# block 1

block_1/port_nets.png
Scale bar: 50 um.
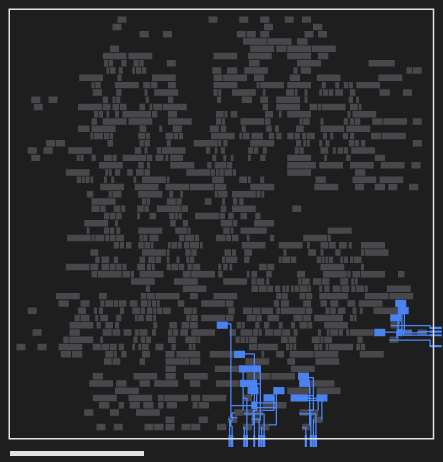
block_1/clock_map.png
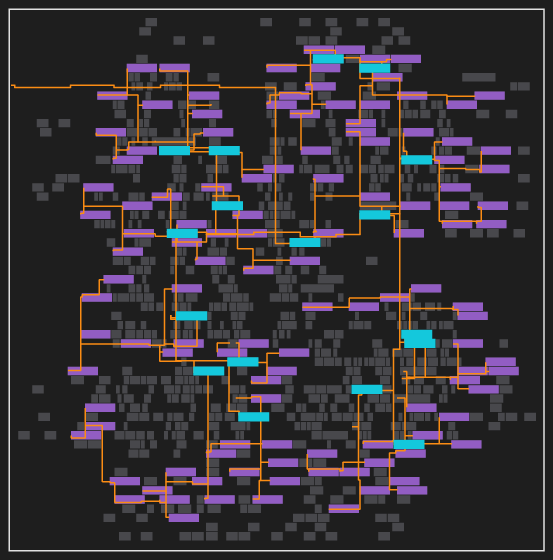
block_1/final_congestion.png
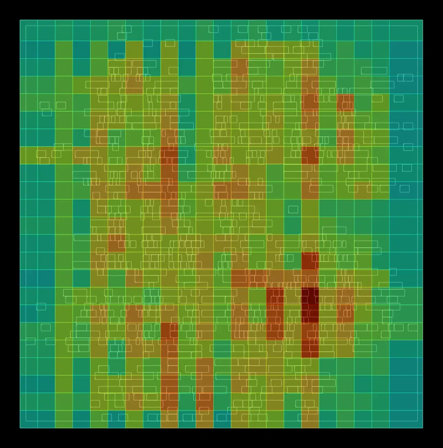
--- src/rtl/rc_stim_sequencer.sv ---
// rc_stim_sequencer: drives a programmable square wave into a clk-synchronous
// analog model and times each model-output transition against the drive edge
// that caused it, reporting per-edge delays and a count of unanswered edges.
module rc_stim_sequencer #(
  parameter int CW = 16,
  parameter int FW = 16,
  parameter int DW = 16
) (
  input  logic          clk,
  input  logic          rst,
  input  logic          start,
  input  logic          abort,
  input  logic [CW-1:0] half_period,
  input  logic [FW-1:0] num_flips,
  output logic          drive_in,
  input  logic          out_sense,
  output logic          busy,
  output logic          done,
  output logic          meas_valid,
  output logic          meas_rise,
  output logic [DW-1:0] meas_delay,
  output logic [DW-1:0] miss_count
);

  typedef enum logic [1:0] {
    IDLE = 2'd0,
    RUN  = 2'd1,
    TAIL = 2'd2
  } state_t;

  state_t        state;
  logic [CW-1:0] hp_q;
  logic [CW-1:0] phase;
  logic [FW-1:0] nf_q;
  logic [FW-1:0] flips;
  logic          armed;
  logic [DW-1:0] dly;

  logic          match;
  logic          level_end;
  logic          cfg_ok;

  // Saturating increment shared by the delay counter and the miss counter.
  function automatic logic [DW-1:0] sat_inc(input logic [DW-1:0] v);
    return (v == {DW{1'b1}}) ? v : v + DW'(1);
  endfunction

  // Per-cycle decode: response match while armed, end of the current drive level.
  always_comb begin
    match     = armed && (out_sense == drive_in);
    level_end = (phase == hp_q - CW'(1));
    cfg_ok    = (half_period != '0) && (num_flips != '0);
  end

  // Sequencer FSM with registered drive, status and measurement outputs.
  always_ff @(posedge clk or posedge rst) begin
    if (rst) begin
      state      <= IDLE;
      hp_q       <= '0;
      nf_q       <= '0;
      phase      <= '0;
      flips      <= '0;
      armed      <= 1'b0;
      dly        <= '0;
      drive_in   <= 1'b0;
      busy       <= 1'b0;
      done       <= 1'b0;
      meas_valid <= 1'b0;
      meas_rise  <= 1'b0;
      meas_delay <= '0;
      miss_count <= '0;
    end else begin
      done       <= 1'b0;
      meas_valid <= 1'b0;
      case (state)
        IDLE: begin
          armed <= 1'b0;
          if (start && cfg_ok) begin
            hp_q       <= half_period;
            nf_q       <= num_flips;
            phase      <= '0;
            flips      <= '0;
            miss_count <= '0;
            busy       <= 1'b1;
            state      <= RUN;
          end
        end
        RUN, TAIL: begin
          if (abort) begin
            // Abort wins over toggle/done; a pending capture is simply dropped.
            state    <= IDLE;
            busy     <= 1'b0;
            drive_in <= 1'b0;
            armed    <= 1'b0;
          end else begin
            if (match) begin
              meas_valid <= 1'b1;
              meas_rise  <= drive_in;
              meas_delay <= dly;
            end
            // A match on the closing cycle of a window still counts as a capture.
            if (level_end && armed && !match) begin
              miss_count <= sat_inc(miss_count);
            end
            phase <= level_end ? '0 : phase + CW'(1);
            if (level_end && (state == RUN)) begin
              drive_in <= ~drive_in;
              flips    <= flips + FW'(1);
              armed    <= 1'b1;
              dly      <= DW'(1);
              if (flips == nf_q - FW'(1)) begin
                state <= TAIL;
              end
            end else begin
              dly <= sat_inc(dly);
              if (match || (level_end && (state == TAIL))) begin
                armed <= 1'b0;
              end
              if (level_end && (state == TAIL)) begin
                state <= IDLE;
                busy  <= 1'b0;
                done  <= 1'b1;
              end
            end
          end
        end
        default: begin
          state <= IDLE;
          busy  <= 1'b0;
          armed <= 1'b0;
        end
      endcase
    end
  end

endmodule
--- config.mk ---
export PLATFORM = sky130hd
export DESIGN_NAME = rc_stim_sequencer
export DESIGN_NICKNAME = d
export VERILOG_FILES = /design/src/rtl/rc_stim_sequencer.sv
export SDC_FILE = /design/constraint.sdc
export NUM_CORES = 1
export LEC_CHECK = 0
export CAP_MARGIN = 40
export CORE_AREA = 2 2 156 158
export DETAILED_ROUTE_END_ITERATION = 6
export DIE_AREA = 0 0 158 160
export PLACE_DENSITY_LB_ADDON = 0.25
export SLEW_MARGIN = 20
export SYNTH_ARGS = -nofsm -noshare
export SYNTH_HDL_FRONTEND = slang
export SYNTH_SLANG_ARGS = --single-unit
--- constraint.sdc ---
create_clock -name clk -period 4.1 [get_ports clk]
set_input_delay 0.41 -clock clk [delete_from_list [all_inputs] [get_ports clk]]
set_output_delay 0.41 -clock clk [all_outputs]
set_load 0.02 [all_outputs]
==> results_slide.txt <==
Flow Results at a Glance

Outcome
  – Outcome: finished, final reports clean

STA
  – Part of the cycle the worst path needs: 85.8%
  – Worst-margin pin slew: 0.806 ns
  – Crit path time final: 3.52 ns
  – Setup violations, final: 0
  – Pins Over Slew Limit: 0

Global routing
  – First-pass GRT wire length: 28100 um
  – Antenna violations before repair: 0
  – Largest net degree at the start of global routing: 43

Worst setup path
  – Worst Path Class, Setup: reg -> reg
  – Worst setup path startpoint: hp_q[0]
  – Worst Path Arrival: 3.86 ns
  – Worst path top cell family by delay: simple AND/OR/NAND/NOR gates

Power and ir drop
  – Top power group: sequential cells
  – Power Sequential: 0.00181 W
  – P_int: 0.00317 W
  – PwrDens: 577 mW/mm2
  – Leakage: 3.51 nW
  – Overall Power: 0.00493 W

Final layout
  – Non-clk invs: 25
  – Seq cells: 120
  – Logic share of the area: 41.7%
  – Clock-cell share of area: 7.27%
  – Final nets: 824
  – Number of clock-tree buffers in the layout: 20
  – Fill count: 2433
  – Area grow syn2layout: 26.5%
  – Diode count: 0
  – Final Core Density: 35.9%

Logic synthesis
  – Synth Seq Share: 44.4%
  – XOR/XNOR Fraction of Synth Area: 8.55%
  – MUX share of area: 9.48%
  – Mapped Area: 0.00676 mm2
  – Yosys Instances: 699
  – Yosys reg bits: 120
  – Synth warn: 0
  – AO/OA Area Share: 10.5%

Clock network
  – Clock transition at path regs: 0.05 ns
  – Num CTS Buffers: 17
  – Clock Tree Buf Depth: 2
  – Clock tree root buffer cell: clkbuf_16

Die
  – Core Region: 0.0238 mm2
  – Die X: 158 um

Placed design
  – GPL Wtd Cong: 0.765

Flow run
  – Max-cap violations: 0
Notes on block_1/port_nets.png above:
- half_period: blue (bits 16; direction input; edge 12 south, 4 east; end cells 20; buffers 16; wire 466 um)
Port Buffers: 73
io pins: 74

Notes on block_1/clock_map.png above:
- cells driving clock nets: cyan (count 17)
- clock wires: orange (length 1800 um)
- flip-flops: purple (count 120)
- routed clock nets: 18
- flops lie: spread over the die
clk ins delay skew pair: 0.42 ns
Clock Power Share: 31.9%
Clock Skews: 0.00865 ns
Clock group: 0.00158 W

Notes on block_1/final_congestion.png above:
busiest grt layer: met2
GRT met2 Usage: 23.6%
GRT met3 Usage: 2.80%

[stage by stage]
step / instances / worst slack [ns] / cell area (um2)
after floorplan: 699 / 0.504 / 6760
after global placement: 1081 / 0.587 / 7900
after detailed placement: 1083 / 0.594 / 7930
after CTS: 1115 / 0.581 / 8550
after global routing: 1115 / 0.321 / 8550
final: 1115 / 0.583 / 8550

# block 2

block_2/final_congestion.png
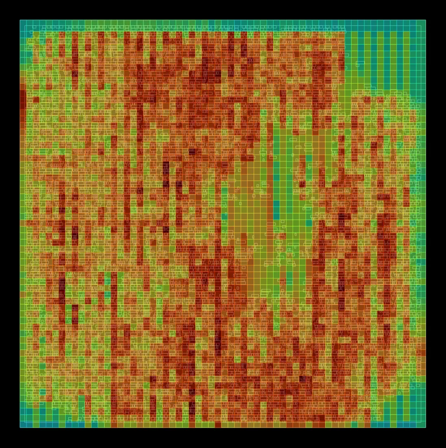
block_2/clock_map.png
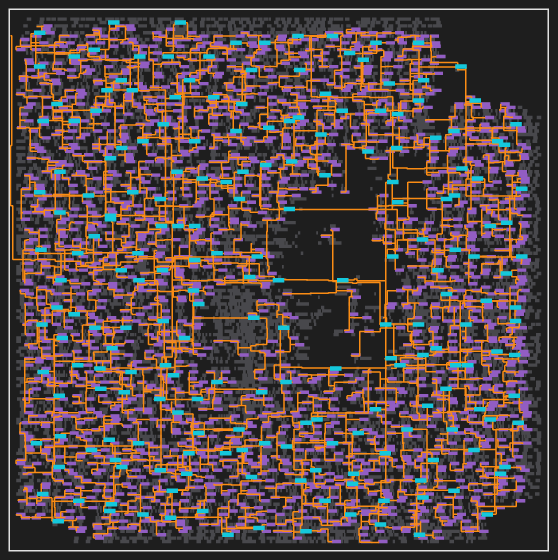
**src/rtl/decap_packet.sv**
```systemverilog
// Aurora RX decapsulator: strips the 9-bit beat header, checks beat sequencing and
// reassembles the 1034-bit DFX word {data, addr} from NUMBER_PACKET payload beats.
//
// state   | meaning
// IDLE    | waiting for a seq==0 beat to open a frame
// COLLECT | frame open; expecting beat cnt_q before the gap timer expires
module decap_packet #(
    parameter int DATA_WIDTH             = 1024,
    parameter int ADDR_WIDTH             = 10,
    parameter int DATA_DFX_WIDTH         = DATA_WIDTH + ADDR_WIDTH,
    parameter int RECOGNIZE_ROUTER_WIDTH = 2,
    parameter int NUMBER_PACKET          = 19,
    parameter int TTL_WIDTH              = 2,
    parameter int HEADER_WIDTH           = RECOGNIZE_ROUTER_WIDTH + $clog2(NUMBER_PACKET) + TTL_WIDTH,
    parameter int AURORA_DATA_WIDTH      = 64,
    parameter int PAYLOAD_WIDTH          = AURORA_DATA_WIDTH - HEADER_WIDTH,
    parameter int TIMEOUT_CYCLES         = 64
) (
    input  logic                              clk,
    input  logic                              rst,
    input  logic [AURORA_DATA_WIDTH-1:0]      data_recv,
    input  logic                              data_recv_valid,
    output logic [DATA_DFX_WIDTH-1:0]         data_dfx_recv,
    output logic [RECOGNIZE_ROUTER_WIDTH-1:0] router_id_recv,
    output logic [TTL_WIDTH-1:0]              ttl_recv,
    output logic                              decap_done,
    output logic                              seq_err,
    output logic                              timeout_err,
    output logic                              busy
);

    localparam int SEQ_WIDTH    = $clog2(NUMBER_PACKET);
    localparam int SHADOW_WIDTH = (NUMBER_PACKET - 1) * PAYLOAD_WIDTH;
    localparam int LAST_WIDTH   = DATA_DFX_WIDTH - SHADOW_WIDTH;
    localparam int GAP_WIDTH    = $clog2(TIMEOUT_CYCLES + 1);

    localparam logic [SEQ_WIDTH-1:0] LAST_SEQ = SEQ_WIDTH'(NUMBER_PACKET - 1);
    localparam logic [GAP_WIDTH-1:0] GAP_LOAD = GAP_WIDTH'(TIMEOUT_CYCLES - 1);

    typedef enum logic {
        IDLE,
        COLLECT
    } state_t;

    state_t                             state_q;
    logic [SEQ_WIDTH-1:0]               cnt_q;
    logic [GAP_WIDTH-1:0]               gap_q;
    logic [SHADOW_WIDTH-1:0]            shadow_q;
    logic [RECOGNIZE_ROUTER_WIDTH-1:0]  rid_q;
    logic [TTL_WIDTH-1:0]               ttl_q;
    logic [DATA_DFX_WIDTH-1:0]          data_dfx_q;
    logic [RECOGNIZE_ROUTER_WIDTH-1:0]  rid_out_q;
    logic [TTL_WIDTH-1:0]               ttl_out_q;
    logic                               done_q;
    logic                               seq_err_q;
    logic                               timeout_err_q;

    logic [RECOGNIZE_ROUTER_WIDTH-1:0]  hdr_rid;
    logic [SEQ_WIDTH-1:0]               hdr_seq;
    logic [TTL_WIDTH-1:0]               hdr_ttl;
    logic [PAYLOAD_WIDTH-1:0]           payload;

    logic start_d;
    logic accept_d;
    logic last_d;
    logic seq_err_d;
    logic timeout_d;

    assign hdr_rid = data_recv[HEADER_WIDTH-1 -: RECOGNIZE_ROUTER_WIDTH];
    assign hdr_seq = data_recv[TTL_WIDTH +: SEQ_WIDTH];
    assign hdr_ttl = data_recv[TTL_WIDTH-1:0];
    assign payload = data_recv[AURORA_DATA_WIDTH-1:HEADER_WIDTH];

    // A seq==0 beat always opens a frame; in COLLECT it also flags the abandoned one.
    always_comb begin
        start_d   = 1'b0;
        accept_d  = 1'b0;
        last_d    = 1'b0;
        seq_err_d = 1'b0;
        timeout_d = 1'b0;
        if (data_recv_valid) begin
            start_d  = (hdr_seq == '0);
            accept_d = (state_q == COLLECT) && (hdr_seq != '0) && (hdr_seq == cnt_q)
                       && (hdr_rid == rid_q) && (hdr_ttl == ttl_q);
            last_d   = accept_d && (cnt_q == LAST_SEQ);
            seq_err_d = !accept_d && !(start_d && (state_q == IDLE));
        end else begin
            timeout_d = (state_q == COLLECT) && (gap_q == '0);
        end
    end

    always_ff @(posedge clk) begin
        if (rst) begin
            state_q       <= IDLE;
            cnt_q         <= '0;
            gap_q         <= '0;
            shadow_q      <= '0;
            rid_q         <= '0;
            ttl_q         <= '0;
            data_dfx_q    <= '0;
            rid_out_q     <= '0;
            ttl_out_q     <= '0;
            done_q        <= 1'b0;
            seq_err_q     <= 1'b0;
            timeout_err_q <= 1'b0;
        end else begin
            done_q        <= last_d;
            seq_err_q     <= seq_err_d;
            timeout_err_q <= timeout_d;
            if (start_d) begin
                shadow_q[PAYLOAD_WIDTH-1:0] <= payload;
                rid_q   <= hdr_rid;
                ttl_q   <= hdr_ttl;
                cnt_q   <= SEQ_WIDTH'(1);
                gap_q   <= GAP_LOAD;
                state_q <= COLLECT;
            end else if (last_d) begin
                // Final beat bypasses the shadow; its upper payload bits are padding.
                data_dfx_q <= {payload[LAST_WIDTH-1:0], shadow_q};
                rid_out_q  <= rid_q;
                ttl_out_q  <= ttl_q;
                cnt_q      <= '0;
                state_q    <= IDLE;
            end else if (accept_d) begin
                for (int k = 1; k < NUMBER_PACKET - 1; k++) begin
                    if (cnt_q == SEQ_WIDTH'(k)) begin
                        shadow_q[k*PAYLOAD_WIDTH +: PAYLOAD_WIDTH] <= payload;
                    end
                end
                cnt_q <= cnt_q + SEQ_WIDTH'(1);
                gap_q <= GAP_LOAD;
            end else if (seq_err_d || timeout_d) begin
                cnt_q   <= '0;
                state_q <= IDLE;
            end else if (state_q == COLLECT) begin
                gap_q <= gap_q - GAP_WIDTH'(1);
            end
        end
    end

    assign data_dfx_recv  = data_dfx_q;
    assign router_id_recv = rid_out_q;
    assign ttl_recv       = ttl_out_q;
    assign decap_done     = done_q;
    assign seq_err        = seq_err_q;
    assign timeout_err    = timeout_err_q;
    assign busy           = (state_q == COLLECT);

endmodule

```
**config.mk**
```make
export PLATFORM = sky130hd
export DESIGN_NAME = decap_packet
export DESIGN_NICKNAME = d
export VERILOG_FILES = /design/src/rtl/decap_packet.sv
export SDC_FILE = /design/constraint.sdc
export NUM_CORES = 2
export LEC_CHECK = 0
export CAP_MARGIN = 20
export CORE_AREA = 5 5 426 428
export DETAILED_ROUTE_END_ITERATION = 8
export DIE_AREA = 0 0 431 433
export GPL_TIMING_DRIVEN = 0
export HOLD_SLACK_MARGIN = 0.12
export SLEW_MARGIN = 20
export SYNTH_ARGS = -nofsm -noshare
export SYNTH_HDL_FRONTEND = slang
export SYNTH_SLANG_ARGS = --single-unit
```
**constraint.sdc**
```tcl
create_clock -name clk -period 2.25 [get_ports clk]
set_input_delay 0.45 -clock clk [delete_from_list [all_inputs] [get_ports clk]]
set_output_delay 0.45 -clock clk [all_outputs]
set_load 0.02 [all_outputs]
```
==> results_slide.txt <==
Flow Results at a Glance

Worst setup path
  – Worst Path Required: 3.03 ns
  – Cells on worst reg2reg path: 13
  – Worst Path Class, Setup: reg -> reg
  – Crit path largest cell delay: 0.40 ns
  – Worst Path Arrival: 3.42 ns
  – Capturing point of the worst reg2reg path: data_dfx_recv[833]
  – Startpoint Class: flip-flop
  – Worst path top cell family by delay: buffers and inverters
  – R2R setup slack: -0.39 ns

Placed design
  – Port Buffers: 1052
  – DP Worst Slack: -2.20 ns
  – GPL Wtd Cong: 0.921

Outcome
  – Violated checks: negative setup slack
  – Outcome: finished, violations left

Power and ir drop
  – Overall Power: 0.0758 W
  – Power Sequential: 0.0363 W
  – Sequential Power Share: 47.8%
  – Sw frac: 22.9%

Die
  – Chip area: 0.187 mm2
  – Row Count: 155

Flow run
  – Tool warnings: 34

STA
  – Slew HR: 14.3%
  – Worst-margin pin slew: 1.29 ns
  – Post-layout worst setup margin: -0.392 ns
  – Setup violations, final: 2826
  – Pins Over Slew Limit: 0

Clock network
  – # Post-CTS Setup Buffers: 63
  – Post-cts sizing count: 505
  – Clock Tree Buf Depth: 3
  – Num CTS Buffers: 211

Final layout
  – Max-area cell class: registers
  – Clock-cell share of area: 7.53%
  – Diode count: 16
  – Non-clk invs: 6
  – Fill count: 16.4k
  – Non-clock buffer share: 19.3%
  – Most numerous logic cells after layout: nand2_1, dfxtp_1, a21oi_1, clkdlybuf4s50_1, clkbuf_1
  – Logic area: 0.0274 mm2
  – Area grow syn2layout: 37.8%
  – Final Cell Area: 0.0976 mm2
  – Commonest Layout Cell: nand2_1

Logic synthesis
  – Yosys reg bits: 2048
  – Yosys Instances: 9073
  – Top cells by count, synth: nand2_1, dfxtp_1, a21oi_1, clkbuf_1, buf_2
  – Cells after Synth: 9073
  – Top FF cell, synth: dfxtp_1

Route
  – DRT antenna net count: 0
  – Drt total wl: 346000 um
  – Vias per cell: 5.32
  – DRC viols: 0
## Picture notes: block_2/final_congestion.png
met1 GRT Util: 40.6%
WL/cell: 26.5 um
GRT Total Usage: 35.3%

## Picture notes: block_2/clock_map.png
- cells driving clock nets: cyan (count 211)
- clock wires: orange (length 25.2 mm)
- flip-flops: purple (count 2048)
- flops lie: spread over the die
- routed clock nets: 212
Clock Skews: 0.0256 ns
Clock group: 0.0369 W
clk ins delay skew pair: 0.86 ns

-- layer usage --
metal / vias to the layer above / GRT usage (%) / share of wire, %
met5: - / 0 / 0
met4: 0 / 25.0 / 8.4
met3: 865 / 7.88 / 8.2
met2: 3299 / 58.2 / 46
met1: 33400 / 40.6 / 37
li1: 32000 / - / -
-- kinds of logic after synthesis --
| group | Yosys count | synth area share [%] |
|---|---|---|
| buf+inv | 784 | 4.73 |
| flops | 2048 | 57.9 |
| xor+xnor | 12 | 0.159 |
| fa+ha+maj | 7 | 0.124 |
| compound gates | 2052 | 14.6 |
| simple gates | 4170 | 22.5 |

# block 3

File: src/rtl/char_move_ctrl.sv
// Tile-stepped player movement controller: turns held direction keys into whole-tile
// walk/run steps with collision and map-edge bumping, and drives the sprite frame.
module char_move_ctrl #(
  parameter int unsigned STEP_PX  = 16,
  parameter int unsigned ANIM_DIV = 10,
  parameter int unsigned MAP_W    = 32,
  parameter int unsigned MAP_H    = 32,
  parameter int unsigned COORD_W  = 6,
  parameter int unsigned START_X  = 0,
  parameter int unsigned START_Y  = 0
) (
  input  logic                        Clk,
  input  logic                        Reset,
  input  logic                        frame_tick,
  input  logic                        enable,
  input  logic                        key_valid,
  input  logic [1:0]                  key_dir,
  input  logic                        key_run,
  input  logic                        blocked,
  output logic [COORD_W-1:0]          target_x,
  output logic [COORD_W-1:0]          target_y,
  output logic [COORD_W-1:0]          tile_x,
  output logic [COORD_W-1:0]          tile_y,
  output logic [$clog2(STEP_PX)-1:0]  pixel_offset,
  output logic [1:0]                  direction,
  output logic                        is_moving,
  output logic                        is_running,
  output logic                        is_bumping,
  output logic [1:0]                  move_frame
);

  localparam int unsigned OFF_W    = $clog2(STEP_PX);
  localparam int unsigned ANIM_MAX = 4 * ANIM_DIV;
  localparam int unsigned ANIM_W   = $clog2(ANIM_MAX);

  localparam logic [1:0] DIR_DOWN  = 2'd0;
  localparam logic [1:0] DIR_UP    = 2'd1;
  localparam logic [1:0] DIR_LEFT  = 2'd2;
  localparam logic [1:0] DIR_RIGHT = 2'd3;

  typedef enum logic [1:0] {
    S_IDLE = 2'd0,
    S_WALK = 2'd1,
    S_BUMP = 2'd2
  } state_t;

  state_t              r_state;
  state_t              w_state_nxt;
  logic [COORD_W-1:0]  r_tile_x;
  logic [COORD_W-1:0]  r_tile_y;
  logic [1:0]          r_dir;
  logic [OFF_W-1:0]    r_offset;
  logic                r_run;
  logic [ANIM_W-1:0]   r_anim_cnt;
  logic [OFF_W-1:0]    r_bump_cnt;

  logic                w_at_edge;
  logic                w_key_match;
  logic                w_idle_go;
  logic                w_start_walk;
  logic                w_start_bump;
  logic                w_turn;
  logic [OFF_W:0]      w_speed;
  logic [OFF_W:0]      w_off_sum;
  logic                w_step_done;
  logic                w_bump_done;
  logic [ANIM_W:0]     w_anim_inc;
  logic [ANIM_W:0]     w_anim_sum;
  logic [ANIM_W-1:0]   w_anim_nxt;
  logic [COORD_W-1:0]  w_tgt_x;
  logic [COORD_W-1:0]  w_tgt_y;

  // Map-edge detection for the current facing; an edge behaves like a blocked tile
  always_comb begin
    w_at_edge = 1'b0;
    case (r_dir)
      DIR_DOWN:  w_at_edge = (r_tile_y == COORD_W'(MAP_H - 1));
      DIR_UP:    w_at_edge = (r_tile_y == '0);
      DIR_LEFT:  w_at_edge = (r_tile_x == '0);
      DIR_RIGHT: w_at_edge = (r_tile_x == COORD_W'(MAP_W - 1));
      default:   w_at_edge = 1'b0;
    endcase
  end

  // Neighbour tile in the facing direction, saturated at the map edge
  always_comb begin
    w_tgt_x = r_tile_x;
    w_tgt_y = r_tile_y;
    if (!w_at_edge) begin
      case (r_dir)
        DIR_DOWN:  w_tgt_y = r_tile_y + COORD_W'(1);
        DIR_UP:    w_tgt_y = r_tile_y - COORD_W'(1);
        DIR_LEFT:  w_tgt_x = r_tile_x - COORD_W'(1);
        DIR_RIGHT: w_tgt_x = r_tile_x + COORD_W'(1);
        default:   w_tgt_x = r_tile_x;
      endcase
    end
  end

  assign w_key_match  = key_valid && (key_dir == r_dir);
  assign w_idle_go    = (r_state == S_IDLE) && enable;
  assign w_start_walk = w_idle_go && w_key_match && !blocked && !w_at_edge;
  assign w_start_bump = w_idle_go && w_key_match && (blocked || w_at_edge);
  assign w_turn       = w_idle_go && key_valid && (key_dir != r_dir);

  assign w_speed     = r_run ? (OFF_W+1)'(2) : (OFF_W+1)'(1);
  assign w_off_sum   = {1'b0, r_offset} + w_speed;
  assign w_step_done = (w_off_sum == (OFF_W+1)'(STEP_PX));
  assign w_bump_done = (r_bump_cnt == OFF_W'(STEP_PX - 1));

  // Animation counter advance with wrap modulo 4*ANIM_DIV
  assign w_anim_inc = r_run ? (ANIM_W+1)'(2) : (ANIM_W+1)'(1);
  assign w_anim_sum = {1'b0, r_anim_cnt} + w_anim_inc;
  always_comb begin
    w_anim_nxt = ANIM_W'(w_anim_sum);
    if (w_anim_sum >= (ANIM_W+1)'(ANIM_MAX)) begin
      w_anim_nxt = ANIM_W'(w_anim_sum - (ANIM_W+1)'(ANIM_MAX));
    end
  end

  // State register
  always_ff @(posedge Clk) begin
    if (Reset) begin
      r_state <= S_IDLE;
    end else begin
      r_state <= w_state_nxt;
    end
  end

  // Next-state logic; only frame ticks advance the FSM
  always_comb begin
    w_state_nxt = r_state;
    if (frame_tick) begin
      case (r_state)
        S_IDLE: begin
          if (w_start_walk) begin
            w_state_nxt = S_WALK;
          end else if (w_start_bump) begin
            w_state_nxt = S_BUMP;
          end
        end
        S_WALK:  if (w_step_done) w_state_nxt = S_IDLE;
        S_BUMP:  if (w_bump_done) w_state_nxt = S_IDLE;
        default: w_state_nxt = S_IDLE;
      endcase
    end
  end

  // Position, facing, step offset and counters
  always_ff @(posedge Clk) begin
    if (Reset) begin
      r_tile_x   <= COORD_W'(START_X);
      r_tile_y   <= COORD_W'(START_Y);
      r_dir      <= DIR_UP;
      r_offset   <= '0;
      r_run      <= 1'b0;
      r_anim_cnt <= '0;
      r_bump_cnt <= '0;
    end else if (frame_tick) begin
      case (r_state)
        S_IDLE: begin
          if (w_turn) begin
            r_dir <= key_dir;
          end
          if (w_start_walk) begin
            r_run    <= key_run;
            r_offset <= key_run ? OFF_W'(2) : OFF_W'(1);
          end else if (w_start_bump) begin
            r_bump_cnt <= OFF_W'(1);
          end else begin
            r_anim_cnt <= '0;
          end
        end
        S_WALK: begin
          r_anim_cnt <= w_anim_nxt;
          if (w_step_done) begin
            r_offset <= '0;
            r_tile_x <= w_tgt_x;
            r_tile_y <= w_tgt_y;
          end else begin
            r_offset <= OFF_W'(w_off_sum);
          end
        end
        S_BUMP: begin
          r_anim_cnt <= w_anim_nxt;
          r_bump_cnt <= w_bump_done ? '0 : r_bump_cnt + OFF_W'(1);
        end
        default: begin
          r_offset <= '0;
        end
      endcase
    end
  end

  // Output decode from registered state
  always_comb begin
    is_moving  = 1'b0;
    is_running = 1'b0;
    is_bumping = 1'b0;
    move_frame = 2'd0;
    case (r_state)
      S_WALK: begin
        is_moving  = 1'b1;
        is_running = r_run;
      end
      S_BUMP:  is_bumping = 1'b1;
      default: is_moving  = 1'b0;
    endcase
    if (r_state != S_IDLE) begin
      if (r_anim_cnt < ANIM_W'(ANIM_DIV)) begin
        move_frame = 2'd0;
      end else if (r_anim_cnt < ANIM_W'(2 * ANIM_DIV)) begin
        move_frame = 2'd1;
      end else if (r_anim_cnt < ANIM_W'(3 * ANIM_DIV)) begin
        move_frame = 2'd2;
      end else begin
        move_frame = 2'd1;
      end
    end
  end

  assign target_x     = w_tgt_x;
  assign target_y     = w_tgt_y;
  assign tile_x       = r_tile_x;
  assign tile_y       = r_tile_y;
  assign pixel_offset = r_offset;
  assign direction    = r_dir;

endmodule
File: config.mk
export PLATFORM = sky130hd
export DESIGN_NAME = char_move_ctrl
export DESIGN_NICKNAME = d
export VERILOG_FILES = /design/src/rtl/char_move_ctrl.sv
export SDC_FILE = /design/constraint.sdc
export NUM_CORES = 1
export LEC_CHECK = 0
export ABC_AREA = 1
export CAP_MARGIN = 20
export CORE_ASPECT_RATIO = 1.4
export CORE_MARGIN = 2
export CORE_UTILIZATION = 43
export DETAILED_ROUTE_END_ITERATION = 10
export DONT_BUFFER_PORTS = 1
export GPL_TIMING_DRIVEN = 0
export PLACE_DENSITY_LB_ADDON = 0.2
export RECOVER_POWER = 25
export SLEW_MARGIN = 15
export SYNTH_ARGS = -nofsm -noshare
export SYNTH_HDL_FRONTEND = slang
export SYNTH_SLANG_ARGS = --single-unit
File: constraint.sdc
create_clock -name Clk -period 3.2 [get_ports Clk]
set_input_delay 0.48 -clock Clk [delete_from_list [all_inputs] [get_ports Clk]]
set_output_delay 0.48 -clock Clk [all_outputs]
set_load 0.03 [all_outputs]
==> results_slide.txt <==
Flow Results at a Glance

Outcome
  – Outcome: finished, final reports clean

Clock network
  – CTS Hold Bufs: 0
  – Clock transition at path regs: 0.07 ns
  – CTS tree: yes
  – Num CTS Buffers: 5
  – # Post-CTS Setup Buffers: 0
  – H-Tree Depth: 2

STA
  – Pins Over Slew Limit: 0
  – Setup TNS: 0 ns
  – Worst-margin pin slew: 0.895 ns
  – Clock Skews: 0.00400 ns
  – Final Hold Viols: 0

Power and ir drop
  – Leakage: 1.43 nW
  – P_int: 0.000662 W
  – Psw: 0.000463 W
  – Clock Power Share: 26.9%
  – Clock group: 0.000303 W
  – Top power group: sequential cells
  – Power Sequential: 0.000453 W
  – Sequential Power Share: 40.3%

Worst setup path
  – RR Startpoint: r_run
  – Cells on worst reg2reg path: 11
  – Capturing point of the worst reg2reg path: tile_x[5]
  – CP Capture Type: primary output
  – Crit path largest cell delay: 0.45 ns
  – Top cell by count, worst path: nand2_1
  – Startpoint Class: flip-flop
  – Crit path max fanout: 8

Placed design
  – Placed Area: 0.00277 mm2
  – GPL Wtd Cong: 0.877

Final layout
  – Final nets: 476
  – Area grow syn2layout: 6.78%
  – Logic area: 0.00178 mm2
  – Diode count: 0
  – Fill count: 657
  – Final Core Density: 46.7%

Logic synthesis
  – AO/OA Area Share: 9.02%
  – Yosys top cell by instances: nand2_1
  – Yosys reg bits: 31
  – Synth warn: 0
  – Yosys Instances: 433
  – XOR/XNOR Fraction of Synth Area: 2.94%
  – Synth Seq Share: 23.2%
  – Asr flop ratio synth: 0%
  – Simple-gate area share of the yosys netlist: 40.6%
  – Top cells by count, synth: nand2_1, inv_1, nor2_1, nand3_1, dfxtp_1
  – MUX share of area: 0%

Global routing
  – Busiest grt layer: met2
  – Largest net degree at the start of global routing: 11
  – GRT Total Usage: 20.3%
  – GRT met3 Usage: 6.54%
  – Antenna violations before repair: 0

Route
  – DRT antenna net count: 0
  – Met3 wire length: 516 um
  – Vias per cell: 5.11
  – Pre-Repair DR Iteration Count: 4
  – WL/cell: 12.7 um

Die
  – Io pins: 44
  – Fp util: 43.7%
  – Die X: 70.7 um

Worst hold path
  – Hold Path Class: in -> reg
==> flip-flops by register name, summed over array words and instances, names as in the netlist <==
signal,cells
tile_x,6
r_state,2
r_bump_cnt,4
direction,2
pixel_offset,4
tile_y,6
r_anim_cnt,6
r_run,1
==> layout make-up <==
type	count	area share (%)
sequential	31	22.0
inverter	71	9.32
clock buffer	7	2.67
clock inverter	1	0.175
multi-input combinational	328	62.2
tap	72	3.15
buffer	3	0.525
==> worst max-delay path, delay by kind of cell, from the launching register on <==
family        cells  cell delay (ns)
fa+ha+maj         2             0.68
buf+inv           1             0.17
flops             1             0.45
simple gates     10             0.84
block_3/registers.png
Other sequential cells in the stronger gray, the rest of the logic in the fainter gray.
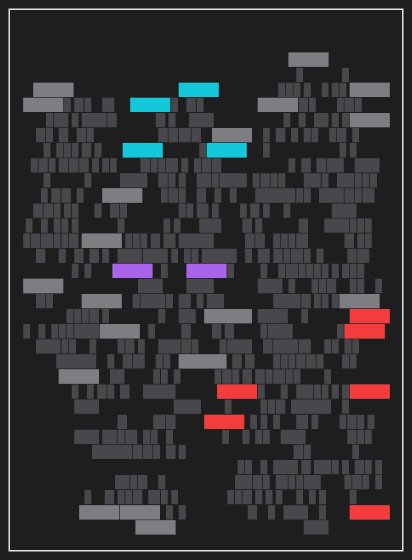
- r_bump_cnt: cyan (placed flops 4; where north)
- r_state: purple (placed flops 2)
- tile_x: red (placed flops 6)
register area: 628 um2
Seq area share: 22.0%

block_3/met1.png
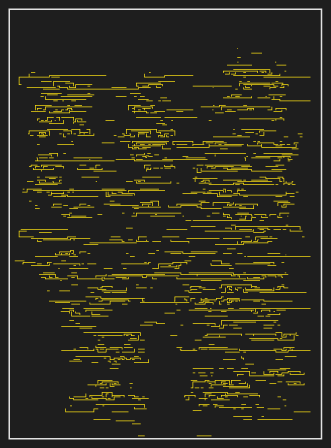
- share of all routed wire: 39%
- wire length on this layer: 2550 um
- nets with wire on the layer: 434
DR vias: 2621
met1 GRT Util: 21.6%
drt total wl: 6500 um


# block 4

**src/rtl/registers_if.sv**
```systemverilog
// registers_if: ALU, register-file and fetch signals between controller and datapath
interface registers_if;
  logic [2:0] opcode;
  logic [7:0] A;
  logic [7:0] B;
  logic [7:0] alu_out;
  logic [1:0] addr;
  logic rd;
  logic wr;
  logic [7:0] data_in;
  logic [7:0] data_out;
  logic [7:0] pc;
  logic en;
  logic [15:0] ir_data;
  modport master (
    output opcode, A, B, addr, rd, wr, data_in, pc, en,
    input alu_out, data_out, ir_data
  );
  modport slave (
    input opcode, A, B, addr, rd, wr, data_in, pc, en,
    output alu_out, data_out, ir_data
  );
endinterface

```
**src/rtl/registers.sv**
```systemverilog
// registers: combinational ALU, 4x8 register file and ROM-backed instruction register
module registers (
  input logic clk,
  input logic rst,
  registers_if.slave bus
);
  logic [7:0] regs [4];
  logic [15:0] ir_q;
  logic [7:0] alu;
  function automatic logic [15:0] rom(input logic [7:0] a);
    case (a)
      8'd0: rom = 16'h8005;
      8'd1: rom = 16'h8103;
      8'd2: rom = 16'h0201;
      8'd3: rom = 16'h1301;
      8'd4: rom = 16'hF006;
      8'd5: rom = 16'h80FF;
      8'd6: rom = 16'h0023;
      default: rom = 16'hE000;
    endcase
  endfunction
  // ALU: 8-bit wrapping result, no flags, independent of reset
  always_comb begin
    alu = bus.A;
    case (bus.opcode)
      3'b000: alu = bus.A + bus.B;
      3'b001: alu = bus.A - bus.B;
      3'b010: alu = bus.A & bus.B;
      3'b011: alu = bus.A | bus.B;
      3'b100: alu = bus.A ^ bus.B;
      3'b101: alu = ~bus.A;
      3'b110: alu = bus.A << 1;
      default: alu = bus.A;
    endcase
  end
  // register file write; reset wins over wr
  always_ff @(posedge clk) begin
    if (rst) for (int i = 0; i < 4; i++) regs[i] <= 8'h00;
    else if (bus.wr) regs[bus.addr] <= bus.data_in;
  end
  // instruction fetch; reset wins over en, holds when en is low
  always_ff @(posedge clk) begin
    if (rst) ir_q <= 16'h0000;
    else if (bus.en) ir_q <= rom(bus.pc);
  end
  assign bus.alu_out = alu;
  assign bus.data_out = bus.rd ? regs[bus.addr] : 8'h00;
  assign bus.ir_data = ir_q;
endmodule

```
**src/flat_wrapper.sv**
```systemverilog
// flat-port wrapper written by rule: the top's interface ports become plain ports
module registers_flat 
  (clk, rst, bus_opcode, bus_A, bus_B, bus_addr, bus_rd, bus_wr, bus_data_in, bus_pc, bus_en, bus_alu_out, bus_data_out, bus_ir_data);
  registers_if bus_i ();
  input logic clk;
  input logic rst;
  input wire logic [$bits(bus_i.opcode)-1:0] bus_opcode;
  input wire logic [$bits(bus_i.A)-1:0] bus_A;
  input wire logic [$bits(bus_i.B)-1:0] bus_B;
  input wire logic [$bits(bus_i.addr)-1:0] bus_addr;
  input wire logic [$bits(bus_i.rd)-1:0] bus_rd;
  input wire logic [$bits(bus_i.wr)-1:0] bus_wr;
  input wire logic [$bits(bus_i.data_in)-1:0] bus_data_in;
  input wire logic [$bits(bus_i.pc)-1:0] bus_pc;
  input wire logic [$bits(bus_i.en)-1:0] bus_en;
  output wire logic [$bits(bus_i.alu_out)-1:0] bus_alu_out;
  output wire logic [$bits(bus_i.data_out)-1:0] bus_data_out;
  output wire logic [$bits(bus_i.ir_data)-1:0] bus_ir_data;
  assign bus_i.opcode = bus_opcode;
  assign bus_i.A = bus_A;
  assign bus_i.B = bus_B;
  assign bus_i.addr = bus_addr;
  assign bus_i.rd = bus_rd;
  assign bus_i.wr = bus_wr;
  assign bus_i.data_in = bus_data_in;
  assign bus_i.pc = bus_pc;
  assign bus_i.en = bus_en;
  assign bus_alu_out = bus_i.alu_out;
  assign bus_data_out = bus_i.data_out;
  assign bus_ir_data = bus_i.ir_data;
  registers u_core (.clk(clk), .rst(rst), .bus(bus_i));
endmodule
```
**config.mk**
```make
export PLATFORM = sky130hd
export DESIGN_NAME = registers_flat
export DESIGN_NICKNAME = d
export VERILOG_FILES = /design/src/rtl/registers_if.sv /design/src/rtl/registers.sv /design/src/flat_wrapper.sv
export SDC_FILE = /design/constraint.sdc
export NUM_CORES = 1
export LEC_CHECK = 0
export CAP_MARGIN = 25
export CORE_UTILIZATION = 37
export CTS_CLUSTER_SIZE = 20
export DETAILED_ROUTE_END_ITERATION = 8
export PLACE_DENSITY = 0.74
export SYNTH_ARGS = -nofsm -noshare
export SYNTH_HDL_FRONTEND = slang
export SYNTH_SLANG_ARGS = --single-unit
```
**constraint.sdc**
```tcl
create_clock -name clk -period 3.8 [get_ports clk]
set_clock_uncertainty 0.15 [all_clocks]
set_input_delay 0.76 -clock clk [delete_from_list [all_inputs] [get_ports clk]]
set_output_delay 0.76 -clock clk [all_outputs]
set_load 0.005 [all_outputs]
```
block_4/final_congestion.png
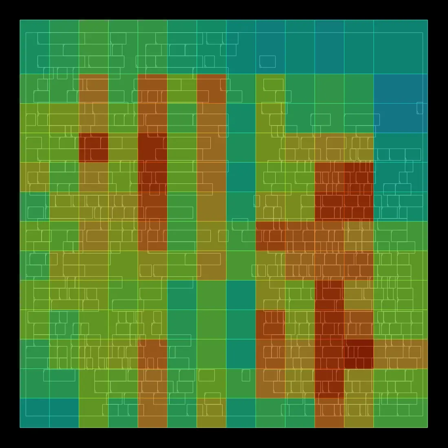
GRT met2 Usage: 34.0%
GRT met3 Usage: 2.71%

block_4/clock_map.png
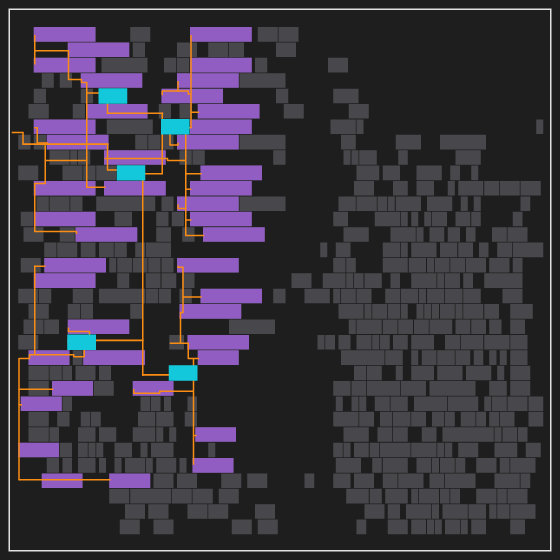
- flip-flops: purple (count 42)
- cells driving clock nets: cyan (count 5)
- clock wires: orange (length 411 um)
- routed clock nets: 6
clk ins delay skew pair: 0.28 ns
Clock group: 0.000267 W
Clock Power Share: 21.9%

-- power by group through the flow --
stage | registers (W) | logic [W] | clock network [W]
3_5_place_dp | 0.000540 | 0.000369 | 0
3_3_place_gp | 0.000538 | 0.000359 | 0
2_1_floorplan | 0.000537 | 0.000194 | 0
6_report | 0.000529 | 0.000421 | 0.000267
4_1_cts | 0.000529 | 0.000391 | 0.000278
5_1_grt | 0.000532 | 0.000457 | 0.000290
-- repair_timing --
item	CTS	global route
buffers inserted	10	5
gates resized	59	31
setup endpoints to repair	7	8
gates cloned	0	0
pin swaps	15	17
==> results_slide.txt <==
Flow Results at a Glance

Final layout
  – Logic area: 0.00200 mm2
  – Non-filler cells, final: 547
  – Non-clk invs: 29
  – Fill count: 722
  – Share of layout cells above drive strength 1: 27.6%
  – Number of clock-tree buffers in the layout: 5
  – Diode count: 0

Worst setup path
  – Cells on worst reg2reg path: 2
  – Worst Path Arrival: 2.89 ns
  – Worst setup path startpoint: bus_opcode[2]

Worst hold path
  – Hold depth: 2
  – Hold Crit Start: u_core.bus.ir_data[1]

STA
  – Slew HR: 61.1%
  – Setup TNS: 0 ns
  – Post-layout worst setup margin: 0.00194 ns
  – RSZ-0062 raised after global routing: yes
  – Worst-margin pin slew: 0.583 ns

Outcome
  – Outcome: finished, final reports clean

Route
  – Top Layer Used: met4
  – DRT antenna net count: 0

Die
  – Die X: 95.4 um

Logic synthesis
  – Top cells by count, synth: and2_1, edfxtp_1, inv_1, ha_1, nor2_1
  – Mean Syn Cell Area: 9.85 um2
  – Synth unique cells: 55
  – Synth warn: 0
  – Dominant cell type by area after synthesis: edfxtp_1

Power and ir drop
  – Max VDD drop: 0.000246 V

Global routing
  – Met1 GRT Util: 18.4%

Placed design
  – DP Worst Slack: -0.743 ns

# block 5

block_5/met1.png
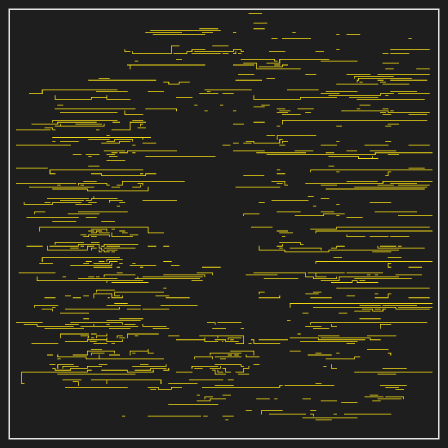
block_5/clock_map.png
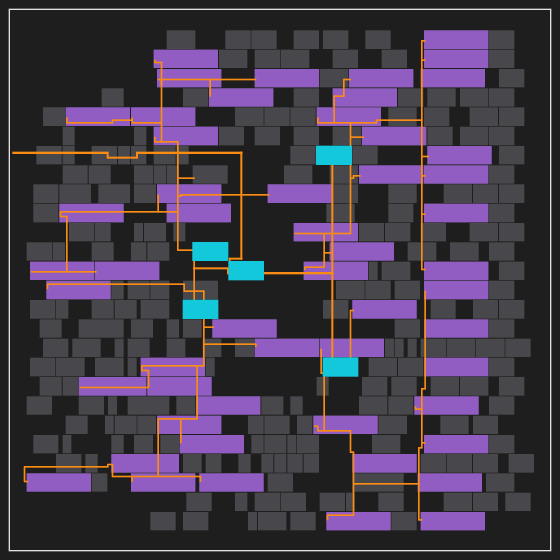
### config.mk
export PLATFORM = sky130hd
export DESIGN_NAME = conf_int_mul_seq_ctrl
export DESIGN_NICKNAME = d
export VERILOG_FILES = /design/src/rtl/conf_int_mul_seq_ctrl.sv
export SDC_FILE = /design/constraint.sdc
export NUM_CORES = 1
export LEC_CHECK = 0
export ABC_CLOCK_PERIOD_IN_PS = 2600
export CAP_MARGIN = 40
export CORE_MARGIN = 2
export CORE_UTILIZATION = 43
export DETAILED_ROUTE_END_ITERATION = 16
export GPL_TIMING_DRIVEN = 0
export PLACE_DENSITY = 0.8
export SYNTH_ARGS = -nofsm -noshare
export SYNTH_HDL_FRONTEND = slang
export SYNTH_SLANG_ARGS = --single-unit
### constraint.sdc
create_clock -name clk -period 2.6 [get_ports clk]
set_clock_uncertainty 0.15 [all_clocks]
set_input_delay 0.65 -clock clk [delete_from_list [all_inputs] [get_ports clk]]
set_output_delay 0.65 -clock clk [all_outputs]
set_load 0.02 [all_outputs]
### src/rtl/conf_int_mul_seq_ctrl.sv
// rtl/conf_int_mul_seq_ctrl.sv - sequencing controller for a configurable integer multiplier wrapper
//
// Steps the wrapper through IDLE -> LOAD -> APX -> ACC -> FLUSH -> IDLE,
// tracks issued products through a tag pipeline and captures valid P values.
//
// Ports:
//   clk          - rising-edge clock
//   racc         - asynchronous active-high reset
//   start        - run request, sampled only in IDLE
//   apx_en       - approximate-mode select, latched on accepted start
//   abort        - synchronous run cancel
//   P            - product from the wrapper
//   state_fb     - state echoed back by the wrapper (one cycle late)
//   state_out    - state driven to the wrapper
//   count0       - per-state phase counter
//   rapx         - approximate-bit control
//   rstP         - clear of the wrapper P register (high in IDLE)
//   busy         - high whenever not in IDLE
//   result       - last valid product captured
//   result_valid - pulse while a tagged product is being captured
//   done         - pulse in the first IDLE cycle after FLUSH
//   fb_err       - sticky state-echo mismatch flag

module conf_int_mul_seq_ctrl #(
  parameter int APX_LEN  = 4,
  parameter int ACC_LEN  = 4,
  parameter int PIPE_LAT = 3
) (
  input  logic        clk,
  input  logic        racc,
  input  logic        start,
  input  logic        apx_en,
  input  logic        abort,
  input  logic [31:0] P,
  input  logic [2:0]  state_fb,
  output logic [2:0]  state_out,
  output logic [8:0]  count0,
  output logic        rapx,
  output logic        rstP,
  output logic        busy,
  output logic [31:0] result,
  output logic        result_valid,
  output logic        done,
  output logic        fb_err
);

  typedef enum logic [2:0] {
    S_IDLE  = 3'b000,
    S_LOAD  = 3'b001,
    S_APX   = 3'b010,
    S_ACC   = 3'b011,
    S_FLUSH = 3'b100
  } state_t;

  localparam logic [8:0] LOAD_LAST  = 9'd63;
  localparam logic [8:0] APX_LAST   = 9'(APX_LEN - 1);
  localparam logic [8:0] ACC_LAST   = 9'(ACC_LEN - 1);
  localparam logic [8:0] FLUSH_LAST = 9'(PIPE_LAT - 1);

  state_t              state_q, state_d;
  logic [8:0]          count_q, count_d;
  logic                rapx_q;
  logic                done_q;
  logic                fb_err_q;
  logic [2:0]          state_dly_q;
  logic [31:0]         result_q;
  logic [PIPE_LAT-1:0] tag_q, tag_d;
  logic                phase_last;
  logic                accept;
  logic                issue;
  logic                in_idle;

  assign in_idle = (state_q == S_IDLE);
  assign accept  = in_idle && start && !abort;
  assign issue   = (state_q == S_APX) || (state_q == S_ACC);

  always_comb begin
    phase_last = 1'b0;
    state_d    = state_q;
    count_d    = count_q + 9'd1;
    case (state_q)
      S_LOAD:  phase_last = (count_q == LOAD_LAST);
      S_APX:   phase_last = (count_q == APX_LAST);
      S_ACC:   phase_last = (count_q == ACC_LAST);
      S_FLUSH: phase_last = (count_q == FLUSH_LAST);
      default: phase_last = 1'b0;
    endcase

    if (in_idle) begin
      count_d = 9'd0;
      if (accept) state_d = S_LOAD;
    end else if (abort) begin
      state_d = S_IDLE;
      count_d = 9'd0;
    end else if (phase_last) begin
      count_d = 9'd0;
      case (state_q)
        S_LOAD:  state_d = S_APX;
        S_APX:   state_d = S_ACC;
        S_ACC:   state_d = S_FLUSH;
        default: state_d = S_IDLE;
      endcase
    end else if (state_q > S_FLUSH) begin
      // Unused encodings fall back to IDLE rather than lock up.
      state_d = S_IDLE;
      count_d = 9'd0;
    end

    // Abort empties the tag pipeline so in-flight products never report.
    tag_d    = tag_q << 1;
    tag_d[0] = issue;
    if (!in_idle && abort) tag_d = '0;
  end

  always_ff @(posedge clk or posedge racc) begin
    if (racc) begin
      state_q     <= S_IDLE;
      count_q     <= 9'd0;
      rapx_q      <= 1'b0;
      done_q      <= 1'b0;
      fb_err_q    <= 1'b0;
      state_dly_q <= 3'b000;
      result_q    <= 32'd0;
      tag_q       <= '0;
    end else begin
      state_q     <= state_d;
      count_q     <= count_d;
      tag_q       <= tag_d;
      state_dly_q <= state_q;
      done_q      <= (state_q == S_FLUSH) && phase_last && !abort;

      if (accept)
        rapx_q <= apx_en;
      else if (state_d == S_IDLE)
        rapx_q <= 1'b0;

      if (tag_q[PIPE_LAT-1])
        result_q <= P;

      // state_dly_q == IDLE only in the first cycle after leaving IDLE,
      // where the wrapper has not yet echoed the new state.
      if (accept)
        fb_err_q <= 1'b0;
      else if (!in_idle && (state_dly_q != S_IDLE) && (state_fb != state_dly_q))
        fb_err_q <= 1'b1;
    end
  end

  assign state_out    = state_q;
  assign count0       = count_q;
  assign rapx         = rapx_q;
  assign rstP         = in_idle;
  assign busy         = !in_idle;
  assign result       = result_q;
  assign result_valid = tag_q[PIPE_LAT-1];
  assign done         = done_q;
  assign fb_err       = fb_err_q;

endmodule

==> results_slide.txt <==
Flow Results at a Glance

Outcome
  – Outcome: finished, final reports clean

Power and ir drop
  – Max VDD drop: 0.000303 V
  – Leakage: 1.48 nW
  – PwrDens: 492 mW/mm2
  – Sw frac: 23.7%

Final layout
  – Register area: 0.00133 mm2
  – Logic share of the area: 25.4%
  – Non-clock buffer share: 29.3%
  – Number of clock-tree buffers in the layout: 7

Worst setup path
  – Cells on worst reg2reg path: 6
  – Crit path depth: 4
  – RR Startpoint: state_out[0]
  – Worst Path Required: 1.80 ns
  – Startpoint Class: flip-flop
  – CP Capture Type: primary output

Clock network
  – Clock transition at path regs: 0.09 ns
  – Clock Tree Buf Depth: 2
  – H-Tree Depth: 2

Worst hold path
  – Hold depth: 0
  – Hold Path Class: reg -> reg

Placed design
  – Placed Area: 0.00324 mm2

Logic synthesis
  – Mapped Area: 0.00225 mm2
  – MUX share of area: 16.5%
  – Yosys top cell by instances: dfrtp_1
  – Synth unique cells: 42
  – XOR/XNOR Fraction of Synth Area: 3.51%

Route
  – DRC viols: 0
  – Top Layer Used: met4
  – Met3 wire length: 266 um
  – DRT antenna net count: 0
  – WL/cell: 14.5 um

Global routing
  – Largest net degree at the start of global routing: 31
  – Busiest grt layer: met2

Die
  – Chip area: 0.00582 mm2
Notes on block_5/met1.png above:
- longest straight run: 25.8 um
- main direction: horizontal
- share of all routed wire: 48%
drt total wl: 4900 um
DR vias: 1674
met1 GRT Util: 25.3%

Notes on block_5/clock_map.png above:
- cells driving clock nets: cyan (count 5)
- flip-flops: purple (count 53)
- clock wires: orange (length 547 um)
- routed clock nets: 6
Clock Power Share: 29.3%
clk ins delay skew pair: 0.29 ns
Clock group: 0.000488 W

## sequential cells by signal, summed over array words and instances, names as in the netlist
signal / count
tag_q: 3
state_out: 3
fb_err: 1
state_dly_q: 3
count0: 9
result: 32
done: 1
rapx: 1
## power groups by stage
stage / Sequential, W / Clock [W] / Combinational (W)
after floorplan: 0.000957 / 0 / 0.0000655
after CTS: 0.000890 / 0.000508 / 0.000288
after detailed placement: 0.000906 / 0 / 0.000288
after global placement: 0.000904 / 0 / 0.000280
final: 0.000888 / 0.000488 / 0.000291
after global routing: 0.000895 / 0.000538 / 0.000311

# block 6

block_6/clock_map.png
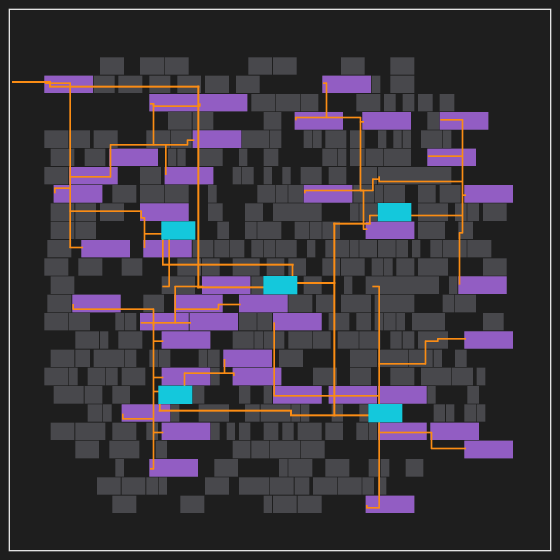
block_6/port_nets.png
Scale bar: 20 um.
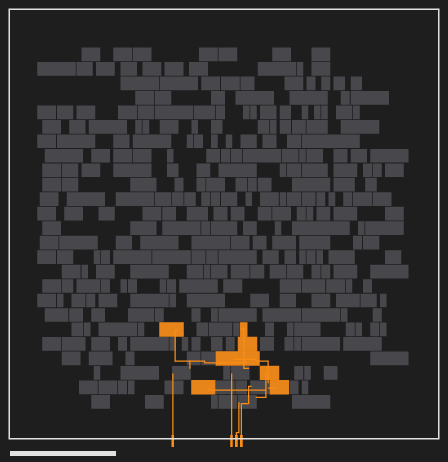
block_6/final_congestion.png
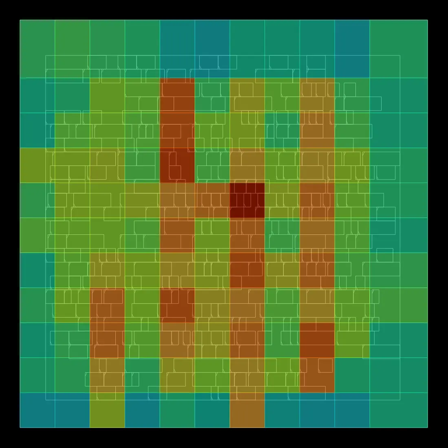
===== src/rtl/pu_inter_bin_sched.sv =====
`default_nettype none
// ============================================================================
//  Module      : pu_inter_bin_sched
//  Description : Orders the inter-prediction syntax bins of one prediction
//                unit: inter_pred_idc (via external binarizer), ref_idx_l0,
//                mvp_l0_flag, ref_idx_l1, mvp_l1_flag. Delivers them one bin
//                per ready/valid handshake.
//  Revision    : 1.0 - initial release
// ============================================================================
module pu_inter_bin_sched (
    input  logic       clk,
    input  logic       rst,
    input  logic       pu_valid,
    output logic       pu_ready,
    input  logic       pu_b_slice,
    input  logic [1:0] pu_inter_pred_idc,
    input  logic [3:0] pu_nPbW,
    input  logic [3:0] pu_nPbH,
    input  logic [3:0] pu_ref_idx_l0,
    input  logic [3:0] pu_ref_idx_l1,
    input  logic [3:0] pu_cmax_l0,
    input  logic [3:0] pu_cmax_l1,
    input  logic [1:0] pu_mvp_flags,
    output logic       ipi_start,
    output logic [1:0] ipi_inter_pred_idc,
    output logic [3:0] ipi_nPbW,
    output logic [3:0] ipi_nPbH,
    input  logic       ipi_bin_valid,
    input  logic       ipi_bin_value,
    input  logic       ipi_done,
    output logic       bin_valid,
    output logic       bin_value,
    output logic [2:0] bin_ctx_sel,
    output logic       bin_last,
    input  logic       bin_ready
);

    typedef enum logic [2:0] {
        IDLE      = 3'd0,
        IPI_START = 3'd1,
        IPI_WAIT  = 3'd2,
        REF_L0    = 3'd3,
        MVP_L0    = 3'd4,
        REF_L1    = 3'd5,
        MVP_L1    = 3'd6
    } state_t;

    state_t     r_state;
    state_t     w_next;
    state_t     w_after_idc;
    state_t     w_after_mvp0;

    logic [1:0] r_idc;
    logic [3:0] r_npbw;
    logic [3:0] r_npbh;
    logic [3:0] r_ref0;
    logic [3:0] r_ref1;
    logic [3:0] r_cmax0;
    logic [3:0] r_cmax1;
    logic [1:0] r_mvp;
    logic [3:0] r_cnt;
    logic       r_done_seen;

    logic [1:0] r_fifo;
    logic       r_wr_ptr;
    logic       r_rd_ptr;
    logic [1:0] r_count;

    logic       w_accept;
    logic       w_push;
    logic       w_pop;
    logic       w_cnt_clr;
    logic       w_cnt_inc_en;
    logic [3:0] w_cnt_inc;
    logic [3:0] w_ref_sel;
    logic [3:0] w_cmax_sel;
    logic       w_ref_final;
    logic [1:0] w_idc_clamped;

    assign w_accept      = (r_state == IDLE) && pu_valid;
    assign w_push        = ipi_bin_valid && ((r_state == IPI_START) || (r_state == IPI_WAIT));
    assign w_cnt_inc     = r_cnt + 4'd1;
    assign w_ref_sel     = (r_state == REF_L1) ? r_ref1  : r_ref0;
    assign w_cmax_sel    = (r_state == REF_L1) ? r_cmax1 : r_cmax0;
    // Truncated unary ends on the '0' bin, or on the last '1' when ref == cmax.
    assign w_ref_final   = (r_cnt == w_ref_sel) || (w_cnt_inc == w_cmax_sel);
    assign w_idc_clamped = (pu_inter_pred_idc == 2'd3) ? 2'd2 : pu_inter_pred_idc;

    assign ipi_start          = (r_state == IPI_START);
    assign ipi_inter_pred_idc = r_idc;
    assign ipi_nPbW           = r_npbw;
    assign ipi_nPbH           = r_npbh;

    // Element following idc / mvp_l0, skipping ref states with a zero cMax.
    always_comb begin
        if (r_idc != 2'd1)
            w_after_idc = (r_cmax0 != 4'd0) ? REF_L0 : MVP_L0;
        else
            w_after_idc = (r_cmax1 != 4'd0) ? REF_L1 : MVP_L1;
        if (r_idc == 2'd0)
            w_after_mvp0 = IDLE;
        else
            w_after_mvp0 = (r_cmax1 != 4'd0) ? REF_L1 : MVP_L1;
    end

    // Next-state and bin output decode.
    always_comb begin
        w_next       = r_state;
        pu_ready     = 1'b0;
        bin_valid    = 1'b0;
        bin_value    = 1'b0;
        bin_ctx_sel  = 3'd0;
        bin_last     = 1'b0;
        w_pop        = 1'b0;
        w_cnt_clr    = 1'b0;
        w_cnt_inc_en = 1'b0;
        case (r_state)
            IDLE: begin
                pu_ready = 1'b1;
                if (pu_valid) begin
                    if (pu_b_slice)
                        w_next = IPI_START;
                    else
                        w_next = (pu_cmax_l0 != 4'd0) ? REF_L0 : MVP_L0;
                end
            end
            IPI_START: w_next = IPI_WAIT;
            IPI_WAIT: begin
                bin_valid = (r_count != 2'd0);
                bin_value = r_fifo[r_rd_ptr];
                w_pop     = bin_valid && bin_ready;
                if (r_done_seen && (r_count == 2'd0) && !ipi_bin_valid)
                    w_next = w_after_idc;
            end
            REF_L0, REF_L1: begin
                bin_valid   = 1'b1;
                bin_value   = (r_cnt < w_ref_sel);
                bin_ctx_sel = (r_state == REF_L1) ? 3'd3 : 3'd1;
                if (bin_ready) begin
                    if (w_ref_final) begin
                        w_cnt_clr = 1'b1;
                        w_next    = (r_state == REF_L1) ? MVP_L1 : MVP_L0;
                    end else begin
                        w_cnt_inc_en = 1'b1;
                    end
                end
            end
            MVP_L0: begin
                bin_valid   = 1'b1;
                bin_value   = r_mvp[0];
                bin_ctx_sel = 3'd2;
                bin_last    = (r_idc == 2'd0);
                if (bin_ready)
                    w_next = w_after_mvp0;
            end
            MVP_L1: begin
                bin_valid   = 1'b1;
                bin_value   = r_mvp[1];
                bin_ctx_sel = 3'd4;
                bin_last    = 1'b1;
                if (bin_ready)
                    w_next = IDLE;
            end
            default: w_next = IDLE;
        endcase
    end

    // State register, PU field latch and truncated-unary counter.
    always_ff @(posedge clk) begin
        if (rst) begin
            r_state     <= IDLE;
            r_idc       <= 2'd0;
            r_npbw      <= 4'd0;
            r_npbh      <= 4'd0;
            r_ref0      <= 4'd0;
            r_ref1      <= 4'd0;
            r_cmax0     <= 4'd0;
            r_cmax1     <= 4'd0;
            r_mvp       <= 2'd0;
            r_cnt       <= 4'd0;
            r_done_seen <= 1'b0;
        end else begin
            r_state <= w_next;
            if (w_accept) begin
                r_idc       <= pu_b_slice ? w_idc_clamped : 2'd0;
                r_npbw      <= pu_nPbW;
                r_npbh      <= pu_nPbH;
                r_ref0      <= (pu_ref_idx_l0 > pu_cmax_l0) ? pu_cmax_l0 : pu_ref_idx_l0;
                r_ref1      <= (pu_ref_idx_l1 > pu_cmax_l1) ? pu_cmax_l1 : pu_ref_idx_l1;
                r_cmax0     <= pu_cmax_l0;
                r_cmax1     <= pu_cmax_l1;
                r_mvp       <= pu_mvp_flags;
                r_done_seen <= 1'b0;
            end else if (ipi_done && ((r_state == IPI_START) || (r_state == IPI_WAIT))) begin
                r_done_seen <= 1'b1;
            end
            if (w_cnt_clr)
                r_cnt <= 4'd0;
            else if (w_cnt_inc_en)
                r_cnt <= w_cnt_inc;
        end
    end

    // Two-entry FIFO decoupling the non-stallable binarizer from downstream.
    always_ff @(posedge clk) begin
        if (rst) begin
            r_fifo   <= 2'd0;
            r_wr_ptr <= 1'b0;
            r_rd_ptr <= 1'b0;
            r_count  <= 2'd0;
        end else begin
            if (w_push) begin
                r_fifo[r_wr_ptr] <= ipi_bin_value;
                r_wr_ptr         <= ~r_wr_ptr;
            end
            if (w_pop)
                r_rd_ptr <= ~r_rd_ptr;
            if (w_push && !w_pop)
                r_count <= r_count + 2'd1;
            else if (!w_push && w_pop)
                r_count <= r_count - 2'd1;
        end
    end

endmodule
`default_nettype wire


===== config.mk =====
export PLATFORM = sky130hd
export DESIGN_NAME = pu_inter_bin_sched
export DESIGN_NICKNAME = d
export VERILOG_FILES = /design/src/rtl/pu_inter_bin_sched.sv
export SDC_FILE = /design/constraint.sdc
export NUM_CORES = 1
export LEC_CHECK = 0
export CAP_MARGIN = 10
export CORE_MARGIN = 5
export CORE_UTILIZATION = 45
export DETAILED_ROUTE_END_ITERATION = 8
export GPL_ROUTABILITY_DRIVEN = 1
export PLACE_DENSITY_LB_ADDON = 0.08
export SYNTH_ARGS = -nofsm -noshare
export SYNTH_HDL_FRONTEND = slang
export SYNTH_SLANG_ARGS = --single-unit

===== constraint.sdc =====
create_clock -name clk -period 2.8 [get_ports clk]
set_input_delay 0.56 -clock clk [delete_from_list [all_inputs] [get_ports clk]]
set_output_delay 0.56 -clock clk [all_outputs]
set_load 0.01 [all_outputs]

==> results_slide.txt <==
Flow Results at a Glance

Power and ir drop
  – Max VDD drop: 0.000399 V

Clock network
  – # Post-CTS Setup Buffers: 0
  – Clock tree root buffer cell: clkbuf_8
  – Clk ins delay skew pair: 0.30 ns

Final layout
  – Signal buffers: 66
  – Max-area cell class: combinational gates
  – Seq cells: 42
  – Share of layout cells above drive strength 1: 9.94%
  – Logic area: 0.00129 mm2

Logic synthesis
  – MUX share of area: 9.19%
  – Mean Syn Cell Area: 8.93 um2
  – XOR/XNOR Fraction of Synth Area: 4.32%

STA
  – Max Freq: 375 MHz
  – Setup violations, final: 0

Placed design
  – GPL Wtd Cong: 0.817

Outcome
  – Outcome: finished, final reports clean

Route
  – Pre-Repair DR Iteration Count: 4
  – WL met1: 2400 um

Global routing
  – First-pass GRT wire length: 8510 um

Die
  – Die X: 80.4 um

Worst setup path
  – Startpoint Class: flip-flop

Worst hold path
  – Hold depth: 2
## Picture notes: block_6/clock_map.png
- clock wires: orange (length 574 um)
- flip-flops: purple (count 42)
- cells driving clock nets: cyan (count 5)
- routed clock nets: 6
Clock group: 0.000596 W
Clock Skews: 0.00297 ns

## Picture notes: block_6/port_nets.png
- pu_ref_idx_l0: orange (bits 4; direction input; edge south; end cells 8; buffers 4; wire 102 um)
Port Buffers: 53
io pins: 54

## Picture notes: block_6/final_congestion.png
met1 GRT Util: 21.5%
GRT met3 Usage: 5.94%

## cells by family (layout without fill, tap and decap cells)
kind of cell	Yosys count	after routing
AND-OR/OR-AND	66	66
XOR/XNOR	11	11
buffers and inverters	27	89
multiplexers	20	20
AND/OR/NAND/NOR	70	70
adder cells (fa/ha/maj)	14	14
flip-flops	42	42
## critical path, cell delays in order (launching register included)
cell           delay (ns)
dfxtp_1              0.36
nand3b_4             0.20
mux2i_2              0.22
ha_1                 0.26
nand3_1              0.13
nor2_1               0.07
o32ai_2              0.26
dlygate4sd2_1        0.30


==> screenshots <==
Port wiring.
(a)
Scale bar: 20 um.
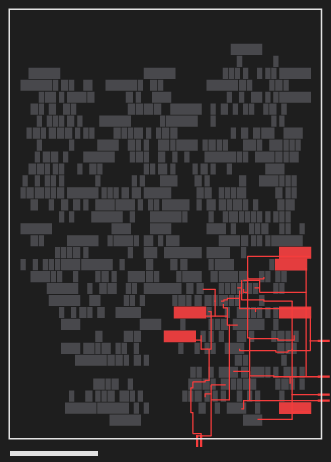
(b)
Scale bar: 100 um.
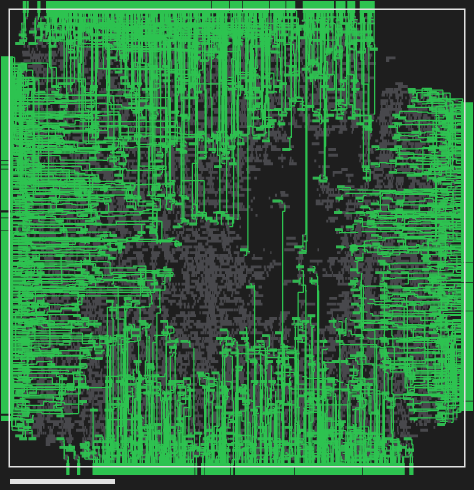
(c)
Scale bar: 20 um.
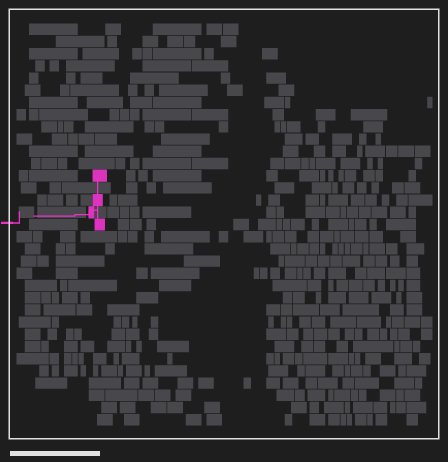
(d)
Scale bar: 20 um.
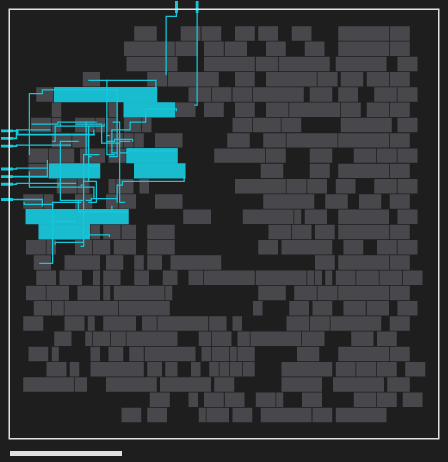
The one with the smallest die is (d).
- (a) = block 3
- (b) = block 2
- (d) = block 5
- (c) = block 4

Key to (c):
- bus_wr: magenta (bits 1; direction input; edge west; end cells 4; buffers 1; wire 31.3 um)


==> layout pictures side by side <==
Register map, names as in the netlist.
image #1
Other sequential cells in the stronger gray, the rest of the logic in the fainter gray.
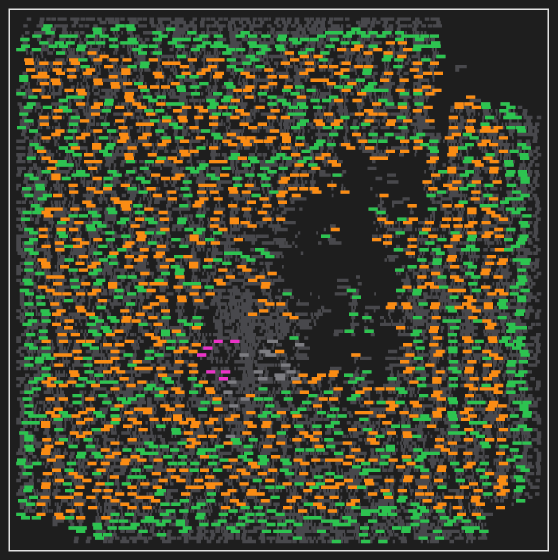
image #2
Other sequential cells in the stronger gray, the rest of the logic in the fainter gray.
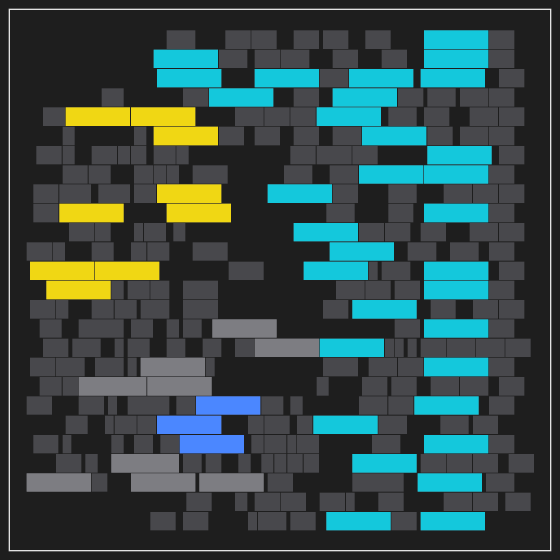
image #3
Other cells in gray.
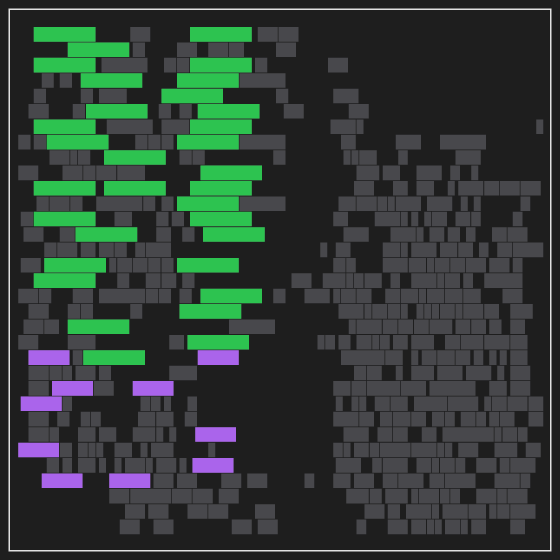
- most sequential cells: image #1
- fewest cells: image #2
- image #3 = block 4
- image #1 = block 2
- image #2 = block 5

Power figures rest on the tool's default switching activity, not on a simulated workload.
